######## rr_mux_arb8 ########
rr_mux_arb8/layer_met3.png
The bar under the picture is 10 µm long.
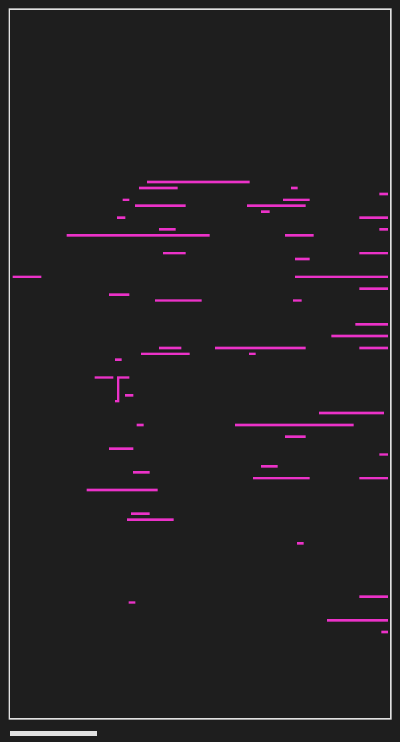

--- config.mk ---
export PLATFORM = sky130hd
export DESIGN_NAME = rr_mux_arb8
export DESIGN_NICKNAME = d
export VERILOG_FILES = /design/src/rtl/mux_arb_pkg.sv /design/src/rtl/rr_mux_arb8_mux8.sv /design/src/rtl/rr_mux_arb8.sv
export SDC_FILE = /design/constraint.sdc
export NUM_CORES = 1
export LEC_CHECK = 0
export ABC_AREA = 1
export CAP_MARGIN = 30
export CORE_ASPECT_RATIO = 2
export CORE_MARGIN = 3
export CORE_UTILIZATION = 47
export CTS_CLUSTER_SIZE = 20
export DETAILED_ROUTE_END_ITERATION = 8
export PLACE_DENSITY_LB_ADDON = 0.25
export SLEW_MARGIN = 20
export SYNTH_ARGS = -nofsm -noshare
export SYNTH_HDL_FRONTEND = slang
export SYNTH_SLANG_ARGS = --single-unit
--- constraint.sdc ---
create_clock -name clk -period 4.2 [get_ports clk]
set_input_delay 0.84 -clock clk [delete_from_list [all_inputs] [get_ports clk]]
set_output_delay 0.84 -clock clk [all_outputs]
set_load 0.01 [all_outputs]
--- src/rtl/mux_arb_pkg.sv ---
// mux_arb_pkg: shared sizes and FSM state type for the round-robin mux arbiter.
package mux_arb_pkg;
    localparam int NUM_CH = 8;
    localparam int SEL_W  = 3;
    typedef enum logic {IDLE, BUSY} state_t;
endpackage

--- src/rtl/rr_mux_arb8_mux8.sv ---
// mux8: 8:1 single-bit data selector.
module mux8 (
    input  logic [7:0] d,
    input  logic [2:0] s,
    output logic       y
);
    assign y = d[s];
endmodule

--- src/rtl/rr_mux_arb8.sv ---
// rr_mux_arb8: 8-channel round-robin arbiter with registered 1-bit data mux and valid/ready output.
// Optional sticky grant via `RR_MUX_ARB8_LOCK_EN (adds the lock input).
module rr_mux_arb8
    import mux_arb_pkg::*;
(
    input  logic              clk,
    input  logic              rst_n,
    input  logic [NUM_CH-1:0] req,
    input  logic [NUM_CH-1:0] d,
`ifdef RR_MUX_ARB8_LOCK_EN
    input  logic [NUM_CH-1:0] lock,
`endif
    input  logic              y_ready,
    output logic              y,
    output logic              y_valid,
    output logic [SEL_W-1:0]  s,
    output logic [NUM_CH-1:0] grant,
    output logic [NUM_CH-1:0] ack
);
    state_t            r_state;
    logic [SEL_W-1:0]  r_s;
    logic [SEL_W-1:0]  r_ptr;
    logic              r_y;
    logic              w_hs;
    logic              w_keep;
    logic              w_any;
    logic              w_mux_y;
    logic [SEL_W-1:0]  w_base;
    logic [SEL_W-1:0]  w_win;
    logic [SEL_W-1:0]  w_idx;
    logic [SEL_W-1:0]  w_next;
    logic [NUM_CH-1:0] w_req;

    assign w_hs = (r_state == BUSY) && y_ready;
`ifdef RR_MUX_ARB8_LOCK_EN
    assign w_keep = w_hs && lock[r_s] && req[r_s];
`else
    assign w_keep = 1'b0;
`endif
    // On handshake the search restarts after the channel just served, which is masked out.
    assign w_base = w_hs ? r_s : r_ptr;
    assign w_req  = w_hs ? (req & ~(NUM_CH'(1) << r_s)) : req;
    assign w_any  = |w_req;

    always_comb begin
        w_win = '0;
        w_idx = '0;
        for (int k = NUM_CH; k >= 1; k--) begin
            w_idx = w_base + SEL_W'(k);
            if (w_req[w_idx]) w_win = w_idx;
        end
    end

    assign w_next = w_keep ? r_s : w_win;

    mux8 u_mux (.d(d), .s(w_next), .y(w_mux_y));

    always_ff @(posedge clk or negedge rst_n) begin
        if (!rst_n) begin
            r_state <= IDLE;
            r_s     <= '0;
            r_y     <= 1'b0;
            r_ptr   <= SEL_W'(NUM_CH - 1);
        end else if (r_state == IDLE || w_hs) begin
            if (w_hs && !w_keep) r_ptr <= r_s;
            if (w_keep || w_any) begin
                r_s     <= w_next;
                r_y     <= w_mux_y;
                r_state <= BUSY;
            end else begin
                r_state <= IDLE;
            end
        end
    end

    assign y       = r_y;
    assign y_valid = (r_state == BUSY);
    assign s       = r_s;
    assign grant   = y_valid ? (NUM_CH'(1) << r_s) : '0;
    assign ack     = w_hs ? grant : '0;
endmodule

######## fp_wb_nanbox_flat ########
File: src/rtl/fp_wb_nanbox_if.sv
// Upstream result and register-file writeback handshake bundle for fp_wb_nanbox.
//   in_*  : completed FP result from the converter/ALU units (valid/ready)
//   wb_*  : boxed result presented to the FP register file (valid/ready)
// The slave modport is the writeback stage; the master modport drives results and accepts writebacks.
interface fp_wb_nanbox_if;
  logic        in_valid;
  logic        in_ready;
  logic        in_fmt;
  logic [63:0] in_data;
  logic [4:0]  in_rd;
  logic [4:0]  in_flags;
  logic        wb_valid;
  logic        wb_ready;
  logic [63:0] wb_data;
  logic [4:0]  wb_rd;

  modport slave (
    input  in_valid, in_fmt, in_data, in_rd, in_flags, wb_ready,
    output in_ready, wb_valid, wb_data, wb_rd
  );

  modport master (
    output in_valid, in_fmt, in_data, in_rd, in_flags, wb_ready,
    input  in_ready, wb_valid, wb_data, wb_rd
  );
endinterface

File: src/rtl/fp_wb_nanbox.sv
// FP writeback stage: buffers completed results in a DEPTH-entry FIFO, NaN-boxes
// single-precision values into the 64-bit register format, and accumulates sticky fflags.
// Ports:
//   clk, rst_n  : clock, synchronous active-low reset
//   bus         : fp_wb_nanbox_if.slave (in_* result input, wb_* writeback output)
//   fflags_clr  : clear accumulated flags (CSR write)
//   fflags      : sticky accumulated exception flags {NV,DZ,OF,UF,NX}
// Optional macro FP_WB_CANON_NAN_EN: replace NaN results with the RISC-V canonical NaN.
module fp_wb_nanbox #(
  parameter int unsigned DEPTH = 2,
  parameter int unsigned PTR_W = 1
) (
  input  logic           clk,
  input  logic           rst_n,
  fp_wb_nanbox_if.slave  bus,
  input  logic           fflags_clr,
  output logic [4:0]     fflags
);

  localparam int unsigned CNT_W = PTR_W + 1;

  typedef struct packed {
    logic [63:0] data;
    logic [4:0]  rd;
    logic [4:0]  flags;
  } entry_t;

  entry_t            mem_q [DEPTH];
  logic [PTR_W-1:0]  rd_ptr_q, rd_ptr_d;
  logic [PTR_W-1:0]  wr_ptr_q, wr_ptr_d;
  logic [CNT_W-1:0]  count_q, count_d;
  logic              in_ready_q, in_ready_d;
  logic              wb_valid_q, wb_valid_d;
  logic [4:0]        fflags_q, fflags_d;
  logic [63:0]       boxed_data;
  logic              push, pop;
  entry_t            head;

  assign push = bus.in_valid && in_ready_q;
  assign pop  = wb_valid_q && bus.wb_ready;
  assign head = mem_q[rd_ptr_q];

  // Format the incoming result into the 64-bit register layout.
  always_comb begin
    boxed_data = bus.in_fmt ? bus.in_data : {32'hFFFF_FFFF, bus.in_data[31:0]};
`ifdef FP_WB_CANON_NAN_EN
    if (!bus.in_fmt && (bus.in_data[30:23] == 8'hFF) && (bus.in_data[22:0] != 23'd0)) begin
      boxed_data = 64'hFFFF_FFFF_7FC0_0000;
    end
    if (bus.in_fmt && (bus.in_data[62:52] == 11'h7FF) && (bus.in_data[51:0] != 52'd0)) begin
      boxed_data = 64'h7FF8_0000_0000_0000;
    end
`endif
  end

  // Next-state for pointers, occupancy, handshake flags and sticky fflags.
  always_comb begin
    rd_ptr_d = rd_ptr_q;
    wr_ptr_d = wr_ptr_q;
    count_d  = count_q;
    fflags_d = fflags_q;
    if (push) wr_ptr_d = wr_ptr_q + PTR_W'(1);
    if (pop)  rd_ptr_d = rd_ptr_q + PTR_W'(1);
    count_d = count_q + CNT_W'(push) - CNT_W'(pop);
    // Clear takes effect before the popped flags are merged, so they survive.
    if (fflags_clr) fflags_d = 5'd0;
    if (pop)        fflags_d = fflags_d | head.flags;
    in_ready_d = (count_d != CNT_W'(DEPTH));
    wb_valid_d = (count_d != CNT_W'(0));
  end

  always_ff @(posedge clk) begin
    if (!rst_n) begin
      rd_ptr_q   <= '0;
      wr_ptr_q   <= '0;
      count_q    <= '0;
      fflags_q   <= '0;
      in_ready_q <= 1'b1;
      wb_valid_q <= 1'b0;
    end else begin
      rd_ptr_q   <= rd_ptr_d;
      wr_ptr_q   <= wr_ptr_d;
      count_q    <= count_d;
      fflags_q   <= fflags_d;
      in_ready_q <= in_ready_d;
      wb_valid_q <= wb_valid_d;
    end
  end

  // Storage has no reset; only entries covered by count are ever observed.
  always_ff @(posedge clk) begin
    if (push) begin
      mem_q[wr_ptr_q] <= '{data: boxed_data, rd: bus.in_rd, flags: bus.in_flags};
    end
  end

  assign bus.in_ready = in_ready_q;
  assign bus.wb_valid = wb_valid_q;
  assign bus.wb_data  = head.data;
  assign bus.wb_rd    = head.rd;
  assign fflags       = fflags_q;

endmodule

File: src/flat_wrapper.sv
// flat-port wrapper written by rule: the top's interface ports become plain ports
module fp_wb_nanbox_flat 
#(
  parameter int unsigned DEPTH = 2,
  parameter int unsigned PTR_W = 1
)
  (clk, rst_n, fflags_clr, fflags, bus_in_valid, bus_in_fmt, bus_in_data, bus_in_rd, bus_in_flags, bus_wb_ready, bus_in_ready, bus_wb_valid, bus_wb_data, bus_wb_rd);
  fp_wb_nanbox_if bus_i ();
  input  logic clk;
  input  logic rst_n;
  input  logic fflags_clr;
  output logic [4:0] fflags;
  input wire logic [$bits(bus_i.in_valid)-1:0] bus_in_valid;
  input wire logic [$bits(bus_i.in_fmt)-1:0] bus_in_fmt;
  input wire logic [$bits(bus_i.in_data)-1:0] bus_in_data;
  input wire logic [$bits(bus_i.in_rd)-1:0] bus_in_rd;
  input wire logic [$bits(bus_i.in_flags)-1:0] bus_in_flags;
  input wire logic [$bits(bus_i.wb_ready)-1:0] bus_wb_ready;
  output wire logic [$bits(bus_i.in_ready)-1:0] bus_in_ready;
  output wire logic [$bits(bus_i.wb_valid)-1:0] bus_wb_valid;
  output wire logic [$bits(bus_i.wb_data)-1:0] bus_wb_data;
  output wire logic [$bits(bus_i.wb_rd)-1:0] bus_wb_rd;
  assign bus_i.in_valid = bus_in_valid;
  assign bus_i.in_fmt = bus_in_fmt;
  assign bus_i.in_data = bus_in_data;
  assign bus_i.in_rd = bus_in_rd;
  assign bus_i.in_flags = bus_in_flags;
  assign bus_i.wb_ready = bus_wb_ready;
  assign bus_in_ready = bus_i.in_ready;
  assign bus_wb_valid = bus_i.wb_valid;
  assign bus_wb_data = bus_i.wb_data;
  assign bus_wb_rd = bus_i.wb_rd;
  fp_wb_nanbox #(.DEPTH(DEPTH), .PTR_W(PTR_W)) u_core (.clk(clk), .rst_n(rst_n), .bus(bus_i), .fflags_clr(fflags_clr), .fflags(fflags));
endmodule
File: config.mk
export PLATFORM = sky130hd
export DESIGN_NAME = fp_wb_nanbox_flat
export DESIGN_NICKNAME = d
export VERILOG_FILES = /design/src/rtl/fp_wb_nanbox_if.sv /design/src/rtl/fp_wb_nanbox.sv /design/src/flat_wrapper.sv
export SDC_FILE = /design/constraint.sdc
export NUM_CORES = 1
export LEC_CHECK = 0
export ABC_AREA = 1
export CAP_MARGIN = 40
export CORE_MARGIN = 2
export CORE_UTILIZATION = 44
export DETAILED_ROUTE_END_ITERATION = 6
export GPL_TIMING_DRIVEN = 0
export PLACE_DENSITY = 0.76
export SLEW_MARGIN = 40
export SYNTH_ARGS = -nofsm -noshare
export SYNTH_HDL_FRONTEND = slang
export SYNTH_SLANG_ARGS = --single-unit
File: constraint.sdc
create_clock -name clk -period 4.35 [get_ports clk]
set_clock_uncertainty 0.05 [all_clocks]
set_input_delay 0.87 -clock clk [delete_from_list [all_inputs] [get_ports clk]]
set_output_delay 0.87 -clock clk [all_outputs]
set_load 0.01 [all_outputs]
######## bkg_map_ram ########
==> src/rtl/bkg_map_ram_pkg.sv <==
// rtl/bkg_map_ram_pkg.sv - shared map geometry, tile codes and FSM encodings
//
// Purpose: constants and types shared by bkg_map_ram and tile_ram_1r1w.
//   Map is MAP_W x MAP_H tiles, cell index = row*MAP_W + col.
// Ports: none (package).
package bkg_map_ram_pkg;

  localparam int MAP_W = 20;
  localparam int MAP_H = 15;
  localparam int CELLS = MAP_W * MAP_H;
  localparam int TW    = 3;
  localparam int AW    = 9;

  localparam logic [AW-1:0] CELLS_A   = AW'(CELLS);
  localparam logic [AW-1:0] LAST_CELL = AW'(CELLS - 1);

  localparam logic [TW-1:0] TILE_EMPTY = 3'd0;
  localparam logic [TW-1:0] TILE_WALL  = 3'd1;
  localparam logic [TW-1:0] TILE_BRICK = 3'd2;
  localparam logic [TW-1:0] TILE_BOMB  = 3'd3;
  localparam logic [TW-1:0] TILE_FIRE  = 3'd4;

  typedef enum logic [1:0] {
    ST_IDLE = 2'd0,
    ST_LOAD = 2'd1,
    ST_RUN  = 2'd2
  } map_state_t;

  // True when a cell index addresses a real map cell.
  function automatic logic in_map(input logic [AW-1:0] a);
    return a < CELLS_A;
  endfunction

endpackage

==> src/rtl/tile_ram_1r1w.sv <==
// rtl/tile_ram_1r1w.sv - CELLS x TW tile storage, one write port, one registered read port
//
// Purpose: backing store for the tile map. The registered read port returns
//   the value held before any same-cycle write (read-before-write). A
//   combinational peek port lets the owner inspect the cell being written.
//   Storage contents are not affected by reset; only rd_q is cleared.
// Ports:
//   clk        in   clock
//   rst        in   synchronous active-high reset (rd_q only)
//   we         in   write enable
//   waddr      in   write cell index (caller guarantees < DEPTH when we=1)
//   wdata      in   tile code to store
//   rd_en      in   1: capture mem[raddr] into rd_q; 0: rd_q <= 0
//   raddr      in   read cell index
//   rd_q       out  registered read data
//   peek_addr  in   combinational inspect index
//   peek_q     out  mem[peek_addr], combinational
module tile_ram_1r1w
  import bkg_map_ram_pkg::*;
#(
  parameter int DEPTH = CELLS
) (
  input  logic          clk,
  input  logic          rst,
  input  logic          we,
  input  logic [AW-1:0] waddr,
  input  logic [TW-1:0] wdata,
  input  logic          rd_en,
  input  logic [AW-1:0] raddr,
  output logic [TW-1:0] rd_q,
  input  logic [AW-1:0] peek_addr,
  output logic [TW-1:0] peek_q
);

  logic [TW-1:0] mem [DEPTH];

  always_ff @(posedge clk) begin
    if (we) begin
      mem[waddr] <= wdata;
    end
  end

  always_ff @(posedge clk) begin
    if (rst) begin
      rd_q <= '0;
    end else if (rd_en) begin
      rd_q <= mem[raddr];
    end else begin
      rd_q <= '0;
    end
  end

  assign peek_q = mem[peek_addr];

endmodule

==> src/rtl/bkg_map_ram.sv <==
// rtl/bkg_map_ram.sv - writable play-field tile map loaded from the background ROM
//
// Purpose: on load_start copies all CELLS tiles from the combinational
//   background ROM, then serves one renderer read port and one game-logic
//   write port. Build option PROTECT_WALL_EN: writes aimed at a cell that
//   currently holds TILE_WALL are dropped (the ROM load still writes walls).
// Ports:
//   clk         in   system clock
//   rst         in   synchronous active-high reset
//   load_start  in   1-cycle pulse, start (or restart from RUN) the ROM copy
//   rom_addr    out  ROM address (= copy counter)
//   rom_q       in   ROM data for rom_addr, combinational
//   busy        out  high during the copy
//   load_done   out  1-cycle pulse in the first RUN cycle
//   rd_addr     in   renderer read index
//   rd_q        out  tile code, 1-cycle latency, 0 outside RUN or out of range
//   wr_en       in   game write request
//   wr_addr     in   game write index
//   wr_data     in   tile code to write
//   wr_ack      out  pulses the cycle after a write commits
module bkg_map_ram
  import bkg_map_ram_pkg::*;
(
  input  logic          clk,
  input  logic          rst,
  input  logic          load_start,
  output logic [AW-1:0] rom_addr,
  input  logic [TW-1:0] rom_q,
  output logic          busy,
  output logic          load_done,
  input  logic [AW-1:0] rd_addr,
  output logic [TW-1:0] rd_q,
  input  logic          wr_en,
  input  logic [AW-1:0] wr_addr,
  input  logic [TW-1:0] wr_data,
  output logic          wr_ack
);

  map_state_t    state, state_nx;
  logic [AW-1:0] cnt, cnt_nx;
  logic          load_done_nx;
  logic          game_wr;
  logic          wall_block;

  logic          mem_we;
  logic [AW-1:0] mem_waddr;
  logic [TW-1:0] mem_wdata;
  logic          rd_en;
  logic [TW-1:0] peek_q;

  always_ff @(posedge clk) begin
    if (rst) begin
      state     <= ST_IDLE;
      cnt       <= '0;
      load_done <= 1'b0;
      wr_ack    <= 1'b0;
    end else begin
      state     <= state_nx;
      cnt       <= cnt_nx;
      load_done <= load_done_nx;
      wr_ack    <= game_wr;
    end
  end

  // Next state plus the write-port mux: the loader owns the RAM write port
  // in LOAD, the game writer owns it in RUN, nobody writes in IDLE.
  always_comb begin
    state_nx     = state;
    cnt_nx       = cnt;
    load_done_nx = 1'b0;
    busy         = 1'b0;
    game_wr      = 1'b0;
    mem_we       = 1'b0;
    mem_waddr    = wr_addr;
    mem_wdata    = wr_data;
    case (state)
      ST_IDLE: begin
        if (load_start) begin
          state_nx = ST_LOAD;
        end
      end
      ST_LOAD: begin
        busy      = 1'b1;
        mem_we    = 1'b1;
        mem_waddr = cnt;
        mem_wdata = rom_q;
        if (cnt == LAST_CELL) begin
          state_nx     = ST_RUN;
          cnt_nx       = '0;
          load_done_nx = 1'b1;
        end else begin
          cnt_nx = cnt + AW'(1);
        end
      end
      ST_RUN: begin
        if (load_start) begin
          state_nx = ST_LOAD;
        end
        game_wr = wr_en && in_map(wr_addr) && !wall_block;
        mem_we  = game_wr;
      end
      default: begin
        state_nx = ST_IDLE;
        cnt_nx   = '0;
      end
    endcase
  end

  assign rom_addr = cnt;
  assign rd_en    = (state == ST_RUN) && in_map(rd_addr);

`ifdef PROTECT_WALL_EN
  assign wall_block = (peek_q == TILE_WALL);
`else
  logic unused_peek;
  assign wall_block  = 1'b0;
  assign unused_peek = ^peek_q;
`endif

  tile_ram_1r1w #(
    .DEPTH(CELLS)
  ) u_ram (
    .clk      (clk),
    .rst      (rst),
    .we       (mem_we),
    .waddr    (mem_waddr),
    .wdata    (mem_wdata),
    .rd_en    (rd_en),
    .raddr    (rd_addr),
    .rd_q     (rd_q),
    .peek_addr(wr_addr),
    .peek_q   (peek_q)
  );

endmodule

==> config.mk <==
export PLATFORM = sky130hd
export DESIGN_NAME = bkg_map_ram
export DESIGN_NICKNAME = d
export VERILOG_FILES = /design/src/rtl/bkg_map_ram_pkg.sv /design/src/rtl/tile_ram_1r1w.sv /design/src/rtl/bkg_map_ram.sv
export SDC_FILE = /design/constraint.sdc
export NUM_CORES = 1
export LEC_CHECK = 0
export CORE_UTILIZATION = 40
export DETAILED_ROUTE_END_ITERATION = 7
export GPL_TIMING_DRIVEN = 0
export PLACE_DENSITY = 0.59
export RECOVER_POWER = 25
export SYNTH_ARGS = -nofsm -noshare
export SYNTH_HDL_FRONTEND = slang
export SYNTH_HIERARCHICAL = 1
export SYNTH_SLANG_ARGS = --single-unit
==> constraint.sdc <==
create_clock -name clk -period 4.59 [get_ports clk]
set_input_delay 0.918 -clock clk [delete_from_list [all_inputs] [get_ports clk]]
set_output_delay 0.918 -clock clk [all_outputs]
set_load 0.05 [all_outputs]
######## median_seq ########
File: src/rtl/median_seq.sv
// median_seq: median of nine unsigned samples via a shared compare-exchange bubble sort.
module median_seq #(
    parameter int WIDTH = 8
) (
    input  logic             CLK,
    input  logic             RST,
    input  logic [WIDTH-1:0] DI,
    input  logic             DSI,
    output logic [WIDTH-1:0] DO,
    output logic             DSO,
    output logic             BUSY
);
    localparam logic [1:0] LOAD = 2'd0, SORT = 2'd1, DONE = 2'd2;
    logic [1:0] state;
    logic [3:0] cnt, step;
    logic [2:0] pass;
    logic [WIDTH-1:0] r [9];
    logic [WIDTH-1:0] a, b, mn, mx;
    logic last;
    assign a = r[step - 4'd1];
    assign b = r[step];
    assign mn = (a < b) ? a : b;
    assign mx = (a < b) ? b : a;
    // five bubble passes park the five largest at r[4..8], leaving the median in r[4]
    assign last = (step == 4'd8 - {1'b0, pass});
    assign BUSY = (state != LOAD);
    always_ff @(posedge CLK) begin
        if (RST) begin
            state <= LOAD;
            cnt <= '0;
            pass <= '0;
            step <= 4'd1;
            DO <= '0;
            DSO <= 1'b0;
            for (int k = 0; k < 9; k++) r[k] <= '0;
        end else begin
            DSO <= 1'b0;
            case (state)
                LOAD: if (DSI) begin
                    r[0] <= DI;
                    for (int k = 1; k < 9; k++) r[k] <= r[k-1];
                    cnt <= (cnt == 4'd8) ? 4'd0 : cnt + 4'd1;
                    if (cnt == 4'd8) begin
                        state <= SORT;
                        pass <= '0;
                        step <= 4'd1;
                    end
                end
                SORT: begin
                    r[step - 4'd1] <= mn;
                    r[step] <= mx;
                    step <= last ? 4'd1 : step + 4'd1;
                    if (last) pass <= (pass == 3'd4) ? 3'd0 : pass + 3'd1;
                    if (last && pass == 3'd4) state <= DONE;
                end
                DONE: begin
                    DO <= r[4];
                    DSO <= 1'b1;
                    state <= LOAD;
                end
                default: state <= LOAD;
            endcase
        end
    end
endmodule

File: config.mk
export PLATFORM = sky130hd
export DESIGN_NAME = median_seq
export DESIGN_NICKNAME = d
export VERILOG_FILES = /design/src/rtl/median_seq.sv
export SDC_FILE = /design/constraint.sdc
export NUM_CORES = 1
export LEC_CHECK = 0
export CORE_MARGIN = 2
export CORE_UTILIZATION = 55
export CTS_CLUSTER_DIAMETER = 80
export CTS_CLUSTER_SIZE = 40
export DETAILED_ROUTE_END_ITERATION = 6
export PLACE_DENSITY = 0.76
export REMOVE_ABC_BUFFERS = 1
export SETUP_SLACK_MARGIN = 0.5
export SKIP_LAST_GASP = 1
export SLEW_MARGIN = 20
export SYNTH_ARGS = -nofsm -noshare
export SYNTH_HDL_FRONTEND = slang
export SYNTH_SLANG_ARGS = --single-unit
File: constraint.sdc
create_clock -name CLK -period 6.5 [get_ports CLK]
set_input_delay 0.975 -clock CLK [delete_from_list [all_inputs] [get_ports CLK]]
set_output_delay 0.975 -clock CLK [all_outputs]
set_load 0.005 [all_outputs]
median_seq/metal_density.png
The bar under the picture is 50 µm long. The die is cut into 29 by 29 equal tiles; dark blue is low, red is high, scaled to the fullest tile. Values are wire area over tile area, all layers added.
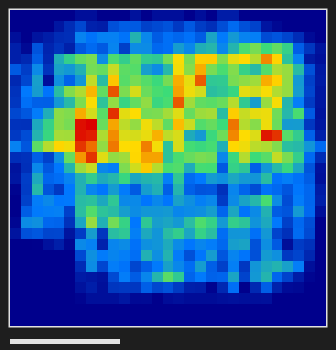
fullest tile	0.93
tiles over half the peak	23%
mean over tiles	0.28
emptiest ninth of the die	south-west
nearly empty tiles	18%

median_seq/clocks.png
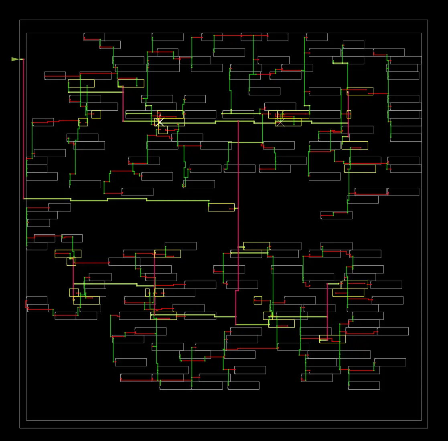
total clock sinks: 154
final-layout clock buffer total: 19
Insertion Delay late pin: 0.44 ns
power drawn by the clock network: 0.000995 W
Flop Count: 154

==> summary.txt, median_seq <==
Summary of the current implementation state.

- The flow ran to the end, but the final reports show violations.
- Setup repair after global routing left no endpoint under its margin.
- The sequential share of cell area is 0.3728, for reference.
- The wire length of the first global-routing pass is 48.91 mm, for reference.
- The floorplan step defined a core boundary enclosing 18,890 µm².
- Once routing completed, OpenROAD measured the worst setup slack at 0.9231 ns.
- The checks that failed: design-rule violations.
- More flip-flops sit in one register than any other, and that register is r.
- Of the total standard cell area in the layout, the multi-input combinational portion is 0.5083.
- The congestion estimate from routability-driven global placement came to 1.052.
- The analysis attributes to cell leakage a power of 4.085 nW.
- The total negative slack for setup checks is 0 ns, for reference.
- For this run, the top clock speed supported by timing is 0.1793 GHz.
- The net switching power figure is 0.0006850 W, for reference.
- The number of maximum-capacitance violations recorded for the run is 0.
- The area occupied by multi-input gates is 5956 µm², for reference.
- The count of unresolved DRC violations after routing is 7, for reference.
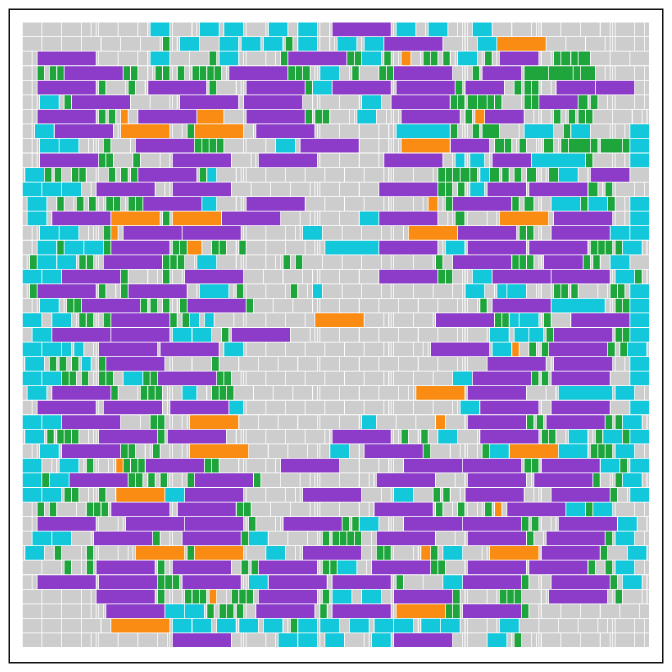
fp_wb_nanbox_flat/placement_by_type.png
Fill, decap, tap and diode cells in grey.
class	colour	cells
clock drivers and dummy loads	orange	32
other buffers and delay cells	cyan	183
combinational and other logic	green	340
flops	purple	160

==> summary.txt, fp_wb_nanbox_flat <==
Summary of the current implementation state.

- Grouping stages by cell kind, the critical path spends the most delay in buffers and inverters.
- Measured on the final layout, the clock distribution area share stands at 0.06397.
- The finished layout reports a core utilization of 0.6316.
- The instance area at placement is 8110 µm², for reference.
- The worst-case hold path end point is u_core.fflags[4], for reference.
- The mean post-synth cell area is 11.79 µm², for reference.
- Summing all flip-flop and latch instances after layout gives 4684 µm².
- The most flop-heavy register is u_core.mem_q, for reference.
- The multiplexer share of the synthesized area is 0, for reference.
- The netlist uses 15 different library cells.
- After global routing the overflow that remains totals 0.
- For the pin with the worst max-slew slack, the measured transition is 0.4916 ns.
- Of the post-synthesis cell area, the dominant cell type holds 0.7261.
- The flow ran to the end, and the final reports show no timing, DRC or antenna violations.
- The non-clock buffering overhead in the final layout is 0.2152, for reference.
- The number of buffers on the longest clock path is 2, for reference.
- The final layout report lists a clock buffer count of 24.
- For reference, the final report shows the max-slew violation count at 0.
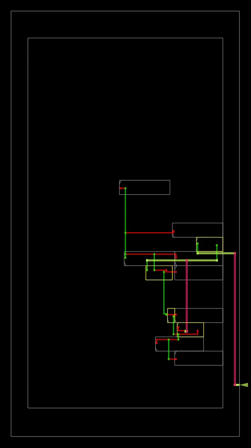
rr_mux_arb8/clocks.png
Insertion Delay late pin: 0.23 ns
power drawn by the clock network: 0.0000990 W

About rr_mux_arb8/layer_met3.png:
main direction	horizontal
nets with wire on the layer	39
wire length on this layer	189 µm
longest straight run	16.1 µm

==> summary.txt, rr_mux_arb8 <==
Summary of the current implementation state.

- The floorplan has 26 rows.
- The iteration count of the initial detailed-routing pass is 4, for reference.
- The wire length of the first global-routing pass is 6.513 mm, for reference.
- The clock buffer count is 4, for reference.
- For reference, the final report shows the hold violation count at 0.
- Per Yosys stat, the portion of area used by sequential elements is 0.1531.
- IR analysis of the VDD net gives a maximum drop of 0.6582 mV.
- Once the clock tree was built, the setup fixing pass inserted 0 buffers.
- The power report attributes to the combinational group a share of 0.841.
- Counting instances, the worst hold path has a depth of 2.
- The power report lists cell-internal power as 0.0007255 W.
- The routed design uses 188 µm of met3 wire.
- The most frequently used cell type in the post-synthesis netlist is sky130_fd_sc_hd__nand3_1, for reference.
- The run finished with clean final reports.
- The fraction of synthesized cell area taken by the top area cell type is 0.2291, for reference.
- By startpoint and endpoint, the worst setup path is classified as in -> reg.
- OpenSTA, run right after detailed placement, puts the worst setup slack at 0.3757 ns.
- Looking at the critical path, the single cell with the biggest stage delay is sky130_fd_sc_hd__clkdlybuf4s50_1.
- Non-clock inverters in the final layout number 39.
- The flop-to-flop setup slack is 1.37 ns, for reference.
- Per report_power, the Sequential row totals 0.000172 W.
- For this run the detailed placement stage logged an HPWL of 3.358 mm.
- The area figure in the yosys stat output is 1333 µm², for reference.
- Per STA, the worst path is made up of clkdlybuf4s50_1, nand2_4, o21ai_4, inv_2, ha_1, inv_1, nand3_1, nand3_1, nand2_2, o21ai_1, nand2_1, nand2_1, nand2_1, nand2_1, nand2_2, nand2_4, nand2_1, nand3_1, nand3_1, nand3_1, nand2_1.
- The slew of the pin with the lowest slew margin is 0.4434 ns, for reference.
- The cell-mix breakdown from Yosys lists the compound-gate area share as 0.1052.
- The finished design was reported to have a net count of 294.
- The number of buffers on the longest clock path is 2, for reference.
- The maximum fanout along the worst path is 9, for reference.
- Non-clock buffers in the final layout number 41.
- The area growth from synthesis to layout is 34.84%, for reference.
bkg_map_ram/metal_density.png
The bar under the picture is 100 µm long. The die is cut into 31 by 31 equal tiles; dark blue is low, red is high, scaled to the fullest tile. Values are wire area over tile area, all layers added.
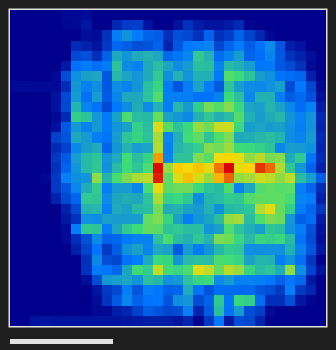
mean over tiles	0.20
densest ninth of the die	centre
tiles over half the peak	12%
nearly empty tiles	24%
emptiest ninth of the die	south-west
routed via count: 20,380
Global Route Usage Sum: 0.2393
Avg WL per Cell: 33.30 µm

==> summary.txt, bkg_map_ram <==
Summary of the current implementation state.

- The flow ran to the end, but the final reports show violations.
- The checks that failed: max-capacitance violations, max-slew violations, negative setup slack.
- The period utilization is 1.032, for reference.
- Per the detail_route log, met2 wirelength is 53.28 mm.
- The clock network fraction of design power is 0.420, for reference.
- The setup fix buffers added after clock tree synthesis is 0, for reference.
- The switching part of the total power is 0.2193, for reference.
- Summing all flip-flop and latch instances after layout gives 27,350 µm².
- In this run the number of cells on the critical path is 8.
- The total buffers and inverters traversed by the critical path is 3, for reference.
- Cell internal power was estimated by the tool at 0.01414 W.
- The design draws 0.01812 W.
- The floorplan step set the die width to 305.9 µm.
- In the post-route analysis, the smallest setup slack over all paths is -0.1476 ns.
- The total non-filler cell area in the finished layout is 42,000 µm², for reference.
- The design has 916 sequential cells.
- Per the timing report, the achievable frequency comes out to 0.2111 GHz.
- The min-delay analysis places its worst path in the category reg -> reg.
- The number of buffers on the longest clock path is 3, for reference.
- The combinational fraction of the cell area is 0.2129, for reference.
- The proportion of power drawn by flip-flops and latches is 0.516, for reference.
- The layout has 107 clock buffers.
- The end-of-flow timing check tallies setup violations at 3.
- In this run the maximum-capacitance check reported violations numbering 4.
- The number of buffers created by CTS is 92, for reference.
- The critical path required time is 5.08 ns, for reference.
- The type of the worst setup path is in -> reg, for reference.
- Measured on the finished design, the core utilization comes to 0.4589.
- The max-slew violation count is 424, for reference.
- The maximum cell stage delay along the critical path is 1.11 ns, for reference.
- The share of post-route cells with drive strength above 1 is 0.2177, for reference.
- The script extracted a total leakage power of 12.81 nW.
- The number of filler cells placed in the layout is 7,626, for reference.

==> layout pictures side by side <==
The metal 1 layer.
image #1
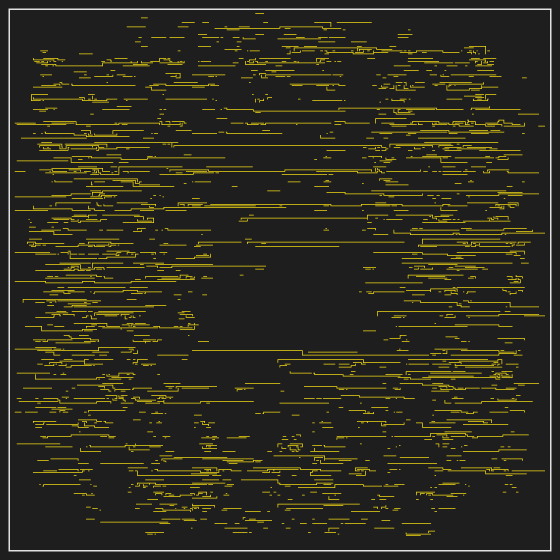
image #2
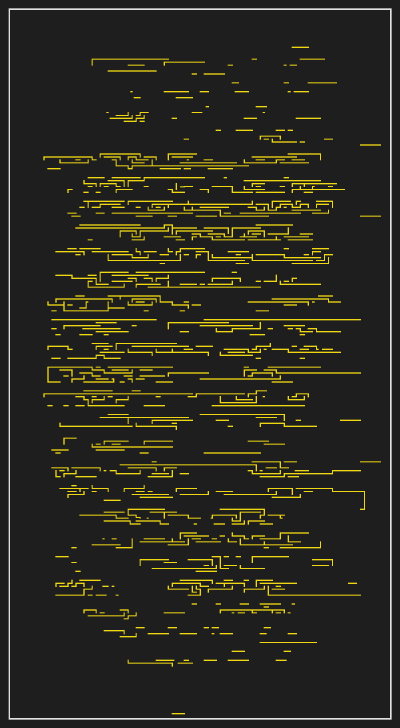
image #3
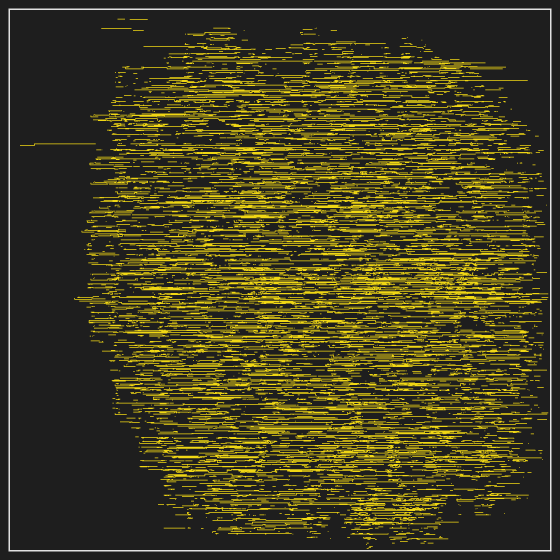
image #4
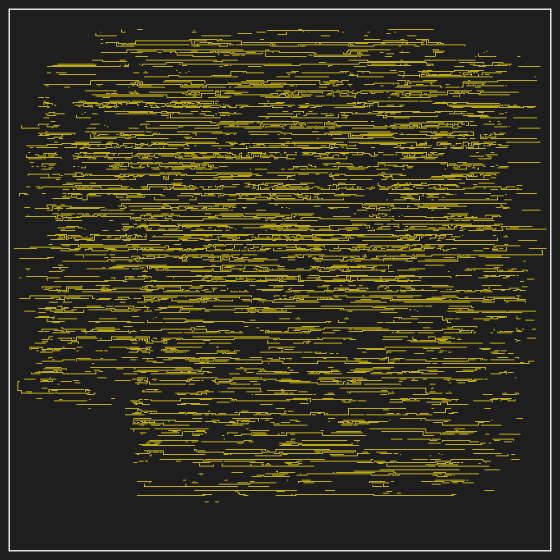
median_seq: image #4
rr_mux_arb8: image #2
bkg_map_ram: image #3
fp_wb_nanbox_flat: image #1


######## vga_pattern_scroller ########
vga_pattern_scroller/clocks.png
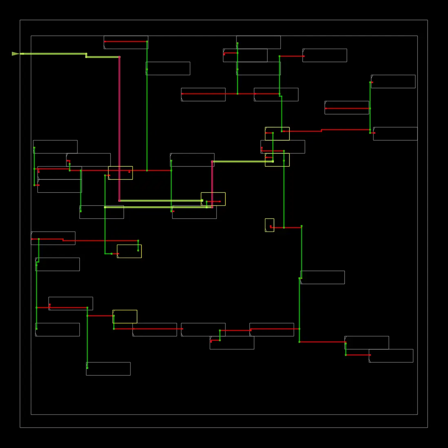

[src/rtl/vga_pattern_scroller.sv]
// 640x480@60 VGA timing generator that paints a scrolling colour pattern.
// Scroll controls are sampled once per frame so each frame is drawn with one consistent setting.
module vga_pattern_scroller #(
    parameter int COLOR_BITS = 2,
    parameter int OFS_W      = 10,
    parameter int SHIFT      = 5,
    parameter int H_ACTIVE   = 640,
    parameter int H_FRONT    = 16,
    parameter int H_SYNC     = 96,
    parameter int H_BACK     = 48,
    parameter int V_ACTIVE   = 480,
    parameter int V_FRONT    = 10,
    parameter int V_SYNC     = 2,
    parameter int V_BACK     = 33
) (
    input  logic                  clk,
    input  logic                  rst_n,
    input  logic [1:0]            mode,
    input  logic [2:0]            speed,
    input  logic                  dir,
    input  logic                  pause,
    output logic                  hsync,
    output logic                  vsync,
    output logic                  display_on,
    output logic [COLOR_BITS-1:0] r,
    output logic [COLOR_BITS-1:0] g,
    output logic [COLOR_BITS-1:0] b,
    output logic                  frame_tick
);

    localparam int CNT_W   = 10;
    localparam int H_TOTAL = H_ACTIVE + H_FRONT + H_SYNC + H_BACK;
    localparam int V_TOTAL = V_ACTIVE + V_FRONT + V_SYNC + V_BACK;

    localparam logic [CNT_W-1:0] H_LAST     = CNT_W'(H_TOTAL - 1);
    localparam logic [CNT_W-1:0] V_LAST     = CNT_W'(V_TOTAL - 1);
    localparam logic [CNT_W-1:0] H_VIS      = CNT_W'(H_ACTIVE);
    localparam logic [CNT_W-1:0] V_VIS      = CNT_W'(V_ACTIVE);
    localparam logic [CNT_W-1:0] HS_START   = CNT_W'(H_ACTIVE + H_FRONT);
    localparam logic [CNT_W-1:0] HS_END     = CNT_W'(H_ACTIVE + H_FRONT + H_SYNC - 1);
    localparam logic [CNT_W-1:0] VS_START   = CNT_W'(V_ACTIVE + V_FRONT);
    localparam logic [CNT_W-1:0] VS_END     = CNT_W'(V_ACTIVE + V_FRONT + V_SYNC - 1);

    logic [CNT_W-1:0] hpos_reg;
    logic [CNT_W-1:0] vpos_reg;
    logic [OFS_W-1:0] offset_reg;
    logic [OFS_W-1:0] offset_next;
    logic [1:0]       mode_reg;
    logic [2:0]       speed_reg;
    logic             dir_reg;
    logic             pause_reg;

    logic [OFS_W-1:0] pattern;
    logic [OFS_W-1:0] coord;
    logic [2:0][COLOR_BITS-1:0] chan;
    logic             unused_bits;

    assign frame_tick = (hpos_reg == H_LAST) && (vpos_reg == V_LAST);
    assign display_on = (hpos_reg < H_VIS) && (vpos_reg < V_VIS);
    assign hsync      = !((hpos_reg >= HS_START) && (hpos_reg <= HS_END));
    assign vsync      = !((vpos_reg >= VS_START) && (vpos_reg <= VS_END));

    // The step uses the live inputs so the update lands on the same edge they are sampled.
    always_comb begin
        offset_next = offset_reg;
        if (!pause && (speed != 3'd0)) begin
            offset_next = dir ? (offset_reg - OFS_W'(speed)) : (offset_reg + OFS_W'(speed));
        end
    end

    always_ff @(posedge clk or negedge rst_n) begin
        if (!rst_n) begin
            hpos_reg   <= '0;
            vpos_reg   <= '0;
            offset_reg <= '0;
            mode_reg   <= '0;
            speed_reg  <= '0;
            dir_reg    <= 1'b0;
            pause_reg  <= 1'b0;
        end else begin
            if (hpos_reg == H_LAST) begin
                hpos_reg <= '0;
                vpos_reg <= (vpos_reg == V_LAST) ? '0 : vpos_reg + CNT_W'(1);
            end else begin
                hpos_reg <= hpos_reg + CNT_W'(1);
            end
            if (frame_tick) begin
                mode_reg   <= mode;
                speed_reg  <= speed;
                dir_reg    <= dir;
                pause_reg  <= pause;
                offset_reg <= offset_next;
            end
        end
    end

    always_comb begin
        case (mode_reg)
            2'd0:    pattern = OFS_W'(hpos_reg);
            2'd1:    pattern = OFS_W'(vpos_reg);
            2'd2:    pattern = OFS_W'(hpos_reg) + OFS_W'(vpos_reg);
            default: pattern = OFS_W'(hpos_reg ^ vpos_reg);
        endcase
        coord = pattern + offset_reg;
    end

    // Channels r, g, b take overlapping windows of the coordinate, one bit apart.
    generate
        for (genvar gi = 0; gi < 3; gi++) begin : g_chan
            assign chan[gi] = display_on ? coord[SHIFT + gi +: COLOR_BITS] : '0;
        end
    endgenerate

    assign r = chan[0];
    assign g = chan[1];
    assign b = chan[2];

    // Shadow copies of speed/dir/pause are kept for observability only.
    assign unused_bits = ^{coord, speed_reg, dir_reg, pause_reg};

endmodule

[config.mk]
export PLATFORM = sky130hd
export DESIGN_NAME = vga_pattern_scroller
export DESIGN_NICKNAME = d
export VERILOG_FILES = /design/src/rtl/vga_pattern_scroller.sv
export SDC_FILE = /design/constraint.sdc
export NUM_CORES = 1
export LEC_CHECK = 0
export CELL_PAD_IN_SITES_DETAIL_PLACEMENT = 1
export CELL_PAD_IN_SITES_GLOBAL_PLACEMENT = 1
export CORE_MARGIN = 2
export CORE_UTILIZATION = 40
export DETAILED_ROUTE_END_ITERATION = 8
export PLACE_DENSITY_LB_ADDON = 0.1
export SYNTH_ARGS = -nofsm -noshare
export SYNTH_HDL_FRONTEND = slang
export SYNTH_SLANG_ARGS = --single-unit
[constraint.sdc]
create_clock -name clk -period 4.69 [get_ports clk]
set_input_delay 0.938 -clock clk [delete_from_list [all_inputs] [get_ports clk]]
set_output_delay 0.938 -clock clk [all_outputs]
set_load 0.01 [all_outputs]
######## stream_mux_rr ########
[config.mk]
export PLATFORM = sky130hd
export DESIGN_NAME = stream_mux_rr
export DESIGN_NICKNAME = d
export VERILOG_FILES = /design/src/rtl/stream_mux_pkg.sv /design/src/rtl/rr_arbiter.sv /design/src/rtl/stream_mux_rr.sv
export SDC_FILE = /design/constraint.sdc
export NUM_CORES = 1
export LEC_CHECK = 0
export CAP_MARGIN = 25
export CORE_MARGIN = 2
export CORE_UTILIZATION = 44
export CTS_BUF_LIST = sky130_fd_sc_hd__clkbuf_16
export DETAILED_ROUTE_END_ITERATION = 12
export GPL_ROUTABILITY_DRIVEN = 0
export PLACE_DENSITY = 0.85
export SLEW_MARGIN = 20
export SYNTH_ARGS = -nofsm -noshare
export SYNTH_HDL_FRONTEND = slang
export SYNTH_SLANG_ARGS = --single-unit
[constraint.sdc]
create_clock -name clk -period 8.7 [get_ports clk]
set_clock_uncertainty 0.05 [all_clocks]
set_input_delay 1.74 -clock clk [delete_from_list [all_inputs] [get_ports clk]]
set_output_delay 1.74 -clock clk [all_outputs]
set_load 0.03 [all_outputs]
[src/rtl/stream_mux_pkg.sv]
// -----------------------------------------------------------------------------
// stream_mux_pkg
// Shared constants and helpers for the round-robin stream multiplexer.
//   N_MIN/N_MAX : legal range of the channel count
//   W_MIN/W_MAX : legal range of the per-channel data width
//   rr_next()   : next channel index in round-robin order, wrapping n-1 -> 0
// -----------------------------------------------------------------------------
package stream_mux_pkg;

    localparam int N_MIN = 2;
    localparam int N_MAX = 16;
    localparam int W_MIN = 1;
    localparam int W_MAX = 64;

    function automatic int unsigned rr_next(input int unsigned idx, input int unsigned n);
        return (idx >= n - 1) ? 0 : idx + 1;
    endfunction

endpackage

[src/rtl/rr_arbiter.sv]
// -----------------------------------------------------------------------------
// rr_arbiter
// Round-robin arbiter. Priority starts at the channel after the last grant
// and wraps N-1 -> 0. The stored last grant moves only when advance is high,
// i.e. when the granted request actually transferred.
// Ports:
//   clk, rst   : clock, asynchronous active-high reset (last grant -> N-1)
//   req        : per-channel requests
//   advance    : the current grant was consumed this cycle
//   grant_oh   : one-hot grant (zero when no request)
//   grant_idx  : binary index of the granted channel
//   grant_vld  : some channel is granted
// -----------------------------------------------------------------------------
module rr_arbiter
    import stream_mux_pkg::*;
#(
    parameter int N  = 4,
    parameter int SW = $clog2(N)
) (
    input  logic          clk,
    input  logic          rst,
    input  logic [N-1:0]  req,
    input  logic          advance,
    output logic [N-1:0]  grant_oh,
    output logic [SW-1:0] grant_idx,
    output logic          grant_vld
);

    logic [SW-1:0] last_grant_q;
    logic [SW-1:0] last_grant_d;
    int unsigned   idx;

    // Walk the channels in priority order starting after last_grant; the
    // first requester wins.
    always_comb begin
        grant_oh  = '0;
        grant_idx = '0;
        grant_vld = 1'b0;
        idx       = int'(last_grant_q);
        for (int k = 0; k < N; k++) begin
            idx = rr_next(idx, N);
            if (!grant_vld && req[idx]) begin
                grant_vld     = 1'b1;
                grant_oh[idx] = 1'b1;
                grant_idx     = SW'(idx);
            end
        end
    end

    always_comb begin
        last_grant_d = last_grant_q;
        if (advance) begin
            last_grant_d = grant_idx;
        end
    end

    always_ff @(posedge clk or posedge rst) begin
        if (rst) begin
            last_grant_q <= SW'(N - 1);
        end else begin
            last_grant_q <= last_grant_d;
        end
    end

endmodule

[src/rtl/stream_mux_rr.sv]
// -----------------------------------------------------------------------------
// stream_mux_rr
// N-to-1 valid/ready stream multiplexer with round-robin arbitration and a
// single output register stage (1-cycle latency, 1 beat/cycle throughput).
// Optional feature macro: STREAM_MUX_LAST_LOCK_EN -- adds in_last/out_last and
// holds the grant on one channel from its first beat until its last beat.
// Ports:
//   clk, rst   : clock, asynchronous active-high reset
//   in_valid   : per-channel valid, bit i = channel i
//   in_data    : channel i at [i*W +: W]
//   in_last    : per-channel end-of-packet (lock build only)
//   in_ready   : per-channel accept (combinational)
//   out_valid  : output register holds a beat
//   out_ready  : downstream accept
//   out_data   : registered data of the selected channel
//   out_last   : registered end-of-packet (lock build only)
//   out_sel    : index of the channel that sourced out_data
// -----------------------------------------------------------------------------
module stream_mux_rr
    import stream_mux_pkg::*;
#(
    parameter int N  = 4,
    parameter int W  = 8,
    parameter int SW = $clog2(N)
) (
    input  logic           clk,
    input  logic           rst,
    input  logic [N-1:0]   in_valid,
    input  logic [N*W-1:0] in_data,
`ifdef STREAM_MUX_LAST_LOCK_EN
    input  logic [N-1:0]   in_last,
`endif
    output logic [N-1:0]   in_ready,
    output logic           out_valid,
    input  logic           out_ready,
    output logic [W-1:0]   out_data,
`ifdef STREAM_MUX_LAST_LOCK_EN
    output logic           out_last,
`endif
    output logic [SW-1:0]  out_sel
);

    if (N < N_MIN || N > N_MAX) begin : g_bad_n
        $error("stream_mux_rr: N out of range");
    end
    if (W < W_MIN || W > W_MAX) begin : g_bad_w
        $error("stream_mux_rr: W out of range");
    end

    logic          out_valid_q, out_valid_d;
    logic [W-1:0]  out_data_q,  out_data_d;
    logic [SW-1:0] out_sel_q,   out_sel_d;

    logic          loadable;
    logic          take;
    logic [N-1:0]  req_eff;
    logic [N-1:0]  grant_oh;
    logic [SW-1:0] grant_idx;
    logic          grant_vld;
    logic [W-1:0]  mux_data;

    assign loadable = !out_valid_q || out_ready;
    assign take     = grant_vld && loadable && !rst;
    assign in_ready = (loadable && !rst) ? grant_oh : '0;

`ifdef STREAM_MUX_LAST_LOCK_EN
    logic lock_q, lock_d;
    logic out_last_q, out_last_d;
    logic mux_last;

    // While locked only the owning channel may request. The owner is always
    // the channel of the most recent transfer, which out_sel_q already holds.
    always_comb begin
        req_eff = in_valid;
        if (lock_q) begin
            req_eff = in_valid & (N'(1) << out_sel_q);
        end
    end

    assign mux_last = |(in_last & grant_oh);

    always_comb begin
        lock_d     = lock_q;
        out_last_d = out_last_q;
        if (take) begin
            lock_d     = !mux_last;
            out_last_d = mux_last;
        end
    end

    always_ff @(posedge clk or posedge rst) begin
        if (rst) begin
            lock_q     <= 1'b0;
            out_last_q <= 1'b0;
        end else begin
            lock_q     <= lock_d;
            out_last_q <= out_last_d;
        end
    end

    assign out_last = out_last_q;
`else
    assign req_eff = in_valid;
`endif

    rr_arbiter #(.N(N), .SW(SW)) u_arb (
        .clk       (clk),
        .rst       (rst),
        .req       (req_eff),
        .advance   (take),
        .grant_oh  (grant_oh),
        .grant_idx (grant_idx),
        .grant_vld (grant_vld)
    );

    // AND-OR select over the one-hot grant.
    always_comb begin
        mux_data = '0;
        for (int i = 0; i < N; i++) begin
            mux_data = mux_data | (in_data[i*W +: W] & {W{grant_oh[i]}});
        end
    end

    // A loadable register either refills (drain+fill in one cycle) or empties.
    always_comb begin
        out_valid_d = out_valid_q;
        out_data_d  = out_data_q;
        out_sel_d   = out_sel_q;
        if (take) begin
            out_valid_d = 1'b1;
            out_data_d  = mux_data;
            out_sel_d   = grant_idx;
        end else if (loadable) begin
            out_valid_d = 1'b0;
        end
    end

    always_ff @(posedge clk or posedge rst) begin
        if (rst) begin
            out_valid_q <= 1'b0;
            out_data_q  <= '0;
            out_sel_q   <= '0;
        end else begin
            out_valid_q <= out_valid_d;
            out_data_q  <= out_data_d;
            out_sel_q   <= out_sel_d;
        end
    end

    assign out_valid = out_valid_q;
    assign out_data  = out_data_q;
    assign out_sel   = out_sel_q;

endmodule
vga_pattern_scroller/layer_met1.png
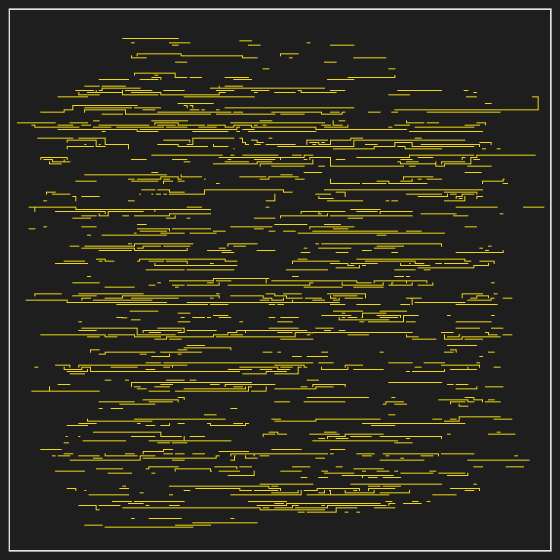
share of all routed wire	47%
wire length on this layer	3,270 µm
final wirelength: 6.905 mm
met1 routing resource usage after global routing: 0.2827

## Picture notes: vga_pattern_scroller/clocks.png
power drawn by the clock network: 0.000218 W
total clock sinks: 31

==> summary.txt, vga_pattern_scroller <==
Summary of the current implementation state.

- The run finished with clean final reports.
- For this design the static power due to leakage is 1.496 nW.
- Looking at the VDD voltage map, the peak drop is 0.1724 mV.
- Wire segments on met2 add up to 3.386 mm in the final route.
- In the routed design, unresolved DRC markers number 0.
- The beginning of the critical path is vpos_reg[1], for reference.
- Per the area breakdown, the dominant cell category is multi-input combinational cells.
- In the hold timing report, the worst path depth is 2.
- Per the layout area report, the combinational fraction of cell area is 0.5725.
- The flip-flop and latch area is 775.7 µm², for reference.
- Hold-check failures listed in the final report amount to 0.
- The worst slew margin relative to its limit is 0.4055, for reference.
- The post-route minimum period is 4.497 ns, for reference.
- By count the netlist is led by 31 x sky130_fd_sc_hd__dfrtp_1, 29 x sky130_fd_sc_hd__ha_1, 26 x sky130_fd_sc_hd__nor2_1.
- The xor/xnor cell area share of the yosys netlist is 0.08700, for reference.
- The timing report gives the biggest stage delay along the critical path as 0.46 ns.
- The cell family contributing the most delay on the critical path is AND-OR/OR-AND gates, for reference.
- The number of unique standard cell types used by synthesis is 47, for reference.
- The synthesis run identifies the leading combinational cell family as simple AND/OR/NAND/NOR gates.
- The width of the die is 84.90 µm, for reference.
- The dominant cell type by area after synthesis is sky130_fd_sc_hd__dfrtp_1, for reference.
- Per the final report, max-transition violations number 0.
- The cell-mix breakdown from Yosys lists the simple-gate area share as 0.1969.
stream_mux_rr/metal_density.png
The bar under the picture is 20 µm long. The die is cut into 11 by 11 equal tiles; dark blue is low, red is high, scaled to the fullest tile. Values are wire area over tile area, all layers added.
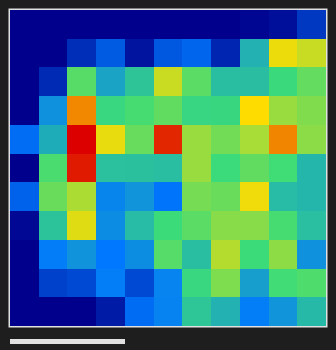
densest ninth of the die	east
nearly empty tiles	17%
fullest tile	0.50

stream_mux_rr/layer_met1.png
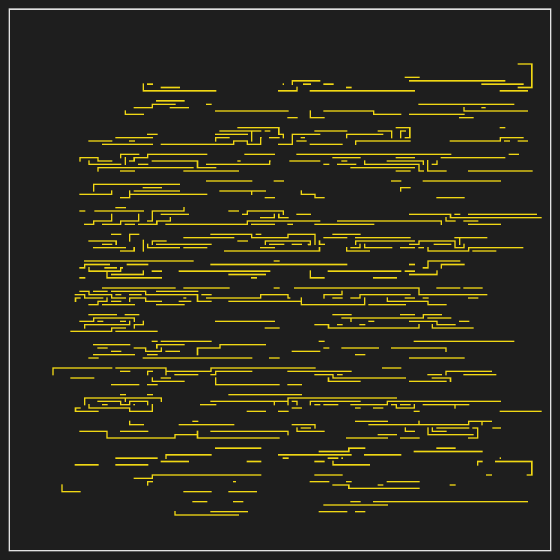
wire length on this layer	1,350 µm
main direction	horizontal
nets with wire on the layer	169

==> summary.txt, stream_mux_rr <==
Summary of the current implementation state.

- The area growth from synthesis to layout is 51.86%, for reference.
- Per the OpenROAD floorplan log, the area of the die is 3023 µm².
- Summing all non-filler instances in the final layout gives an area of 1737 µm².
- The launch point of the worst min-delay path is recorded as out_sel[1].
- The type recorded for the worst min-delay path is reg -> reg.
- The run finished with clean final reports.
- The net switching power figure is 0.0002718 W, for reference.
- The total routed wirelength is 3.388 mm, for reference.
- The post-synth register bit count is 13.
- The final timing report lists a max-slew violation count of 0.
- The die is 54.98 µm tall.
- For this run, the register share of the synthesized area comes to 0.2867.
- The total of cells resized after clock tree synthesis is 0, for reference.
- The power attributed to the clock group is 0.0000875 W, for reference.
- The final count of negative-setup-slack endpoints is 0, for reference.
- The layout report lists the clock-cell share of area as 0.04611.
- In the Yosys stats the netlist draws on 40 distinct library cells.
- On met2, the global router reports a usage of 0.4425.
- The internal portion of the total power is 0.0003199 W.
- met1 track demand over resource after global routing is 0.2420.
- The worst register-to-register path ends at out_data[4].
- The worst slew margin relative to its limit is 0.5341, for reference.
- The warning tally printed by Yosys for this design is 0.

==> notes/layouts.md <==
Pictures saved along the way, in no particular order.

Cells coloured by class.
Fill, decap, tap and diode cells in grey.
Plate I
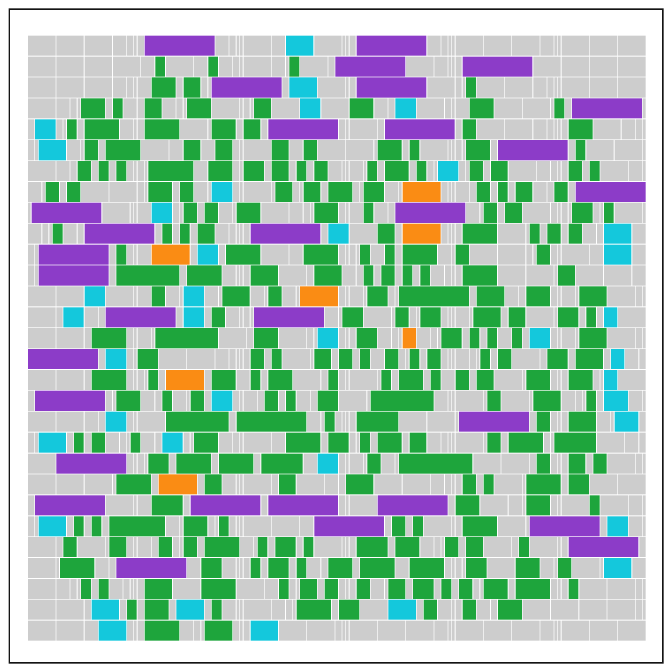
Plate II
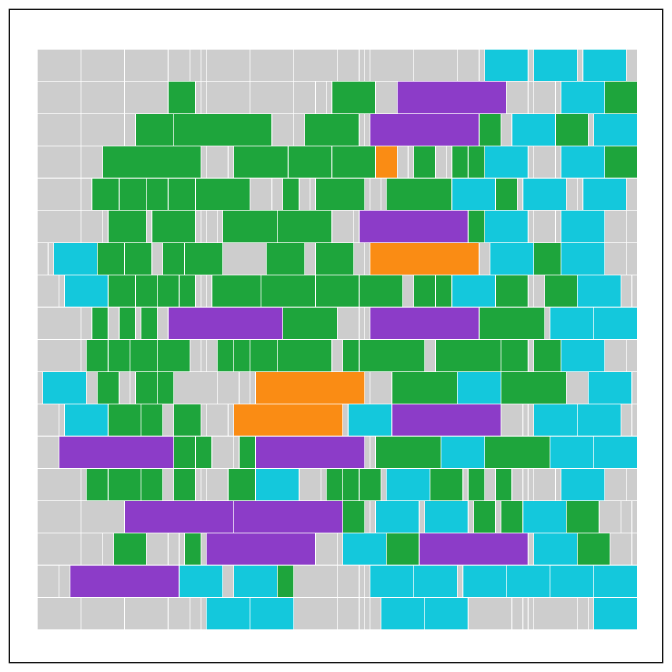
- stream_mux_rr = Plate II
- vga_pattern_scroller = Plate I
Of these, most sequential cells: Plate I
Of these, most cells: Plate I

Key to Plate I:
class	colour	cells
combinational and other logic	green	252
other buffers and delay cells	cyan	38
clock drivers and dummy loads	orange	7
flops	purple	31


######## alu_cmd_sequencer ########
alu_cmd_sequencer/clocks.png
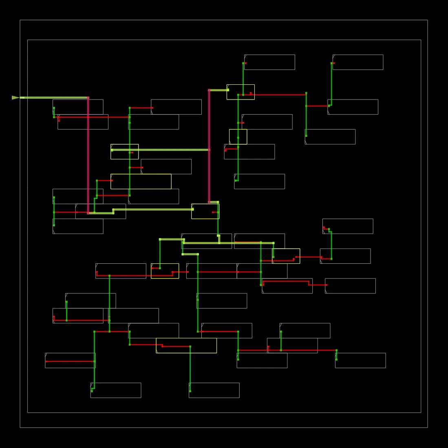

**config.mk**
```make
export PLATFORM = sky130hd
export DESIGN_NAME = alu_cmd_sequencer
export DESIGN_NICKNAME = d
export VERILOG_FILES = /design/src/rtl/alu_cmd_sequencer.sv
export SDC_FILE = /design/constraint.sdc
export NUM_CORES = 1
export LEC_CHECK = 0
export CAP_MARGIN = 20
export CORE_MARGIN = 1
export CORE_UTILIZATION = 30
export CTS_CLUSTER_DIAMETER = 150
export DETAILED_ROUTE_END_ITERATION = 10
export HOLD_SLACK_MARGIN = 0.08
export PLACE_DENSITY_LB_ADDON = 0.25
export SLEW_MARGIN = 30
export SYNTH_ARGS = -nofsm -noshare
export SYNTH_HDL_FRONTEND = slang
export SYNTH_SLANG_ARGS = --single-unit
```
**constraint.sdc**
```tcl
create_clock -name clk -period 2.42 [get_ports clk]
set_clock_uncertainty 0.1 [all_clocks]
set_input_delay 0.484 -clock clk [delete_from_list [all_inputs] [get_ports clk]]
set_output_delay 0.484 -clock clk [all_outputs]
set_load 0.05 [all_outputs]
```
**src/rtl/alu_cmd_sequencer.sv**
```systemverilog
// alu_cmd_sequencer: accepts one tagged ALU command, launches registered operands
// into an external combinational ALU, waits a fixed settle time, then returns the
// captured result with zero/error flags over a response handshake.
module alu_cmd_sequencer #(
  parameter int DATA_W      = 8,
  parameter int WAIT_CYCLES = 1
) (
  input  logic              clk,
  input  logic              rst_n,
  input  logic              cmd_valid,
  output logic              cmd_ready,
  input  logic [3:0]        cmd_op,
  input  logic [DATA_W-1:0] cmd_a,
  input  logic [DATA_W-1:0] cmd_b,
  input  logic [3:0]        cmd_tag,
  output logic [DATA_W-1:0] alu_a,
  output logic [DATA_W-1:0] alu_b,
  output logic [3:0]        alu_sel,
  input  logic [DATA_W-1:0] alu_result,
  input  logic              alu_carry,
  output logic              rsp_valid,
  input  logic              rsp_ready,
  output logic [DATA_W-1:0] rsp_result,
  output logic              rsp_carry,
  output logic              rsp_zero,
  output logic              rsp_err,
  output logic [3:0]        rsp_tag,
  output logic              busy
);

  localparam int CNT_W = $clog2(WAIT_CYCLES + 1);

  typedef enum logic [1:0] {
    S_IDLE,
    S_WAIT,
    S_RESP
  } state_t;

  state_t              r_state;
  state_t              w_next;
  logic [CNT_W-1:0]    r_cnt;
  logic [DATA_W-1:0]   r_aluA;
  logic [DATA_W-1:0]   r_aluB;
  logic [3:0]          r_aluSel;
  logic [DATA_W-1:0]   r_rspResult;
  logic                r_rspCarry;
  logic                r_rspZero;
  logic                r_rspErr;
  logic [3:0]          r_rspTag;

  logic w_accept;
  logic w_divZero;
  logic w_expire;
  logic w_rspDone;
  logic w_carryOp;

  assign w_accept  = cmd_valid && (r_state == S_IDLE);
  assign w_divZero = (cmd_op == 4'h3) && (cmd_b == '0);
  assign w_expire  = (r_state == S_WAIT) && (r_cnt == CNT_W'(1));
  assign w_rspDone = (r_state == S_RESP) && rsp_ready;
  // Only ADD and SUB produce a meaningful carry/borrow; the operand launch
  // registers still hold the opcode of the command being captured.
  assign w_carryOp = (r_aluSel == 4'h0) || (r_aluSel == 4'h1);

  // State register; an abandoned command simply vanishes on reset.
  always_ff @(posedge clk or negedge rst_n) begin
    if (!rst_n) begin
      r_state <= S_IDLE;
    end else begin
      r_state <= w_next;
    end
  end

  // Next-state: divide-by-zero skips the ALU and goes straight to the response.
  always_comb begin
    w_next = r_state;
    case (r_state)
      S_IDLE: begin
        if (w_accept) begin
          w_next = w_divZero ? S_RESP : S_WAIT;
        end
      end
      S_WAIT: begin
        if (w_expire) begin
          w_next = S_RESP;
        end
      end
      S_RESP: begin
        if (w_rspDone) begin
          w_next = S_IDLE;
        end
      end
      default: w_next = S_IDLE;
    endcase
  end

  // Operand launch, settle counter and response capture.
  always_ff @(posedge clk or negedge rst_n) begin
    if (!rst_n) begin
      r_cnt       <= '0;
      r_aluA      <= '0;
      r_aluB      <= '0;
      r_aluSel    <= '0;
      r_rspResult <= '0;
      r_rspCarry  <= 1'b0;
      r_rspZero   <= 1'b0;
      r_rspErr    <= 1'b0;
      r_rspTag    <= '0;
    end else begin
      if (w_accept) begin
        r_rspTag <= cmd_tag;
        if (w_divZero) begin
          r_rspResult <= '1;
          r_rspCarry  <= 1'b0;
          r_rspZero   <= 1'b0;
          r_rspErr    <= 1'b1;
        end else begin
          r_aluA   <= cmd_a;
          r_aluB   <= cmd_b;
          r_aluSel <= cmd_op;
          r_cnt    <= CNT_W'(WAIT_CYCLES);
        end
      end else if (r_state == S_WAIT) begin
        if (w_expire) begin
          r_rspResult <= alu_result;
          r_rspCarry  <= w_carryOp ? alu_carry : 1'b0;
          r_rspZero   <= (alu_result == '0);
          r_rspErr    <= 1'b0;
        end
        r_cnt <= r_cnt - CNT_W'(1);
      end
    end
  end

  assign cmd_ready  = (r_state == S_IDLE);
  assign busy       = (r_state != S_IDLE);
  assign rsp_valid  = (r_state == S_RESP);
  assign alu_a      = r_aluA;
  assign alu_b      = r_aluB;
  assign alu_sel    = r_aluSel;
  assign rsp_result = r_rspResult;
  assign rsp_carry  = r_rspCarry;
  assign rsp_zero   = r_rspZero;
  assign rsp_err    = r_rspErr;
  assign rsp_tag    = r_rspTag;

endmodule

```
######## fetch_stage ########
`config.mk`:
```
export PLATFORM = sky130hd
export DESIGN_NAME = fetch_stage
export DESIGN_NICKNAME = d
export VERILOG_FILES = /design/src/rtl/fetch_stage_pkg.sv /design/src/rtl/fetch_stage_imm_gen.sv /design/src/rtl/fetch_stage.sv
export SDC_FILE = /design/constraint.sdc
export NUM_CORES = 1
export LEC_CHECK = 0
export CAP_MARGIN = 15
export CORE_UTILIZATION = 45
export CTS_BUF_LIST = sky130_fd_sc_hd__clkbuf_16
export DETAILED_ROUTE_END_ITERATION = 10
export MAX_ROUTING_LAYER = met4
export PLACE_DENSITY = 0.78
export SETUP_SLACK_MARGIN = 0.02
export SLEW_MARGIN = 20
export SYNTH_ARGS = -nofsm -noshare
export SYNTH_HDL_FRONTEND = slang
export SYNTH_HIERARCHICAL = 1
export SYNTH_SLANG_ARGS = --single-unit
```
`constraint.sdc`:
```
create_clock -name clk -period 9.03 [get_ports clk]
set_input_delay 2.2575 -clock clk [delete_from_list [all_inputs] [get_ports clk]]
set_output_delay 2.2575 -clock clk [all_outputs]
set_load 0.05 [all_outputs]
```
`src/rtl/fetch_stage_pkg.sv`:
```
// Shared constants and helpers for the instruction fetch stage.
package fetch_stage_pkg;

    localparam logic [6:0] OpBranch = 7'b1100011;
    localparam logic [6:0] OpJal    = 7'b1101111;
    localparam logic [6:0] OpJalr   = 7'b1100111;
    localparam logic [6:0] OpLui    = 7'b0110111;
    localparam logic [6:0] OpAuipc  = 7'b0010111;
    localparam logic [6:0] OpLoad   = 7'b0000011;
    localparam logic [6:0] OpStore  = 7'b0100011;
    localparam logic [6:0] OpOpImm  = 7'b0010011;

    localparam logic [1:0] BhtCtrReset = 2'b01;

    typedef enum logic [1:0] {
        ClsSeq,
        ClsBranch,
        ClsJal
    } fetch_cls_e;

    function automatic fetch_cls_e classify(input logic [6:0] opcode);
        if (opcode == OpBranch) begin
            return ClsBranch;
        end else if (opcode == OpJal) begin
            return ClsJal;
        end
        return ClsSeq;
    endfunction

    function automatic logic [1:0] ctr_update(input logic [1:0] ctr, input logic taken);
        if (taken) begin
            return (ctr == 2'b11) ? ctr : ctr + 2'b01;
        end
        return (ctr == 2'b00) ? ctr : ctr - 2'b01;
    endfunction

endpackage

```
`src/rtl/fetch_stage_imm_gen.sv`:
```
// Combinational RV32I immediate extraction, selected by opcode.
module imm_gen
    import fetch_stage_pkg::*;
#(
    parameter int unsigned size = 32
) (
    input  logic [size-1:0] i_instr,
    output logic [size-1:0] o_imm
);

    always_comb begin
        o_imm = '0;
        case (i_instr[6:0])
            OpLoad, OpOpImm, OpJalr: begin
                o_imm = {{(size-12){i_instr[31]}}, i_instr[31:20]};
            end
            OpStore: begin
                o_imm = {{(size-12){i_instr[31]}}, i_instr[31:25], i_instr[11:7]};
            end
            OpBranch: begin
                o_imm = {{(size-12){i_instr[31]}}, i_instr[7], i_instr[30:25],
                         i_instr[11:8], 1'b0};
            end
            OpLui, OpAuipc: begin
                o_imm = {{(size-32){i_instr[31]}}, i_instr[31:12], 12'b0};
            end
            OpJal: begin
                o_imm = {{(size-20){i_instr[31]}}, i_instr[19:12], i_instr[20],
                         i_instr[30:21], 1'b0};
            end
            default: o_imm = '0;
        endcase
    end

endmodule

```
`src/rtl/fetch_stage.sv`:
```
// Instruction fetch with a 2-bit-counter branch history table and IF/ID registers.
module fetch_stage
    import fetch_stage_pkg::*;
#(
    parameter int unsigned     size      = 32,
    parameter int unsigned     BHT_DEPTH = 16,
    parameter logic [size-1:0] RESET_PC  = 32'h0000_0000
) (
    input  logic            clk,
    input  logic            reset,
    input  logic            buble,
    output logic [size-1:0] imem_addr,
    input  logic [size-1:0] imem_data,
    input  logic            redirect,
    input  logic [size-1:0] redirect_pc,
    input  logic            upd_en,
    input  logic [size-1:0] upd_pc,
    input  logic            upd_taken,
    output logic [size-1:0] instruction_o,
    output logic [size-1:0] IMM_o,
    output logic [size-1:0] PCplus_o,
    output logic            Predicted_MPC_o
);

    localparam int unsigned     IdxW   = $clog2(BHT_DEPTH);
    localparam logic [size-1:0] PcStep = size'(4);

    logic [size-1:0] r_pc;
    logic [1:0]      r_bht [BHT_DEPTH];

    logic [size-1:0] w_imm;
    logic [size-1:0] w_pc_plus;
    logic [size-1:0] w_next_pc;
    logic [IdxW-1:0] w_lookup_idx;
    logic [IdxW-1:0] w_upd_idx;
    fetch_cls_e      w_cls;
    logic            w_pred;
    logic            w_unused_upd;

    imm_gen #(
        .size(size)
    ) u_imm_gen (
        .i_instr(imem_data),
        .o_imm  (w_imm)
    );

    assign imem_addr    = r_pc;
    assign w_lookup_idx = r_pc[IdxW+1:2];
    assign w_upd_idx    = upd_pc[IdxW+1:2];
    assign w_unused_upd = ^{upd_pc[size-1:IdxW+2], upd_pc[1:0]};

    // Lookup reads the array before this edge's update, so a same-index hit sees the old value.
    always_comb begin
        w_cls     = classify(imem_data[6:0]);
        w_pred    = (w_cls == ClsJal) || ((w_cls == ClsBranch) && r_bht[w_lookup_idx][1]);
        w_pc_plus = r_pc + PcStep;
        w_next_pc = w_pred ? r_pc + w_imm : w_pc_plus;
    end

    always_ff @(posedge clk or negedge reset) begin
        if (!reset) begin
            r_pc            <= RESET_PC;
            instruction_o   <= '0;
            IMM_o           <= '0;
            PCplus_o        <= '0;
            Predicted_MPC_o <= 1'b0;
        end else if (redirect) begin
            r_pc            <= redirect_pc;
            instruction_o   <= '0;
            IMM_o           <= '0;
            PCplus_o        <= '0;
            Predicted_MPC_o <= 1'b0;
        end else if (!buble) begin
            r_pc            <= w_next_pc;
            instruction_o   <= imem_data;
            IMM_o           <= w_imm;
            PCplus_o        <= w_pc_plus;
            Predicted_MPC_o <= w_pred;
        end
    end

    always_ff @(posedge clk or negedge reset) begin
        if (!reset) begin
            for (int unsigned i = 0; i < BHT_DEPTH; i++) begin
                r_bht[i] <= BhtCtrReset;
            end
        end else if (upd_en) begin
            r_bht[w_upd_idx] <= ctr_update(r_bht[w_upd_idx], upd_taken);
        end
    end

endmodule

```
######## binary_search_ctrl_flat ########
File: config.mk
export PLATFORM = sky130hd
export DESIGN_NAME = binary_search_ctrl_flat
export DESIGN_NICKNAME = d
export VERILOG_FILES = /design/src/rtl/binary_search_ctrl_if.sv /design/src/rtl/binary_search_ctrl.sv /design/src/flat_wrapper.sv
export SDC_FILE = /design/constraint.sdc
export NUM_CORES = 1
export LEC_CHECK = 0
export ABC_CLOCK_PERIOD_IN_PS = 5900
export CORE_ASPECT_RATIO = 1.1
export CORE_MARGIN = 3
export CORE_UTILIZATION = 45
export CTS_BUF_LIST = sky130_fd_sc_hd__clkbuf_8
export CTS_CLUSTER_SIZE = 14
export DETAILED_ROUTE_END_ITERATION = 8
export MAX_ROUTING_LAYER = met4
export PLACE_DENSITY_LB_ADDON = 0.08
export SLEW_MARGIN = 40
export SYNTH_ARGS = -nofsm -noshare
export SYNTH_HDL_FRONTEND = slang
export SYNTH_SLANG_ARGS = --single-unit
File: constraint.sdc
create_clock -name CLOCK_50 -period 5.9 [get_ports CLOCK_50]
set_clock_uncertainty 0.2 [all_clocks]
set_input_delay 0.59 -clock CLOCK_50 [delete_from_list [all_inputs] [get_ports CLOCK_50]]
set_output_delay 0.59 -clock CLOCK_50 [all_outputs]
set_load 0.03 [all_outputs]
File: src/rtl/binary_search_ctrl_if.sv
// rtl/binary_search_ctrl_if.sv - controller/datapath bundle for binary_search_ctrl (Steps present with BSC_STEP_COUNT_EN)
interface binary_search_ctrl_if #(
    parameter int DATA_W = 8,
    parameter int ADDR_W = 5
);
    logic              Start;
    logic [DATA_W-1:0] A;
    logic [DATA_W-1:0] q;
    logic [ADDR_W-1:0] LSB;
    logic [ADDR_W-1:0] MSB;
    logic [ADDR_W-1:0] M;
    logic              init;
    logic              compute_M;
    logic              Set_LSB;
    logic              Set_MSB;
    logic              Found;
    logic              Done;
`ifdef BSC_STEP_COUNT_EN
    logic [2:0]        Steps;

    modport master (
        input  Start, A, q, LSB, MSB, M,
        output init, compute_M, Set_LSB, Set_MSB, Found, Done, Steps
    );
    modport slave (
        output Start, A, q, LSB, MSB, M,
        input  init, compute_M, Set_LSB, Set_MSB, Found, Done, Steps
    );
`else
    modport master (
        input  Start, A, q, LSB, MSB, M,
        output init, compute_M, Set_LSB, Set_MSB, Found, Done
    );
    modport slave (
        output Start, A, q, LSB, MSB, M,
        input  init, compute_M, Set_LSB, Set_MSB, Found, Done
    );
`endif
endinterface

File: src/rtl/binary_search_ctrl.sv
// rtl/binary_search_ctrl.sv - binary search FSM driving an external bounds/RAM datapath
// Optional CMP step counter output Steps enabled by BSC_STEP_COUNT_EN.
module binary_search_ctrl #(
    parameter int DATA_W = 8,
    parameter int ADDR_W = 5,
    parameter int RD_LAT = 1
) (
    input  logic                 CLOCK_50,
    input  logic                 Reset,
    binary_search_ctrl_if.master bsc
);
    typedef enum logic [2:0] {
        IDLE,
        WAIT,
        CMP,
        CALC,
        DONE
    } state_t;

    localparam logic [2:0] WAIT_LAST = 3'(RD_LAT);

    state_t            state_q, state_d;
    logic [DATA_W-1:0] key_q, key_d;
    logic [2:0]        wait_cnt_q, wait_cnt_d;
    logic              found_q, found_d;
    logic              done_q, done_d;
    logic              init_s, compute_m_s, set_lsb_s, set_msb_s;
    logic [ADDR_W-1:0] m_cur, lsb_cur, msb_cur;

    assign m_cur   = bsc.M;
    assign lsb_cur = bsc.LSB;
    assign msb_cur = bsc.MSB;

    always_ff @(posedge CLOCK_50 or negedge Reset) begin
        if (!Reset) begin
            state_q    <= IDLE;
            key_q      <= '0;
            wait_cnt_q <= '0;
            found_q    <= 1'b0;
            done_q     <= 1'b0;
        end else begin
            state_q    <= state_d;
            key_q      <= key_d;
            wait_cnt_q <= wait_cnt_d;
            found_q    <= found_d;
            done_q     <= done_d;
        end
    end

    always_comb begin
        state_d     = state_q;
        key_d       = key_q;
        wait_cnt_d  = wait_cnt_q;
        found_d     = found_q;
        done_d      = done_q;
        init_s      = 1'b0;
        compute_m_s = 1'b0;
        set_lsb_s   = 1'b0;
        set_msb_s   = 1'b0;
        case (state_q)
            IDLE: begin
                init_s     = 1'b1;
                wait_cnt_d = '0;
                found_d    = 1'b0;
                done_d     = 1'b0;
                if (bsc.Start) begin
                    key_d   = bsc.A;
                    state_d = WAIT;
                end
            end
            // First WAIT cycle is the address-update cycle, then RD_LAT read-latency cycles.
            WAIT: begin
                if (wait_cnt_q == WAIT_LAST) begin
                    wait_cnt_d = '0;
                    state_d    = CMP;
                end else begin
                    wait_cnt_d = wait_cnt_q + 3'd1;
                end
            end
            CMP: begin
                if (bsc.q == key_q) begin
                    state_d = DONE;
                    found_d = 1'b1;
                    done_d  = 1'b1;
                end else if (bsc.q < key_q) begin
                    // M at the upper bound: M+1 would wrap or leave the range.
                    if (m_cur == msb_cur) begin
                        state_d = DONE;
                        done_d  = 1'b1;
                    end else begin
                        set_lsb_s = 1'b1;
                        state_d   = CALC;
                    end
                end else begin
                    if (m_cur == lsb_cur) begin
                        state_d = DONE;
                        done_d  = 1'b1;
                    end else begin
                        set_msb_s = 1'b1;
                        state_d   = CALC;
                    end
                end
            end
            CALC: begin
                compute_m_s = 1'b1;
                state_d     = WAIT;
            end
            DONE: begin
                if (!bsc.Start) begin
                    state_d = IDLE;
                    found_d = 1'b0;
                    done_d  = 1'b0;
                end
            end
            default: begin
                state_d = IDLE;
            end
        endcase
    end

    assign bsc.init      = init_s;
    assign bsc.compute_M = compute_m_s;
    assign bsc.Set_LSB   = set_lsb_s;
    assign bsc.Set_MSB   = set_msb_s;
    assign bsc.Found     = found_q;
    assign bsc.Done      = done_q;

`ifdef BSC_STEP_COUNT_EN
    logic [2:0] steps_q, steps_d;

    always_comb begin
        steps_d = steps_q;
        if (state_q == IDLE) begin
            steps_d = '0;
        end else if (state_q == CMP) begin
            steps_d = steps_q + 3'd1;
        end
    end

    always_ff @(posedge CLOCK_50 or negedge Reset) begin
        if (!Reset) begin
            steps_q <= '0;
        end else begin
            steps_q <= steps_d;
        end
    end

    assign bsc.Steps = steps_q;
`else
    // Step counter not built.
`endif
endmodule

File: src/flat_wrapper.sv
// flat-port wrapper written by rule: the top's interface ports become plain ports
module binary_search_ctrl_flat 
#(
    parameter int DATA_W = 8,
    parameter int ADDR_W = 5,
    parameter int RD_LAT = 1
)
  (CLOCK_50, Reset, bsc_Start, bsc_A, bsc_q, bsc_LSB, bsc_MSB, bsc_M, bsc_init, bsc_compute_M, bsc_Set_LSB, bsc_Set_MSB, bsc_Found, bsc_Done);
  binary_search_ctrl_if #(.DATA_W(DATA_W), .ADDR_W(ADDR_W)) bsc_i ();
  input  logic CLOCK_50;
  input  logic Reset;
  input wire logic [$bits(bsc_i.Start)-1:0] bsc_Start;
  input wire logic [$bits(bsc_i.A)-1:0] bsc_A;
  input wire logic [$bits(bsc_i.q)-1:0] bsc_q;
  input wire logic [$bits(bsc_i.LSB)-1:0] bsc_LSB;
  input wire logic [$bits(bsc_i.MSB)-1:0] bsc_MSB;
  input wire logic [$bits(bsc_i.M)-1:0] bsc_M;
  output wire logic [$bits(bsc_i.init)-1:0] bsc_init;
  output wire logic [$bits(bsc_i.compute_M)-1:0] bsc_compute_M;
  output wire logic [$bits(bsc_i.Set_LSB)-1:0] bsc_Set_LSB;
  output wire logic [$bits(bsc_i.Set_MSB)-1:0] bsc_Set_MSB;
  output wire logic [$bits(bsc_i.Found)-1:0] bsc_Found;
  output wire logic [$bits(bsc_i.Done)-1:0] bsc_Done;
  assign bsc_i.Start = bsc_Start;
  assign bsc_i.A = bsc_A;
  assign bsc_i.q = bsc_q;
  assign bsc_i.LSB = bsc_LSB;
  assign bsc_i.MSB = bsc_MSB;
  assign bsc_i.M = bsc_M;
  assign bsc_init = bsc_i.init;
  assign bsc_compute_M = bsc_i.compute_M;
  assign bsc_Set_LSB = bsc_i.Set_LSB;
  assign bsc_Set_MSB = bsc_i.Set_MSB;
  assign bsc_Found = bsc_i.Found;
  assign bsc_Done = bsc_i.Done;
  binary_search_ctrl #(.DATA_W(DATA_W), .ADDR_W(ADDR_W), .RD_LAT(RD_LAT)) u_core (.CLOCK_50(CLOCK_50), .Reset(Reset), .bsc(bsc_i));
endmodule
######## load_store_unit ########
[src/rtl/load_store_unit.sv]
// Single-outstanding load/store front end for data_memory.
// Optional request checking: define LSU_ERR_CHECK_EN.
module load_store_unit #(
   parameter int WORDSIZE   = 64,
   parameter int SIZE       = 32,
   parameter int MEM_AW     = 5,
   parameter int ADDR_WIDTH = 16
) (
   input  logic                  clk,
   input  logic                  rst_n,
   input  logic                  req_valid,
   output logic                  req_ready,
   input  logic                  req_write,
   input  logic [ADDR_WIDTH-1:0] req_addr,
   input  logic [WORDSIZE-1:0]   req_wdata,
   output logic                  resp_valid,
   input  logic                  resp_ready,
   output logic [WORDSIZE-1:0]   resp_rdata,
   output logic                  resp_err,
   output logic                  busy,
   output logic [MEM_AW-1:0]     mem_addr,
   output logic [WORDSIZE-1:0]   mem_data_input,
   output logic                  mem_write_enable,
   output logic                  mem_read,
   input  logic [WORDSIZE-1:0]   mem_data_output
);

   localparam int OFF_W = $clog2(WORDSIZE / 8);

   typedef enum logic [1:0] {
      IDLE,
      ACCESS,
      CAPTURE,
      RESP
   } state_t;

   state_t state;
   state_t state_nxt;

   logic                lat_write;
   logic [MEM_AW-1:0]   lat_idx;
   logic [WORDSIZE-1:0] lat_wdata;
   logic [WORDSIZE-1:0] rdata_q;
   logic                err_q;

   logic [MEM_AW-1:0]   req_idx;
   logic                rej;
   logic                accept;

   assign req_idx = req_addr[OFF_W +: MEM_AW];
   assign accept  = (state == IDLE) && req_valid;

`ifdef LSU_ERR_CHECK_EN
   localparam logic [ADDR_WIDTH-1:0] OFF_MASK =
      ADDR_WIDTH'((1 << OFF_W) - 1);
   localparam logic [MEM_AW:0] IDX_LIM = (MEM_AW + 1)'(SIZE);

   logic off_bad;
   logic hi_bad;
   logic idx_bad;

   assign off_bad = |(req_addr & OFF_MASK);
   assign hi_bad  = |(req_addr >> (OFF_W + MEM_AW));
   assign idx_bad = {1'b0, req_idx} >= IDX_LIM;
   assign rej     = off_bad | hi_bad | idx_bad;
`else
   // Offset and upper address bits are deliberately dropped here.
   logic unused_addr;
   assign unused_addr = ^req_addr;
   assign rej         = 1'b0;
`endif

   // State register; reset forces IDLE, which also kills any write strobe.
   always_ff @(posedge clk or negedge rst_n) begin
      if (!rst_n) begin
         state <= IDLE;
      end else begin
         state <= state_nxt;
      end
   end

   // Next state and memory strobes, decoded from registered state only.
   always_comb begin
      state_nxt        = state;
      mem_addr         = '0;
      mem_write_enable = 1'b0;
      mem_read         = 1'b0;
      unique case (state)
         IDLE: begin
            if (req_valid) begin
               state_nxt = rej ? RESP : ACCESS;
            end
         end
         ACCESS: begin
            mem_addr         = lat_idx;
            mem_write_enable = lat_write;
            mem_read         = !lat_write;
            state_nxt        = lat_write ? RESP : CAPTURE;
         end
         CAPTURE: begin
            state_nxt = RESP;
         end
         RESP: begin
            if (resp_ready) begin
               state_nxt = IDLE;
            end
         end
         default: begin
            state_nxt = IDLE;
         end
      endcase
   end

   // Request latch and response capture; response fields hold in RESP.
   always_ff @(posedge clk or negedge rst_n) begin
      if (!rst_n) begin
         lat_write <= 1'b0;
         lat_idx   <= '0;
         lat_wdata <= '0;
         rdata_q   <= '0;
         err_q     <= 1'b0;
      end else begin
         if (accept) begin
            lat_write <= req_write;
            lat_idx   <= req_idx;
            lat_wdata <= req_wdata;
            rdata_q   <= '0;
            err_q     <= rej;
         end
         if (state == CAPTURE) begin
            rdata_q <= mem_data_output;
         end
      end
   end

   assign req_ready      = (state == IDLE);
   assign resp_valid     = (state == RESP);
   assign busy           = (state != IDLE);
   assign mem_data_input = lat_wdata;
   assign resp_rdata     = rdata_q;
   assign resp_err       = err_q;

endmodule

[config.mk]
export PLATFORM = sky130hd
export DESIGN_NAME = load_store_unit
export DESIGN_NICKNAME = d
export VERILOG_FILES = /design/src/rtl/load_store_unit.sv
export SDC_FILE = /design/constraint.sdc
export NUM_CORES = 1
export LEC_CHECK = 0
export CORE_MARGIN = 2
export CORE_UTILIZATION = 39
export DETAILED_ROUTE_END_ITERATION = 16
export HOLD_SLACK_MARGIN = 0.15
export PLACE_DENSITY = 0.8
export SYNTH_ARGS = -nofsm -noshare
export SYNTH_HDL_FRONTEND = slang
export SYNTH_SLANG_ARGS = --single-unit
[constraint.sdc]
create_clock -name clk -period 2 [get_ports clk]
set_input_delay 0.3 -clock clk [delete_from_list [all_inputs] [get_ports clk]]
set_output_delay 0.3 -clock clk [all_outputs]
set_load 0.01 [all_outputs]

==> notes/layouts.md <==
Pictures saved along the way, in no particular order.

Metal 3.
(a)
The bar under the picture is 50 µm long.
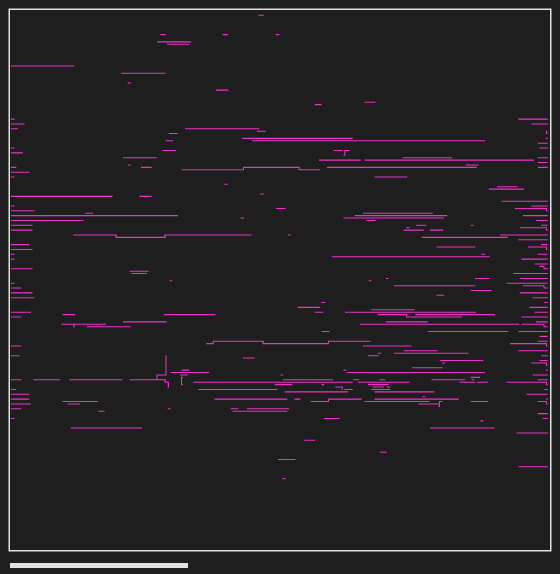
(b)
The bar under the picture is 20 µm long.
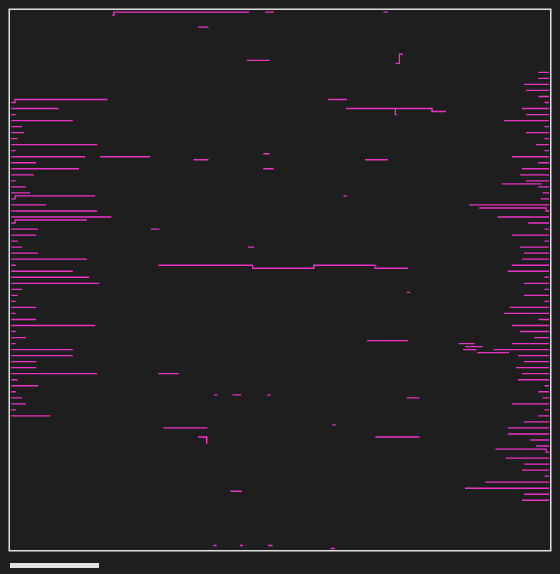
(c)
The bar under the picture is 20 µm long.
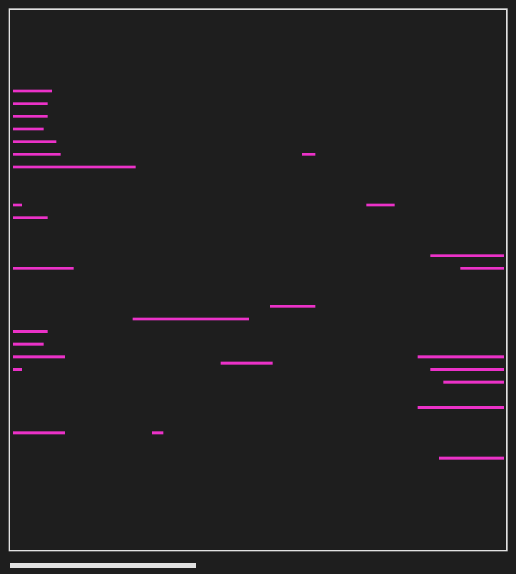
(d)
The bar under the picture is 20 µm long.
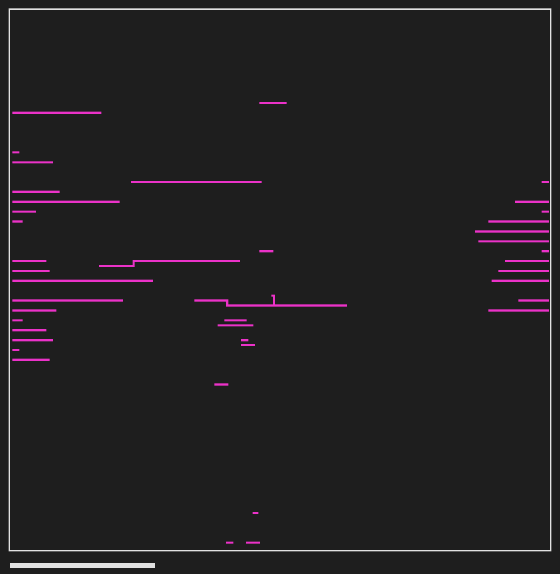
| picture | from |
|---|---|
| (c) | binary_search_ctrl_flat |
| (a) | fetch_stage |
| (d) | alu_cmd_sequencer |
| (b) | load_store_unit |

alu_cmd_sequencer/metal_density.png
The bar under the picture is 20 µm long. The die is cut into 15 by 15 equal tiles; dark blue is low, red is high, scaled to the fullest tile. Values are wire area over tile area, all layers added.
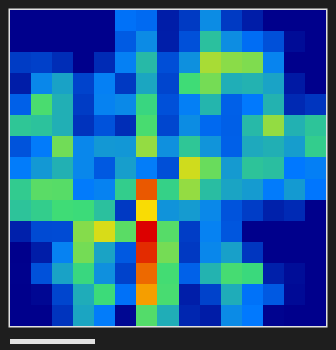
tiles over half the peak	14%
fullest tile	0.45
mean over tiles	0.12
nearly empty tiles	17%

About alu_cmd_sequencer/clocks.png:
total CTS buffers: 5
Flop Count: 38
power drawn by the clock network: 0.000645 W
Insertion Delay late pin: 0.29 ns

==> summary.txt, alu_cmd_sequencer <==
Summary of the current implementation state.

- The run finished with clean final reports.
- The layout report lists the multi-input gate area as 573.1 µm².
- Internal power comes to 0.002182 W.
- In the routed layout, each cell is associated on average with a via count of 4.699.
- Summing internal, switching and leakage power gives 0.004105 W.
- The pre-antenna-repair detailed-routing pass consisted of 4 iterations.
- The total negative slack for setup checks is 0 ns, for reference.
- The detailed router finished its first iteration with 65 violations.
- The area of the placeable core is 4880 µm², for reference.
- The most common cell after layout, fill and taps aside is sky130_fd_sc_hd__clkdlybuf4s50_1, for reference.
- The CTS log lists the clock sinks for this run as 38.
- The flop-to-flop setup slack is 0.46 ns, for reference.
- In this run the tools logged warnings totalling 26.
- For the sequential group, total power comes out at 0.00112 W.
- In this run the most critical hold path is launched from alu_a[7].
- The fraction of synthesized cell area taken by the top area cell type is 0.6056, for reference.
- Of the total standard cell area in the layout, the sequential portion is 0.3679.
- The combinational gate count is 73, for reference.
- The proportion of register bits with asynchronous set or reset after synthesis is 1.000, for reference.
- The pin count of the biggest net entering global routing is 39, for reference.
- The final timing report lists a hold violation count of 0.
- The flip-flop and latch area is 950.9 µm², for reference.
- Clock tree synthesis selected as its root buffer the cell sky130_fd_sc_hd__clkbuf_8.
- Looking at the worst setup and hold paths, the clock pins of their registers show a slew of 0.08 ns.
- The combinational fraction of the cell area is 0.2217, for reference.
- The synthesized instance count is 120.
- The vias after detailed routing is 1,278, for reference.
- Averaged over all synthesized cells, the footprint is 13.09 µm².
- The highest routing layer actually used is met4, for reference.
- Counting flops with a built-in enable in the synthesized netlist gives 0.
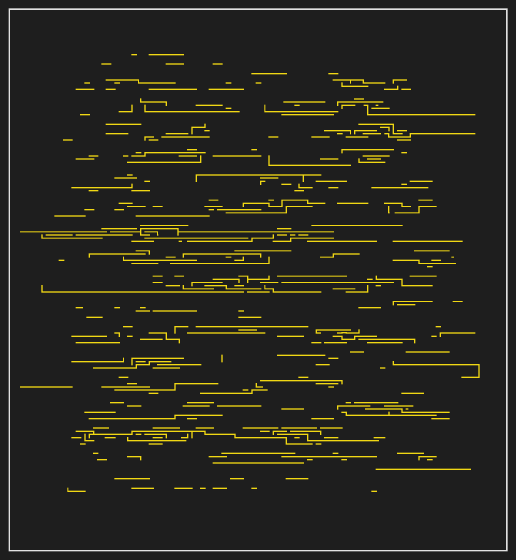
binary_search_ctrl_flat/layer_met1.png
nets with wire on the layer	176
main direction	horizontal
wire length on this layer	1,020 µm
longest straight run	21.6 µm

==> summary.txt, binary_search_ctrl_flat <==
Summary of the current implementation state.

- The net count after synthesis is 165, for reference.
- The most frequently used flop master after synthesis is sky130_fd_sc_hd__dfrtp_1, for reference.
- The final hold slack is 0.3178 ns, for reference.
- The inverter count is 10, for reference.
- The placement summary gives the final routability congestion estimate as 0.8024.
- The cell-mix breakdown from Yosys lists the simple-gate area share as 0.2274.
- In the floorplan report the effective utilization is 0.4815.
- Port buffering added 39 buffers.
- The flop-to-flop setup slack is 3.86 ns, for reference.
- After routing the design area is 1550 µm².
- For this run, the script counts the antenna cells in the layout as 0.
- In this run, power in the clock network comes to 0.0000968 W.
- The tree is rooted in a sky130_fd_sc_hd__clkbuf_8.
- In the global route stage, met2 resource usage came out at 0.2837.
- The worst setup path is launched from an input pin.
- The worst setup margin is 2.263 ns, for reference.
- The largest family of logic cells by area is simple AND/OR/NAND/NOR gates, for reference.
- The combinational fraction of the cell area is 0.4060, for reference.
- The final route contains 993 vias.
- The placed instances occupy a cell area of 1495 µm².
- The total die size is 3089 µm², for reference.
- The flow ran to the end, and the final reports show no timing, DRC or antenna violations.
- For reference, the top cells by area after synthesis are sky130_fd_sc_hd__dfrtp_1 36%, sky130_fd_sc_hd__ha_1 9.0%, sky130_fd_sc_hd__o21ai_0 5.0%.
- The critical path capture point type is an output port, for reference.
- The synthesized flop and latch total is 16, for reference.
- The routed length on met2 is 1.141 mm, for reference.
- The wire length of the first global-routing pass is 4.008 mm, for reference.
- Of the total power, combinational logic draws 0.478.
- The clock buffer count is 4, for reference.
- The registers reported with the highest flop counts are u_core.key_q x8, u_core.state_q x3, u_core.wait_cnt_q x3.
- The post-synth tally of flip-flops with integrated enable is 0, for reference.
- The wire length recorded after detailed routing is 2.340 mm.
- The top power group is combinational logic, for reference.
- The horizontal die dimension reported for this design is 53.27 µm.
- For the final routed database, the setup TNS stands at 0 ns.
- For this run, the register share of the synthesized area comes to 0.3620.
- The worst hold path startpoint is u_core.bsc.Done, for reference.
- The synth_stat.txt file lists the number of cells as 123.
- Counting tap cells, the placed design contains a total of 187 instances.
- The layout summary lists the proportion of cells stronger than drive strength 1 as 0.08075.
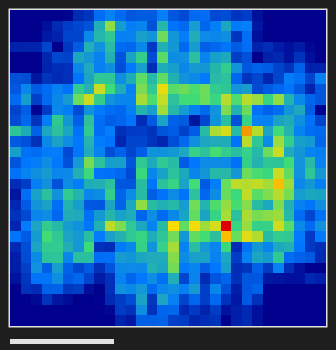
fetch_stage/metal_density.png
The bar under the picture is 50 µm long. The die is cut into 30 by 30 equal tiles; dark blue is low, red is high, scaled to the fullest tile. Values are wire area over tile area, all layers added.
nearly empty tiles	11%
densest ninth of the die	east
tiles over half the peak	10%
fullest tile	0.81
mean over tiles	0.22
routed via count: 9,045
Avg WL per Cell: 20.26 µm
final wirelength: 31.08 mm

==> summary.txt, fetch_stage <==
Summary of the current implementation state.

- The max-slew violation count is 0, for reference.
- The beginning of the critical path is imem_data[3], for reference.
- Measured in cells, the most critical reg-to-reg path has a length of 12.
- The synthesized netlist occupies a cell area of 10,140 µm².
- The count of instantiated cells in the yosys netlist is 1,077, for reference.
- The clock input transition at the sequential cells of the worst setup and hold paths is 0.07 ns, for reference.
- After synthesis, the cell types taking the most area are sky130_fd_sc_hd__dfrtp_1 36%, sky130_fd_sc_hd__mux2i_1 7.4%, sky130_fd_sc_hd__nor2_1 6.0%.
- The area occupied by multi-input gates is 5712 µm², for reference.
- Per the detail_route report, DRC violations left total 23.
- The type of the worst setup path is in -> reg, for reference.
- The initialized floorplan defines 54 standard-cell rows.
- Grouping stages by cell kind, the critical path spends the most delay in AND-OR/OR-AND gates.
- The net count after synthesis is 1,212, for reference.
- The final reports fail on design-rule violations.
- The power attributed to the clock group is 0.000732 W, for reference.
- Counting flops with a built-in enable in the synthesized netlist gives 0.
- The leakage power of the design is 5.673 nW, for reference.
- The worst-case hold path end point is Predicted_MPC_o, for reference.
- The flow ran to the end, but the final reports show violations.
load_store_unit/layer_met1.png
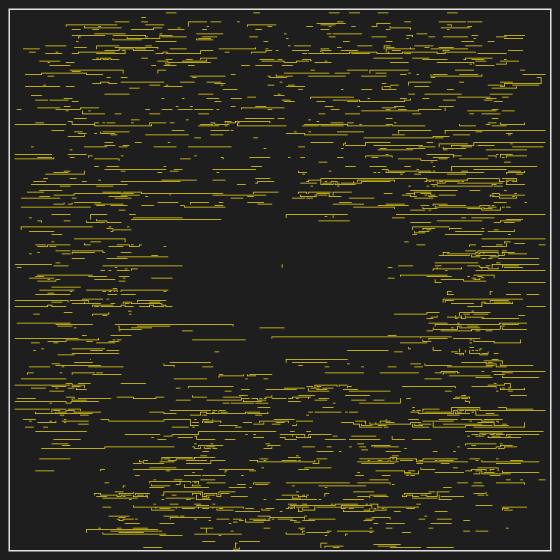
wire length on this layer	5,590 µm
share of all routed wire	37%
routed via count: 4,397
final wirelength: 15.00 mm
met1 routing resource usage after global routing: 0.2177

==> summary.txt, load_store_unit <==
Summary of the current implementation state.

- In this run, power in combinational logic comes to 0.00664 W.
- The total grt overflow is 0, for reference.
- The flow reports power dissipated in sequential cells as 0.00480 W.
- The routed wire length per instance is 16.14 µm, for reference.
- Per the final layout report, the fraction of cells sized above drive strength 1 comes to 0.1696.
- The run finished with clean final reports.
- The critical path required time is 1.70 ns, for reference.
- The H-tree generated during clock tree synthesis spans 4 levels.
- The cell sitting at the root of the clock tree is a sky130_fd_sc_hd__clkbuf_16.
- The cell-internal power is 0.009903 W, for reference.
- The completed layout was analyzed and its total power is 0.01454 W.
- The worst-case clock skew is 0.009353 ns, for reference.
- Yosys reports a chip area of 5416 µm².
- In the global route stage, met2 resource usage came out at 0.3642.
- Per the detail_route log, met3 wirelength is 1.033 mm.
- Looking at the critical path, the single cell with the biggest stage delay is sky130_fd_sc_hd__dfrtp_2.
- The number of global-route vias before repair was 4,714.
- The cell-mix breakdown from Yosys lists the compound-gate area share as 0.06329.
- The width of the die is 121.9 µm, for reference.
- The count of unresolved DRC violations after routing is 0, for reference.
- Max-slew check failures listed in the final report amount to 0.
- After routing, the total negative slack on setup checks comes to 0 ns.
- Looking at the global route congestion table, the highest-usage layer is met2.
- The last element of the critical path is mem_write_enable, for reference.
- Per the placement log, port buffering inserted 275 buffers.
- The clock period could shrink to 1.888 ns.
- The first global-routing pass estimated 23.09 mm of wire.
- Of the synthesized area, sequential elements account for 0.6283.
- In the final layout, excluding clock inverters the inverter count is 4.
- The count of nets after finishing is 891, for reference.
- Per the post-synthesis report, the number of cells in the design is 451.
- After synthesis, the share of flip-flops with an asynchronous set or reset is 1.000.
- The largest family of logic cells by area is multiplexers, for reference.
- The tool warning count for the run is 41.
- The area growth from synthesis to layout is 66.39%, for reference.
- Setup repair after global routing left no endpoint under its margin.
- The well tap count is 180, for reference.
- The non-clock buffer total of the final layout is 296, for reference.
- The effective utilization at floorplan is 0.3948, for reference.
- The sequential cell count is 136, for reference.
- The end-of-flow timing check tallies setup violations at 0.
- The post-synth design cell area is 5416 µm², for reference.
- The worst setup margin is 0.1125 ns, for reference.

######## bin_to_bcd_seq ########
File: config.mk
export PLATFORM = sky130hd
export DESIGN_NAME = bin_to_bcd_seq
export DESIGN_NICKNAME = d
export VERILOG_FILES = /design/src/rtl/bcd_pkg.sv /design/src/rtl/bcd_digit_adj.sv /design/src/rtl/bin_to_bcd_seq.sv
export SDC_FILE = /design/constraint.sdc
export NUM_CORES = 1
export LEC_CHECK = 0
export ABC_AREA = 1
export CAP_MARGIN = 5
export CORE_MARGIN = 1.5
export CORE_UTILIZATION = 45
export CTS_CLUSTER_SIZE = 40
export DETAILED_ROUTE_END_ITERATION = 16
export PLACE_DENSITY = 0.73
export RECOVER_POWER = 100
export SETUP_SLACK_MARGIN = 0.1
export SYNTH_ARGS = -nofsm -noshare
export SYNTH_HDL_FRONTEND = slang
export SYNTH_SLANG_ARGS = --single-unit
File: constraint.sdc
create_clock -name clk -period 1.91 [get_ports clk]
set_input_delay 0.382 -clock clk [delete_from_list [all_inputs] [get_ports clk]]
set_output_delay 0.382 -clock clk [all_outputs]
set_load 0.1 [all_outputs]
File: src/rtl/bcd_pkg.sv
// Shared constants for the sequential binary-to-BCD converter.
//   IDLE/SHIFT/DONE : FSM state encoding (plain constants, legacy-compatible)
//   DIGIT_W         : bits per BCD digit
//   ADJ_THRESH      : digit value at or above which the pre-shift correction applies
//   ADJ_VAL         : correction added so the following shift carries into the next digit
package bcd_pkg;

  localparam logic [1:0] IDLE  = 2'd0;
  localparam logic [1:0] SHIFT = 2'd1;
  localparam logic [1:0] DONE  = 2'd2;

  localparam int unsigned DIGIT_W = 4;

  localparam logic [DIGIT_W-1:0] ADJ_THRESH = 4'd5;
  localparam logic [DIGIT_W-1:0] ADJ_VAL    = 4'd3;

endpackage

File: src/rtl/bcd_digit_adj.sv
// Single-digit double-dabble correction (combinational).
//   digit_i : current scratch BCD digit
//   digit_o : digit_i + 3 when digit_i >= 5, otherwise digit_i unchanged
// A digit of 5..9 becomes 8..12; after the following left shift it overflows
// into the next decade exactly as a decimal carry would.
module bcd_digit_adj
  import bcd_pkg::*;
(
  input  logic [DIGIT_W-1:0] digit_i,
  output logic [DIGIT_W-1:0] digit_o
);

  assign digit_o = (digit_i >= ADJ_THRESH) ? digit_i + ADJ_VAL : digit_i;

endmodule

File: src/rtl/bin_to_bcd_seq.sv
// Sequential (one bit per clock) binary-to-BCD converter, shift-and-add-3.
//   clk       : clock, all state changes on the rising edge
//   aclr      : synchronous active-high clear; aborts any conversion in flight
//   bin       : N-bit operand, captured when a conversion starts
//   is_signed : 1 = bin is two's complement, converted as sign + magnitude
//   start     : conversion request, only honoured in IDLE
//   busy      : high in SHIFT and DONE
//   done      : one-cycle pulse, bcd/neg are freshly loaded in that cycle
//   bcd       : D packed BCD digits, digit 0 (units) in bits [3:0]
//   neg       : sign of the last result
// D must satisfy 10^D > 2^N so the largest magnitude fits in the scratch digits.
module bin_to_bcd_seq
  import bcd_pkg::*;
#(
  parameter int N = 8,
  parameter int D = 3
) (
  input  logic             clk,
  input  logic             aclr,
  input  logic [N-1:0]     bin,
  input  logic             is_signed,
  input  logic             start,
  output logic             busy,
  output logic             done,
  output logic [4*D-1:0]   bcd,
  output logic             neg
);

  localparam int CW = $clog2(N + 1);
  localparam int BW = DIGIT_W * D;

  logic [1:0]    state_q,   state_d;
  logic [N-1:0]  work_q,    work_d;
  logic [BW-1:0] scratch_q, scratch_d;
  logic [CW-1:0] cnt_q,     cnt_d;
  logic          sign_q,    sign_d;
  logic [BW-1:0] bcd_q,     bcd_d;
  logic          neg_q,     neg_d;
  logic          done_q,    done_d;

  // Corrected scratch digits, ready to be shifted this cycle.
  logic [BW-1:0] scratch_adj;

  for (genvar g = 0; g < D; g++) begin : g_adj
    bcd_digit_adj u_adj (
      .digit_i (scratch_q[g*DIGIT_W +: DIGIT_W]),
      .digit_o (scratch_adj[g*DIGIT_W +: DIGIT_W])
    );
  end

  always_comb begin
    // NOTE: every signal assigned here gets a default first so no path leaves
    // it unassigned; otherwise a latch would be inferred.
    state_d   = state_q;
    work_d    = work_q;
    scratch_d = scratch_q;
    cnt_d     = cnt_q;
    sign_d    = sign_q;
    bcd_d     = bcd_q;
    neg_d     = neg_q;
    done_d    = 1'b0;

    case (state_q)
      IDLE: begin
        if (start) begin
          state_d   = SHIFT;
          scratch_d = '0;
          cnt_d     = '0;
          if (is_signed && bin[N-1]) begin
            // N-bit negation: the most negative value maps to magnitude 2^(N-1).
            work_d = -bin;
            sign_d = 1'b1;
          end else begin
            work_d = bin;
            sign_d = 1'b0;
          end
        end
      end

      SHIFT: begin
        {scratch_d, work_d} = {scratch_adj, work_q} << 1;
        cnt_d = cnt_q + CW'(1);
        if (cnt_q == CW'(N - 1)) begin
          state_d = DONE;
        end
      end

      DONE: begin
        // Result and pulse are registered, so they appear in the cycle after
        // DONE, while the FSM is already back in IDLE.
        bcd_d   = scratch_q;
        neg_d   = sign_q;
        done_d  = 1'b1;
        state_d = IDLE;
      end

      default: state_d = IDLE;
    endcase
  end

  // NOTE: sequential state uses non-blocking assignments so every flop
  // samples the pre-edge values computed above.
  always_ff @(posedge clk) begin
    if (aclr) begin
      state_q   <= IDLE;
      work_q    <= '0;
      scratch_q <= '0;
      cnt_q     <= '0;
      sign_q    <= 1'b0;
      bcd_q     <= '0;
      neg_q     <= 1'b0;
      done_q    <= 1'b0;
    end else begin
      state_q   <= state_d;
      work_q    <= work_d;
      scratch_q <= scratch_d;
      cnt_q     <= cnt_d;
      sign_q    <= sign_d;
      bcd_q     <= bcd_d;
      neg_q     <= neg_d;
      done_q    <= done_d;
    end
  end

  assign busy = (state_q == SHIFT) || (state_q == DONE);
  assign done = done_q;
  assign bcd  = bcd_q;
  assign neg  = neg_q;

endmodule

######## dbg_stream_host_flat ########
--- src/rtl/dbg_stream_host_if.sv ---
`default_nettype none
// ============================================================================
// dbg_stream_host_if : host byte link + SoC debug port bundle   (rev 1.0)
// ============================================================================
interface dbg_stream_host_if;
  logic [7:0]  rx_data_i;
  logic        rx_valid_i;
  logic        rx_ready_o;
  logic [7:0]  tx_data_o;
  logic        tx_valid_o;
  logic        tx_ready_i;
  logic [7:0]  dbg_cmd_o;
  logic [31:0] dbg_addr_o;
  logic [31:0] dbg_data_o;
  logic [31:0] dbg_data_i;
  logic        dbg_ready_i;
  logic        busy_o;

  // slave is the bridge itself; master is the link FIFOs plus debug responder
  modport slave (
    input  rx_data_i, rx_valid_i, tx_ready_i, dbg_data_i, dbg_ready_i,
    output rx_ready_o, tx_data_o, tx_valid_o, dbg_cmd_o, dbg_addr_o, dbg_data_o, busy_o
  );

  modport master (
    output rx_data_i, rx_valid_i, tx_ready_i, dbg_data_i, dbg_ready_i,
    input  rx_ready_o, tx_data_o, tx_valid_o, dbg_cmd_o, dbg_addr_o, dbg_data_o, busy_o
  );
endinterface
`default_nettype wire

--- src/rtl/dbg_stream_host.sv ---
`default_nettype none
// ============================================================================
// dbg_stream_host : 9-byte request frames -> debug port, 5-byte responses   (rev 1.0)
// ============================================================================
module dbg_stream_host #(
  parameter int TIMEOUT_CYCLES = 1024,
  parameter int RX_GAP_CYCLES  = 65536
) (
  input  wire logic        clk_i,
  input  wire logic        rst_i,
  dbg_stream_host_if.slave bus
);
  localparam int c_tmo_w = (TIMEOUT_CYCLES > 1) ? $clog2(TIMEOUT_CYCLES) : 1;
  localparam int c_gap_w = (RX_GAP_CYCLES > 1) ? $clog2(RX_GAP_CYCLES) : 1;
  localparam logic [c_tmo_w-1:0] c_tmo_last = c_tmo_w'(TIMEOUT_CYCLES - 1);
  localparam logic [c_gap_w-1:0] c_gap_last = c_gap_w'(RX_GAP_CYCLES - 1);
  localparam logic [7:0] c_st_ok  = 8'h00;
  localparam logic [7:0] c_st_inv = 8'hE1;
  localparam logic [7:0] c_st_tmo = 8'hEE;

  typedef enum logic [1:0] {
    ST_RX      = 2'd0,
    ST_ISSUE   = 2'd1,
    ST_RELEASE = 2'd2,
    ST_TX      = 2'd3
  } state_t;

  state_t              r_state;
  logic [3:0]          r_cnt;
  logic [c_gap_w-1:0]  r_gap;
  logic [c_tmo_w-1:0]  r_tmo;
  logic [7:0]          r_cmd;
  logic [31:0]         r_addr;
  logic [31:0]         r_data;
  logic [7:0]          r_status;
  logic [31:0]         r_rdata;
  logic                r_rx_ready;
  logic                r_tx_valid;
  logic [7:0]          r_tx_data;
  logic [7:0]          r_dbg_cmd;
  logic [31:0]         r_dbg_addr;
  logic [31:0]         r_dbg_data;
  logic                w_rx_fire;
  logic [7:0]          w_next_byte;

  assign w_rx_fire = bus.rx_valid_i && r_rx_ready;

  // In TX, r_cnt is the index of the byte on the wire; the one after it is RDATA byte r_cnt
  always_comb begin
    w_next_byte = 8'h00;
    case (r_cnt[1:0])
      2'd0:    w_next_byte = r_rdata[7:0];
      2'd1:    w_next_byte = r_rdata[15:8];
      2'd2:    w_next_byte = r_rdata[23:16];
      default: w_next_byte = r_rdata[31:24];
    endcase
  end

  always_ff @(posedge clk_i) begin
    if (rst_i) begin
      r_state    <= ST_RX;
      r_cnt      <= 4'd0;
      r_gap      <= '0;
      r_tmo      <= '0;
      r_cmd      <= 8'h00;
      r_addr     <= 32'h0;
      r_data     <= 32'h0;
      r_status   <= 8'h00;
      r_rdata    <= 32'h0;
      r_rx_ready <= 1'b1;
      r_tx_valid <= 1'b0;
      r_tx_data  <= 8'h00;
      r_dbg_cmd  <= 8'h00;
      r_dbg_addr <= 32'h0;
      r_dbg_data <= 32'h0;
    end else begin
      case (r_state)
        ST_RX: begin
          if (w_rx_fire) begin
            r_gap <= '0;
            case (r_cnt)
              4'd0:    r_cmd          <= bus.rx_data_i;
              4'd1:    r_addr[7:0]    <= bus.rx_data_i;
              4'd2:    r_addr[15:8]   <= bus.rx_data_i;
              4'd3:    r_addr[23:16]  <= bus.rx_data_i;
              4'd4:    r_addr[31:24]  <= bus.rx_data_i;
              4'd5:    r_data[7:0]    <= bus.rx_data_i;
              4'd6:    r_data[15:8]   <= bus.rx_data_i;
              4'd7:    r_data[23:16]  <= bus.rx_data_i;
              default: r_data[31:24]  <= bus.rx_data_i;
            endcase
            if (r_cnt == 4'd8) begin
              r_cnt      <= 4'd0;
              r_rx_ready <= 1'b0;
              if (r_cmd == 8'h00) begin
                r_state    <= ST_TX;
                r_status   <= c_st_inv;
                r_rdata    <= 32'h0;
                r_tx_data  <= c_st_inv;
                r_tx_valid <= 1'b1;
              end else begin
                r_state    <= ST_ISSUE;
                r_tmo      <= '0;
                r_dbg_cmd  <= r_cmd;
                r_dbg_addr <= r_addr;
                r_dbg_data <= {bus.rx_data_i, r_data[23:0]};
              end
            end else begin
              r_cnt <= r_cnt + 4'd1;
            end
          end else if (r_cnt != 4'd0) begin
            // A stalled partial frame is dropped silently so the next frame realigns
            if (r_gap == c_gap_last) begin
              r_cnt <= 4'd0;
              r_gap <= '0;
            end else begin
              r_gap <= r_gap + c_gap_w'(1);
            end
          end
        end

        ST_ISSUE: begin
          r_tmo <= r_tmo + c_tmo_w'(1);
          if (bus.dbg_ready_i) begin
            r_rdata   <= bus.dbg_data_i;
            r_status  <= c_st_ok;
            r_dbg_cmd <= 8'h00;
            r_state   <= ST_RELEASE;
          end else if (r_tmo == c_tmo_last) begin
            r_rdata   <= 32'h0;
            r_status  <= c_st_tmo;
            r_dbg_cmd <= 8'h00;
            r_state   <= ST_RELEASE;
          end
        end

        ST_RELEASE: begin
          r_tmo <= '0;
          if (!bus.dbg_ready_i) begin
            r_state    <= ST_TX;
            r_cnt      <= 4'd0;
            r_tx_data  <= r_status;
            r_tx_valid <= 1'b1;
          end
        end

        ST_TX: begin
          if (r_tx_valid && bus.tx_ready_i) begin
            if (r_cnt == 4'd4) begin
              r_state    <= ST_RX;
              r_cnt      <= 4'd0;
              r_tx_valid <= 1'b0;
              r_tx_data  <= 8'h00;
              r_rx_ready <= 1'b1;
            end else begin
              r_cnt     <= r_cnt + 4'd1;
              r_tx_data <= w_next_byte;
            end
          end
        end

        default: r_state <= ST_RX;
      endcase
    end
  end

  assign bus.rx_ready_o = r_rx_ready;
  assign bus.tx_valid_o = r_tx_valid;
  assign bus.tx_data_o  = r_tx_data;
  assign bus.dbg_cmd_o  = r_dbg_cmd;
  assign bus.dbg_addr_o = r_dbg_addr;
  assign bus.dbg_data_o = r_dbg_data;
  assign bus.busy_o     = (r_state != ST_RX) || (r_cnt != 4'd0);

endmodule
`default_nettype wire

--- src/flat_wrapper.sv ---
// flat-port wrapper written by rule: the top's interface ports become plain ports
module dbg_stream_host_flat 
#(
  parameter int TIMEOUT_CYCLES = 1024,
  parameter int RX_GAP_CYCLES  = 65536
)
  (clk_i, rst_i, bus_rx_data_i, bus_rx_valid_i, bus_tx_ready_i, bus_dbg_data_i, bus_dbg_ready_i, bus_rx_ready_o, bus_tx_data_o, bus_tx_valid_o, bus_dbg_cmd_o, bus_dbg_addr_o, bus_dbg_data_o, bus_busy_o);
  dbg_stream_host_if bus_i ();
  input  wire logic clk_i;
  input  wire logic rst_i;
  input wire logic [$bits(bus_i.rx_data_i)-1:0] bus_rx_data_i;
  input wire logic [$bits(bus_i.rx_valid_i)-1:0] bus_rx_valid_i;
  input wire logic [$bits(bus_i.tx_ready_i)-1:0] bus_tx_ready_i;
  input wire logic [$bits(bus_i.dbg_data_i)-1:0] bus_dbg_data_i;
  input wire logic [$bits(bus_i.dbg_ready_i)-1:0] bus_dbg_ready_i;
  output wire logic [$bits(bus_i.rx_ready_o)-1:0] bus_rx_ready_o;
  output wire logic [$bits(bus_i.tx_data_o)-1:0] bus_tx_data_o;
  output wire logic [$bits(bus_i.tx_valid_o)-1:0] bus_tx_valid_o;
  output wire logic [$bits(bus_i.dbg_cmd_o)-1:0] bus_dbg_cmd_o;
  output wire logic [$bits(bus_i.dbg_addr_o)-1:0] bus_dbg_addr_o;
  output wire logic [$bits(bus_i.dbg_data_o)-1:0] bus_dbg_data_o;
  output wire logic [$bits(bus_i.busy_o)-1:0] bus_busy_o;
  assign bus_i.rx_data_i = bus_rx_data_i;
  assign bus_i.rx_valid_i = bus_rx_valid_i;
  assign bus_i.tx_ready_i = bus_tx_ready_i;
  assign bus_i.dbg_data_i = bus_dbg_data_i;
  assign bus_i.dbg_ready_i = bus_dbg_ready_i;
  assign bus_rx_ready_o = bus_i.rx_ready_o;
  assign bus_tx_data_o = bus_i.tx_data_o;
  assign bus_tx_valid_o = bus_i.tx_valid_o;
  assign bus_dbg_cmd_o = bus_i.dbg_cmd_o;
  assign bus_dbg_addr_o = bus_i.dbg_addr_o;
  assign bus_dbg_data_o = bus_i.dbg_data_o;
  assign bus_busy_o = bus_i.busy_o;
  dbg_stream_host #(.TIMEOUT_CYCLES(TIMEOUT_CYCLES), .RX_GAP_CYCLES(RX_GAP_CYCLES)) u_core (.clk_i(clk_i), .rst_i(rst_i), .bus(bus_i));
endmodule
--- config.mk ---
export PLATFORM = sky130hd
export DESIGN_NAME = dbg_stream_host_flat
export DESIGN_NICKNAME = d
export VERILOG_FILES = /design/src/rtl/dbg_stream_host_if.sv /design/src/rtl/dbg_stream_host.sv /design/src/flat_wrapper.sv
export SDC_FILE = /design/constraint.sdc
export NUM_CORES = 1
export LEC_CHECK = 0
export ABC_AREA = 0
export CAP_MARGIN = 0
export CORE_MARGIN = 2
export CORE_UTILIZATION = 45
export DETAILED_ROUTE_END_ITERATION = 6
export PLACE_DENSITY = 0.68
export SETUP_SLACK_MARGIN = 0.3
export SLEW_MARGIN = 40
export SYNTH_ARGS = -nofsm -noshare
export SYNTH_HDL_FRONTEND = slang
export SYNTH_SLANG_ARGS = --single-unit
--- constraint.sdc ---
create_clock -name clk_i -period 2 [get_ports clk_i]
set_clock_uncertainty 0.2 [all_clocks]
set_input_delay 0.5 -clock clk_i [delete_from_list [all_inputs] [get_ports clk_i]]
set_output_delay 0.5 -clock clk_i [all_outputs]
set_load 0.1 [all_outputs]
dbg_stream_host_flat/layer_met1.png
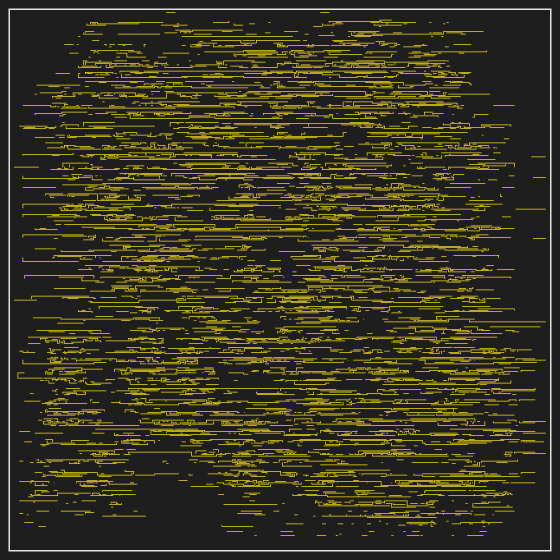
main direction	horizontal
share of all routed wire	41%
nets with wire on the layer	1,255

dbg_stream_host_flat/metal_density.png
The bar under the picture is 50 µm long. The die is cut into 29 by 29 equal tiles; dark blue is low, red is high, scaled to the fullest tile. Values are wire area over tile area, all layers added.
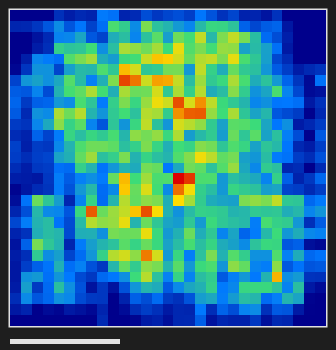
nearly empty tiles	6.5%
tiles over half the peak	23%
fullest tile	0.75

==> summary.txt, dbg_stream_host_flat <==
Summary of the current implementation state.

- Timing would allow up to 0.4153 GHz.
- The dominant kind of cell by area is multi-input combinational cells, for reference.
- The checks that failed: negative setup slack.
- The clock input transition at the sequential cells of the worst setup and hold paths is 0.07 ns, for reference.
- The final count of negative-setup-slack endpoints is 213, for reference.
- The area of the placeable core is 19,270 µm², for reference.
- In this run, the synthesized area fraction spent on AND-OR/OR-AND gates is recorded as 0.1831.
- The run finished, with violations left.
- Together, buffers and inverters on the worst path number 3.
- The cell count after synthesis came out at 1,076.
- The library cell used most frequently in the layout, excluding fill and tap cells, is sky130_fd_sc_hd__dfxtp_1.
- The net count after synthesis is 1,132, for reference.
- Of the available clock period, the critical path in the final layout requires 1.204.
- In this run, post-CTS repair resized a total of 164 instances.
- The share of total power dissipated in sequential elements is 0.347.
- Hold analysis shows the worst path with a depth of 2.
- The non-clock buffer total of the final layout is 296, for reference.
- The fraction of synthesized cell area taken by the top area cell type is 0.4863, for reference.
- Per the skew report, the later register of the worst-skew pair sees a clock latency of 0.51 ns.
- The worst-case hold path end point is u_core.r_tmo[1], for reference.
- Tap insertion was completed with 265 tapcells.
- The worst hold path startpoint is rst_i, for reference.
- The number of unique standard cell types used by synthesis is 58, for reference.
- Of the total standard cell area in the layout, the multi-input combinational portion is 0.3708.
- The critical path capture point type is an output port, for reference.
- The worst setup margin is -0.4078 ns, for reference.
- The worst register-to-register path begins at u_core.r_cnt[1].
- The portion of the layout cell area used by clock cells is 0.04966, for reference.
- The net switching power figure is 0.004192 W, for reference.
- The routed layout has 9,174 vias.
- The routed via count divided by cell count is 5.759, for reference.
- The number of global-route vias before repair is 8,653, for reference.
- Counting endpoints that fail hold in the final report gives 0.
- The portion of the post-synthesis area used by sequential elements is 0.4863, for reference.
- The total power after layout is 0.01304 W, for reference.
- Per report_power, the Combinational row totals 0.00418 W.
- The flow reports power dissipated in sequential cells as 0.00453 W.
- The sum of met3 wire segment lengths after detailed routing is 2.063 mm, for reference.
bin_to_bcd_seq/metal_density.png
The bar under the picture is 20 µm long. The die is cut into 14 by 14 equal tiles; dark blue is low, red is high, scaled to the fullest tile. Values are wire area over tile area, all layers added.
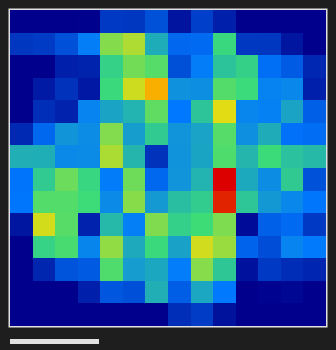
nearly empty tiles	17%
fullest tile	0.48
tiles over half the peak	16%
mean over tiles	0.13
routed via count: 1,866
Global Route Usage Sum: 0.1830
Avg WL per Cell: 11.55 µm
final wirelength: 4.228 mm

bin_to_bcd_seq/placement_by_type.png
Fill, decap, tap and diode cells in grey.
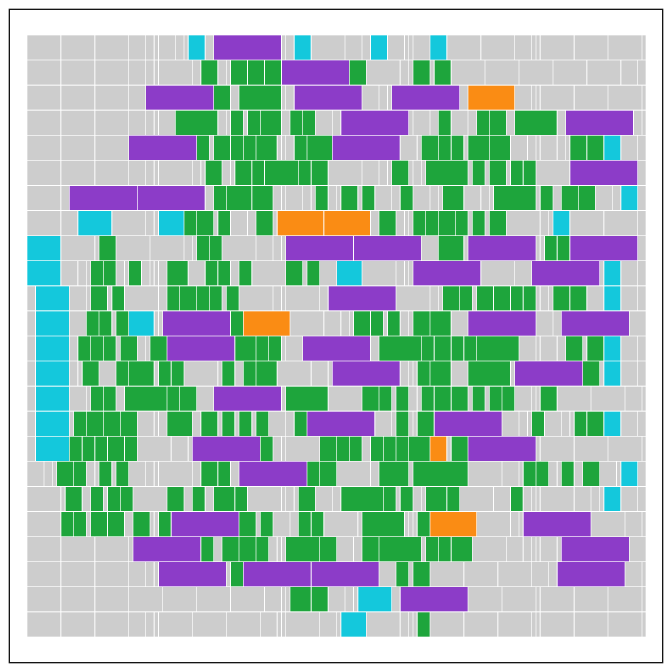
class	colour	cells
clock drivers and dummy loads	orange	6
flops	purple	41
other buffers and delay cells	cyan	29
combinational and other logic	green	238
final core utilization: 0.5382
fin area: 2360 µm²
Seq area share: 0.3478
Site Rows: 24

==> summary.txt, bin_to_bcd_seq <==
Summary of the current implementation state.

- The area fraction in compound gates after synthesis is 0.1789, for reference.
- For the pin with the worst max-slew slack, the measured transition is 0.6897 ns.
- The power in sequential cells is 0.000950 W, for reference.
- The most critical setup path has its endpoint at busy.
- The most frequently used flop master after synthesis is sky130_fd_sc_hd__dfxtp_1, for reference.
- The max-cap check violation count is 0, for reference.
- The logic depth of the worst register-to-register path is 9, for reference.
- In the floorplan report the effective utilization is 0.4706.
- The number of standard cells in the final layout excluding fillers is 366, for reference.
- The sequential cell count is 41, for reference.
- The total negative slack for setup checks is 0 ns, for reference.
- For this run, the final setup violation count is recorded as 0.
- At the worst endpoint, the required time is 1.53 ns.
- The worst hold-check path type is reg -> reg, for reference.
- The share of the Yosys chip area taken by registers is 0.3978.
- For this design the top-level I/O count stands at 27.
- The die is 70.71 µm wide.
- Setup repair after global routing left no endpoint under its margin.
- The clock buffer count is 5, for reference.
- The flow ran to the end, and the final reports show no timing, DRC or antenna violations.
- Grouping stages by cell kind, the critical path spends the most delay in buffers and inverters.
- The count of cell instances traversed by the critical path is 3, for reference.
- Looking at the clock tree report, the maximum root-to-sink buffer count equals 2.
- The count of unresolved DRC violations after routing is 0, for reference.
- The met1 wire length is 2.097 mm, for reference.
- The area share of fa/ha/maj cells after synthesis is 0.06671, for reference.
- The repair_antennas step left the layout with diodes totalling 0.
- The flip-flop and latch area is 820.8 µm², for reference.
- The inverter count is 37, for reference.
- Of the cells placed in the final design, the portion with a size suffix greater than 1 is 0.1115.
- Routed signal wires occupy layers up through met4.
- The global router reports that the layer with the highest usage is met2.

==> gallery <==
Metal 3.
picture 1
The bar under the picture is 20 µm long.
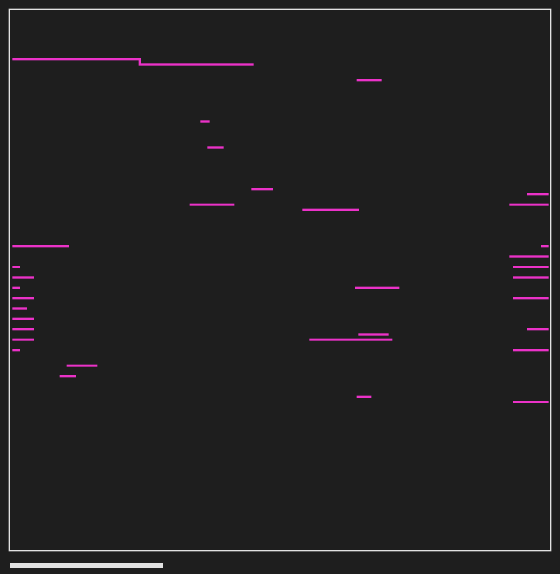
picture 2
The bar under the picture is 50 µm long.
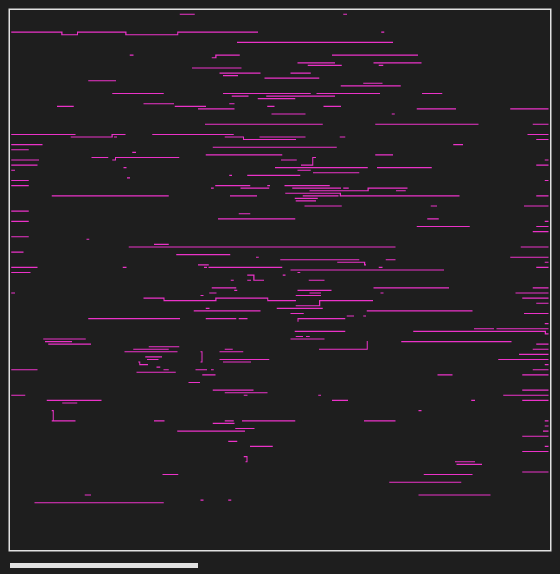
| from | picture |
|---|---|
| dbg_stream_host_flat | picture 2 |
| bin_to_bcd_seq | picture 1 |
- largest die: picture 2



==> layout pictures side by side <==
The metal 1 layer.
shot_01.png
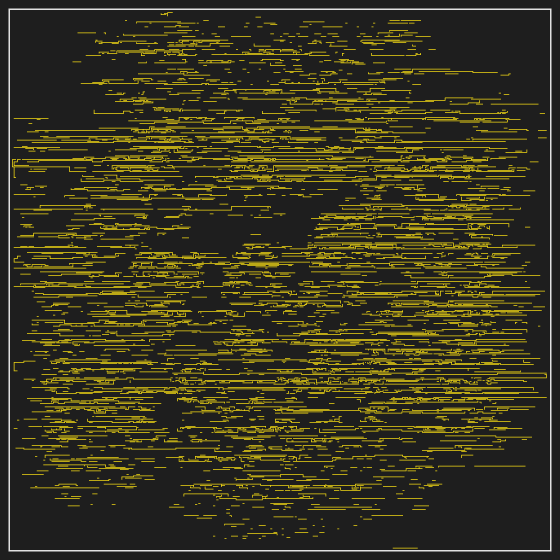
shot_02.png
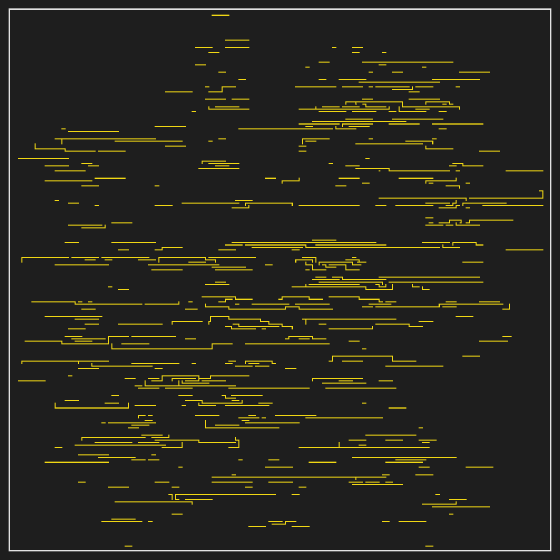
shot_03.png
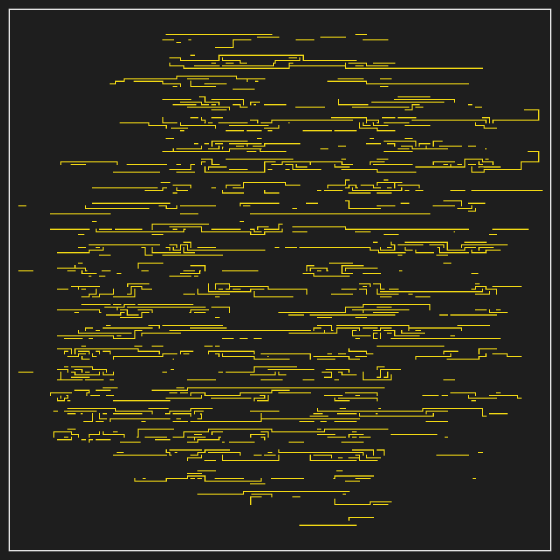
bin_to_bcd_seq: shot_03.png
alu_cmd_sequencer: shot_02.png
fetch_stage: shot_01.png


==> notes/layouts.md <==
Pictures saved along the way, in no particular order.

Cells coloured by class.
Fill, decap, tap and diode cells in grey.
panel A
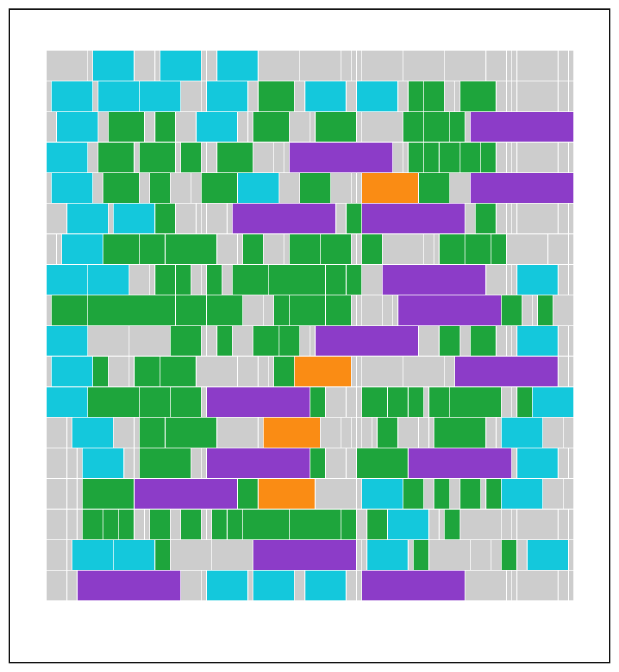
panel B
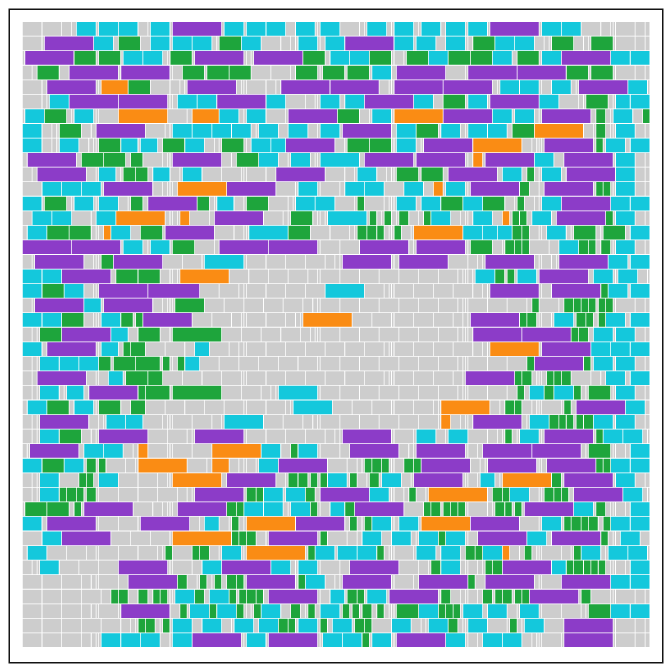
panel C
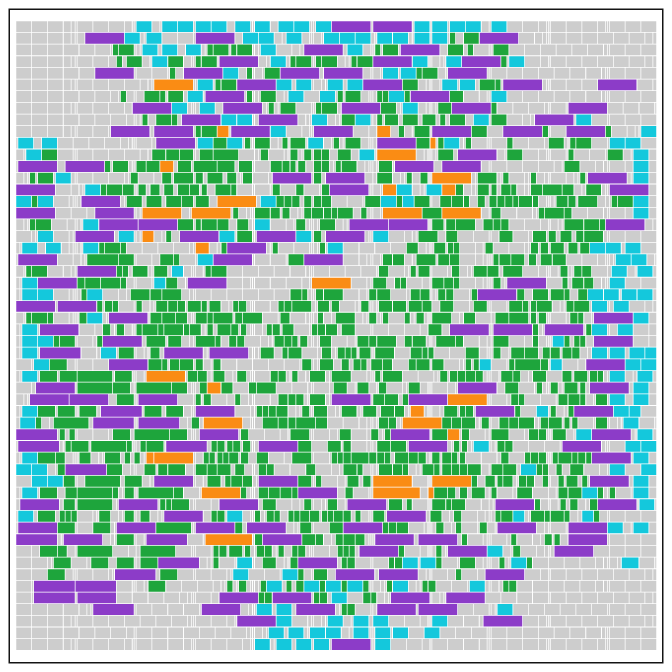
panel D
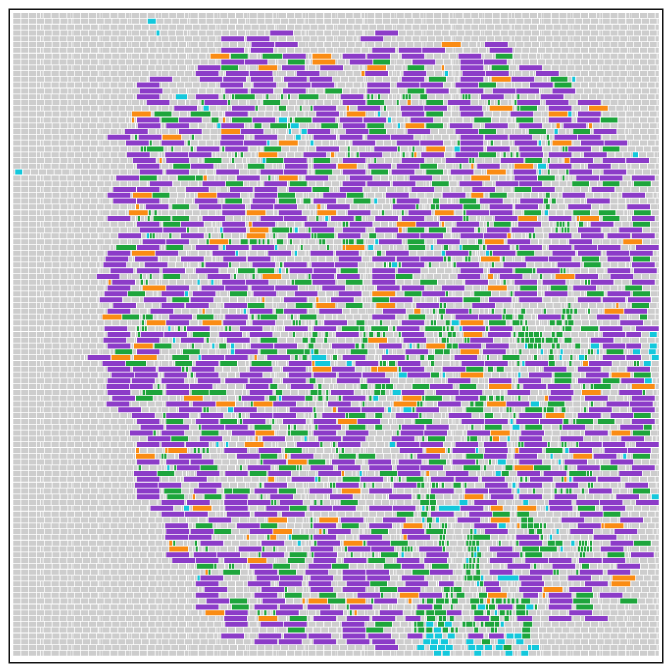
panel E
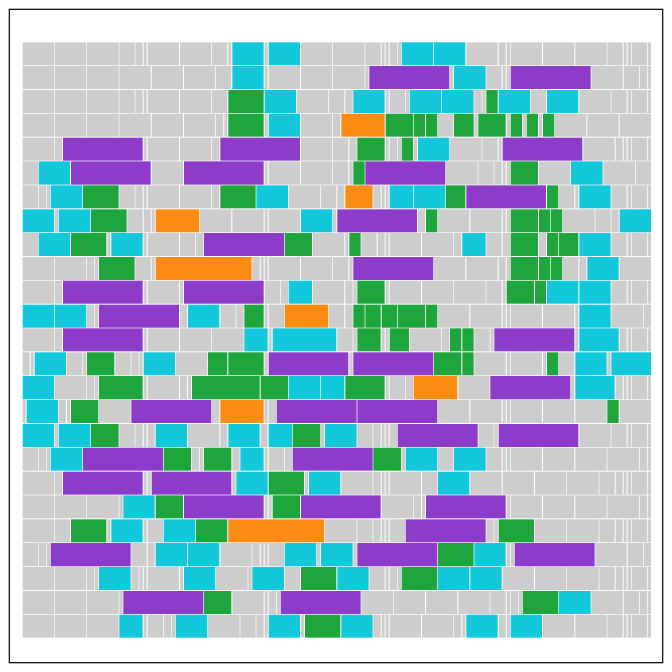
fetch_stage is panel C.
alu_cmd_sequencer is panel E.
bkg_map_ram is panel D.
binary_search_ctrl_flat is panel A.
load_store_unit is panel B.
- fewest sequential cells: panel A

Key to panel C:
class	colour	cells
flops	purple	161
other buffers and delay cells	cyan	211
clock drivers and dummy loads	orange	32
combinational and other logic	green	850

Power figures rest on the tool's default switching activity, not on a simulated workload.
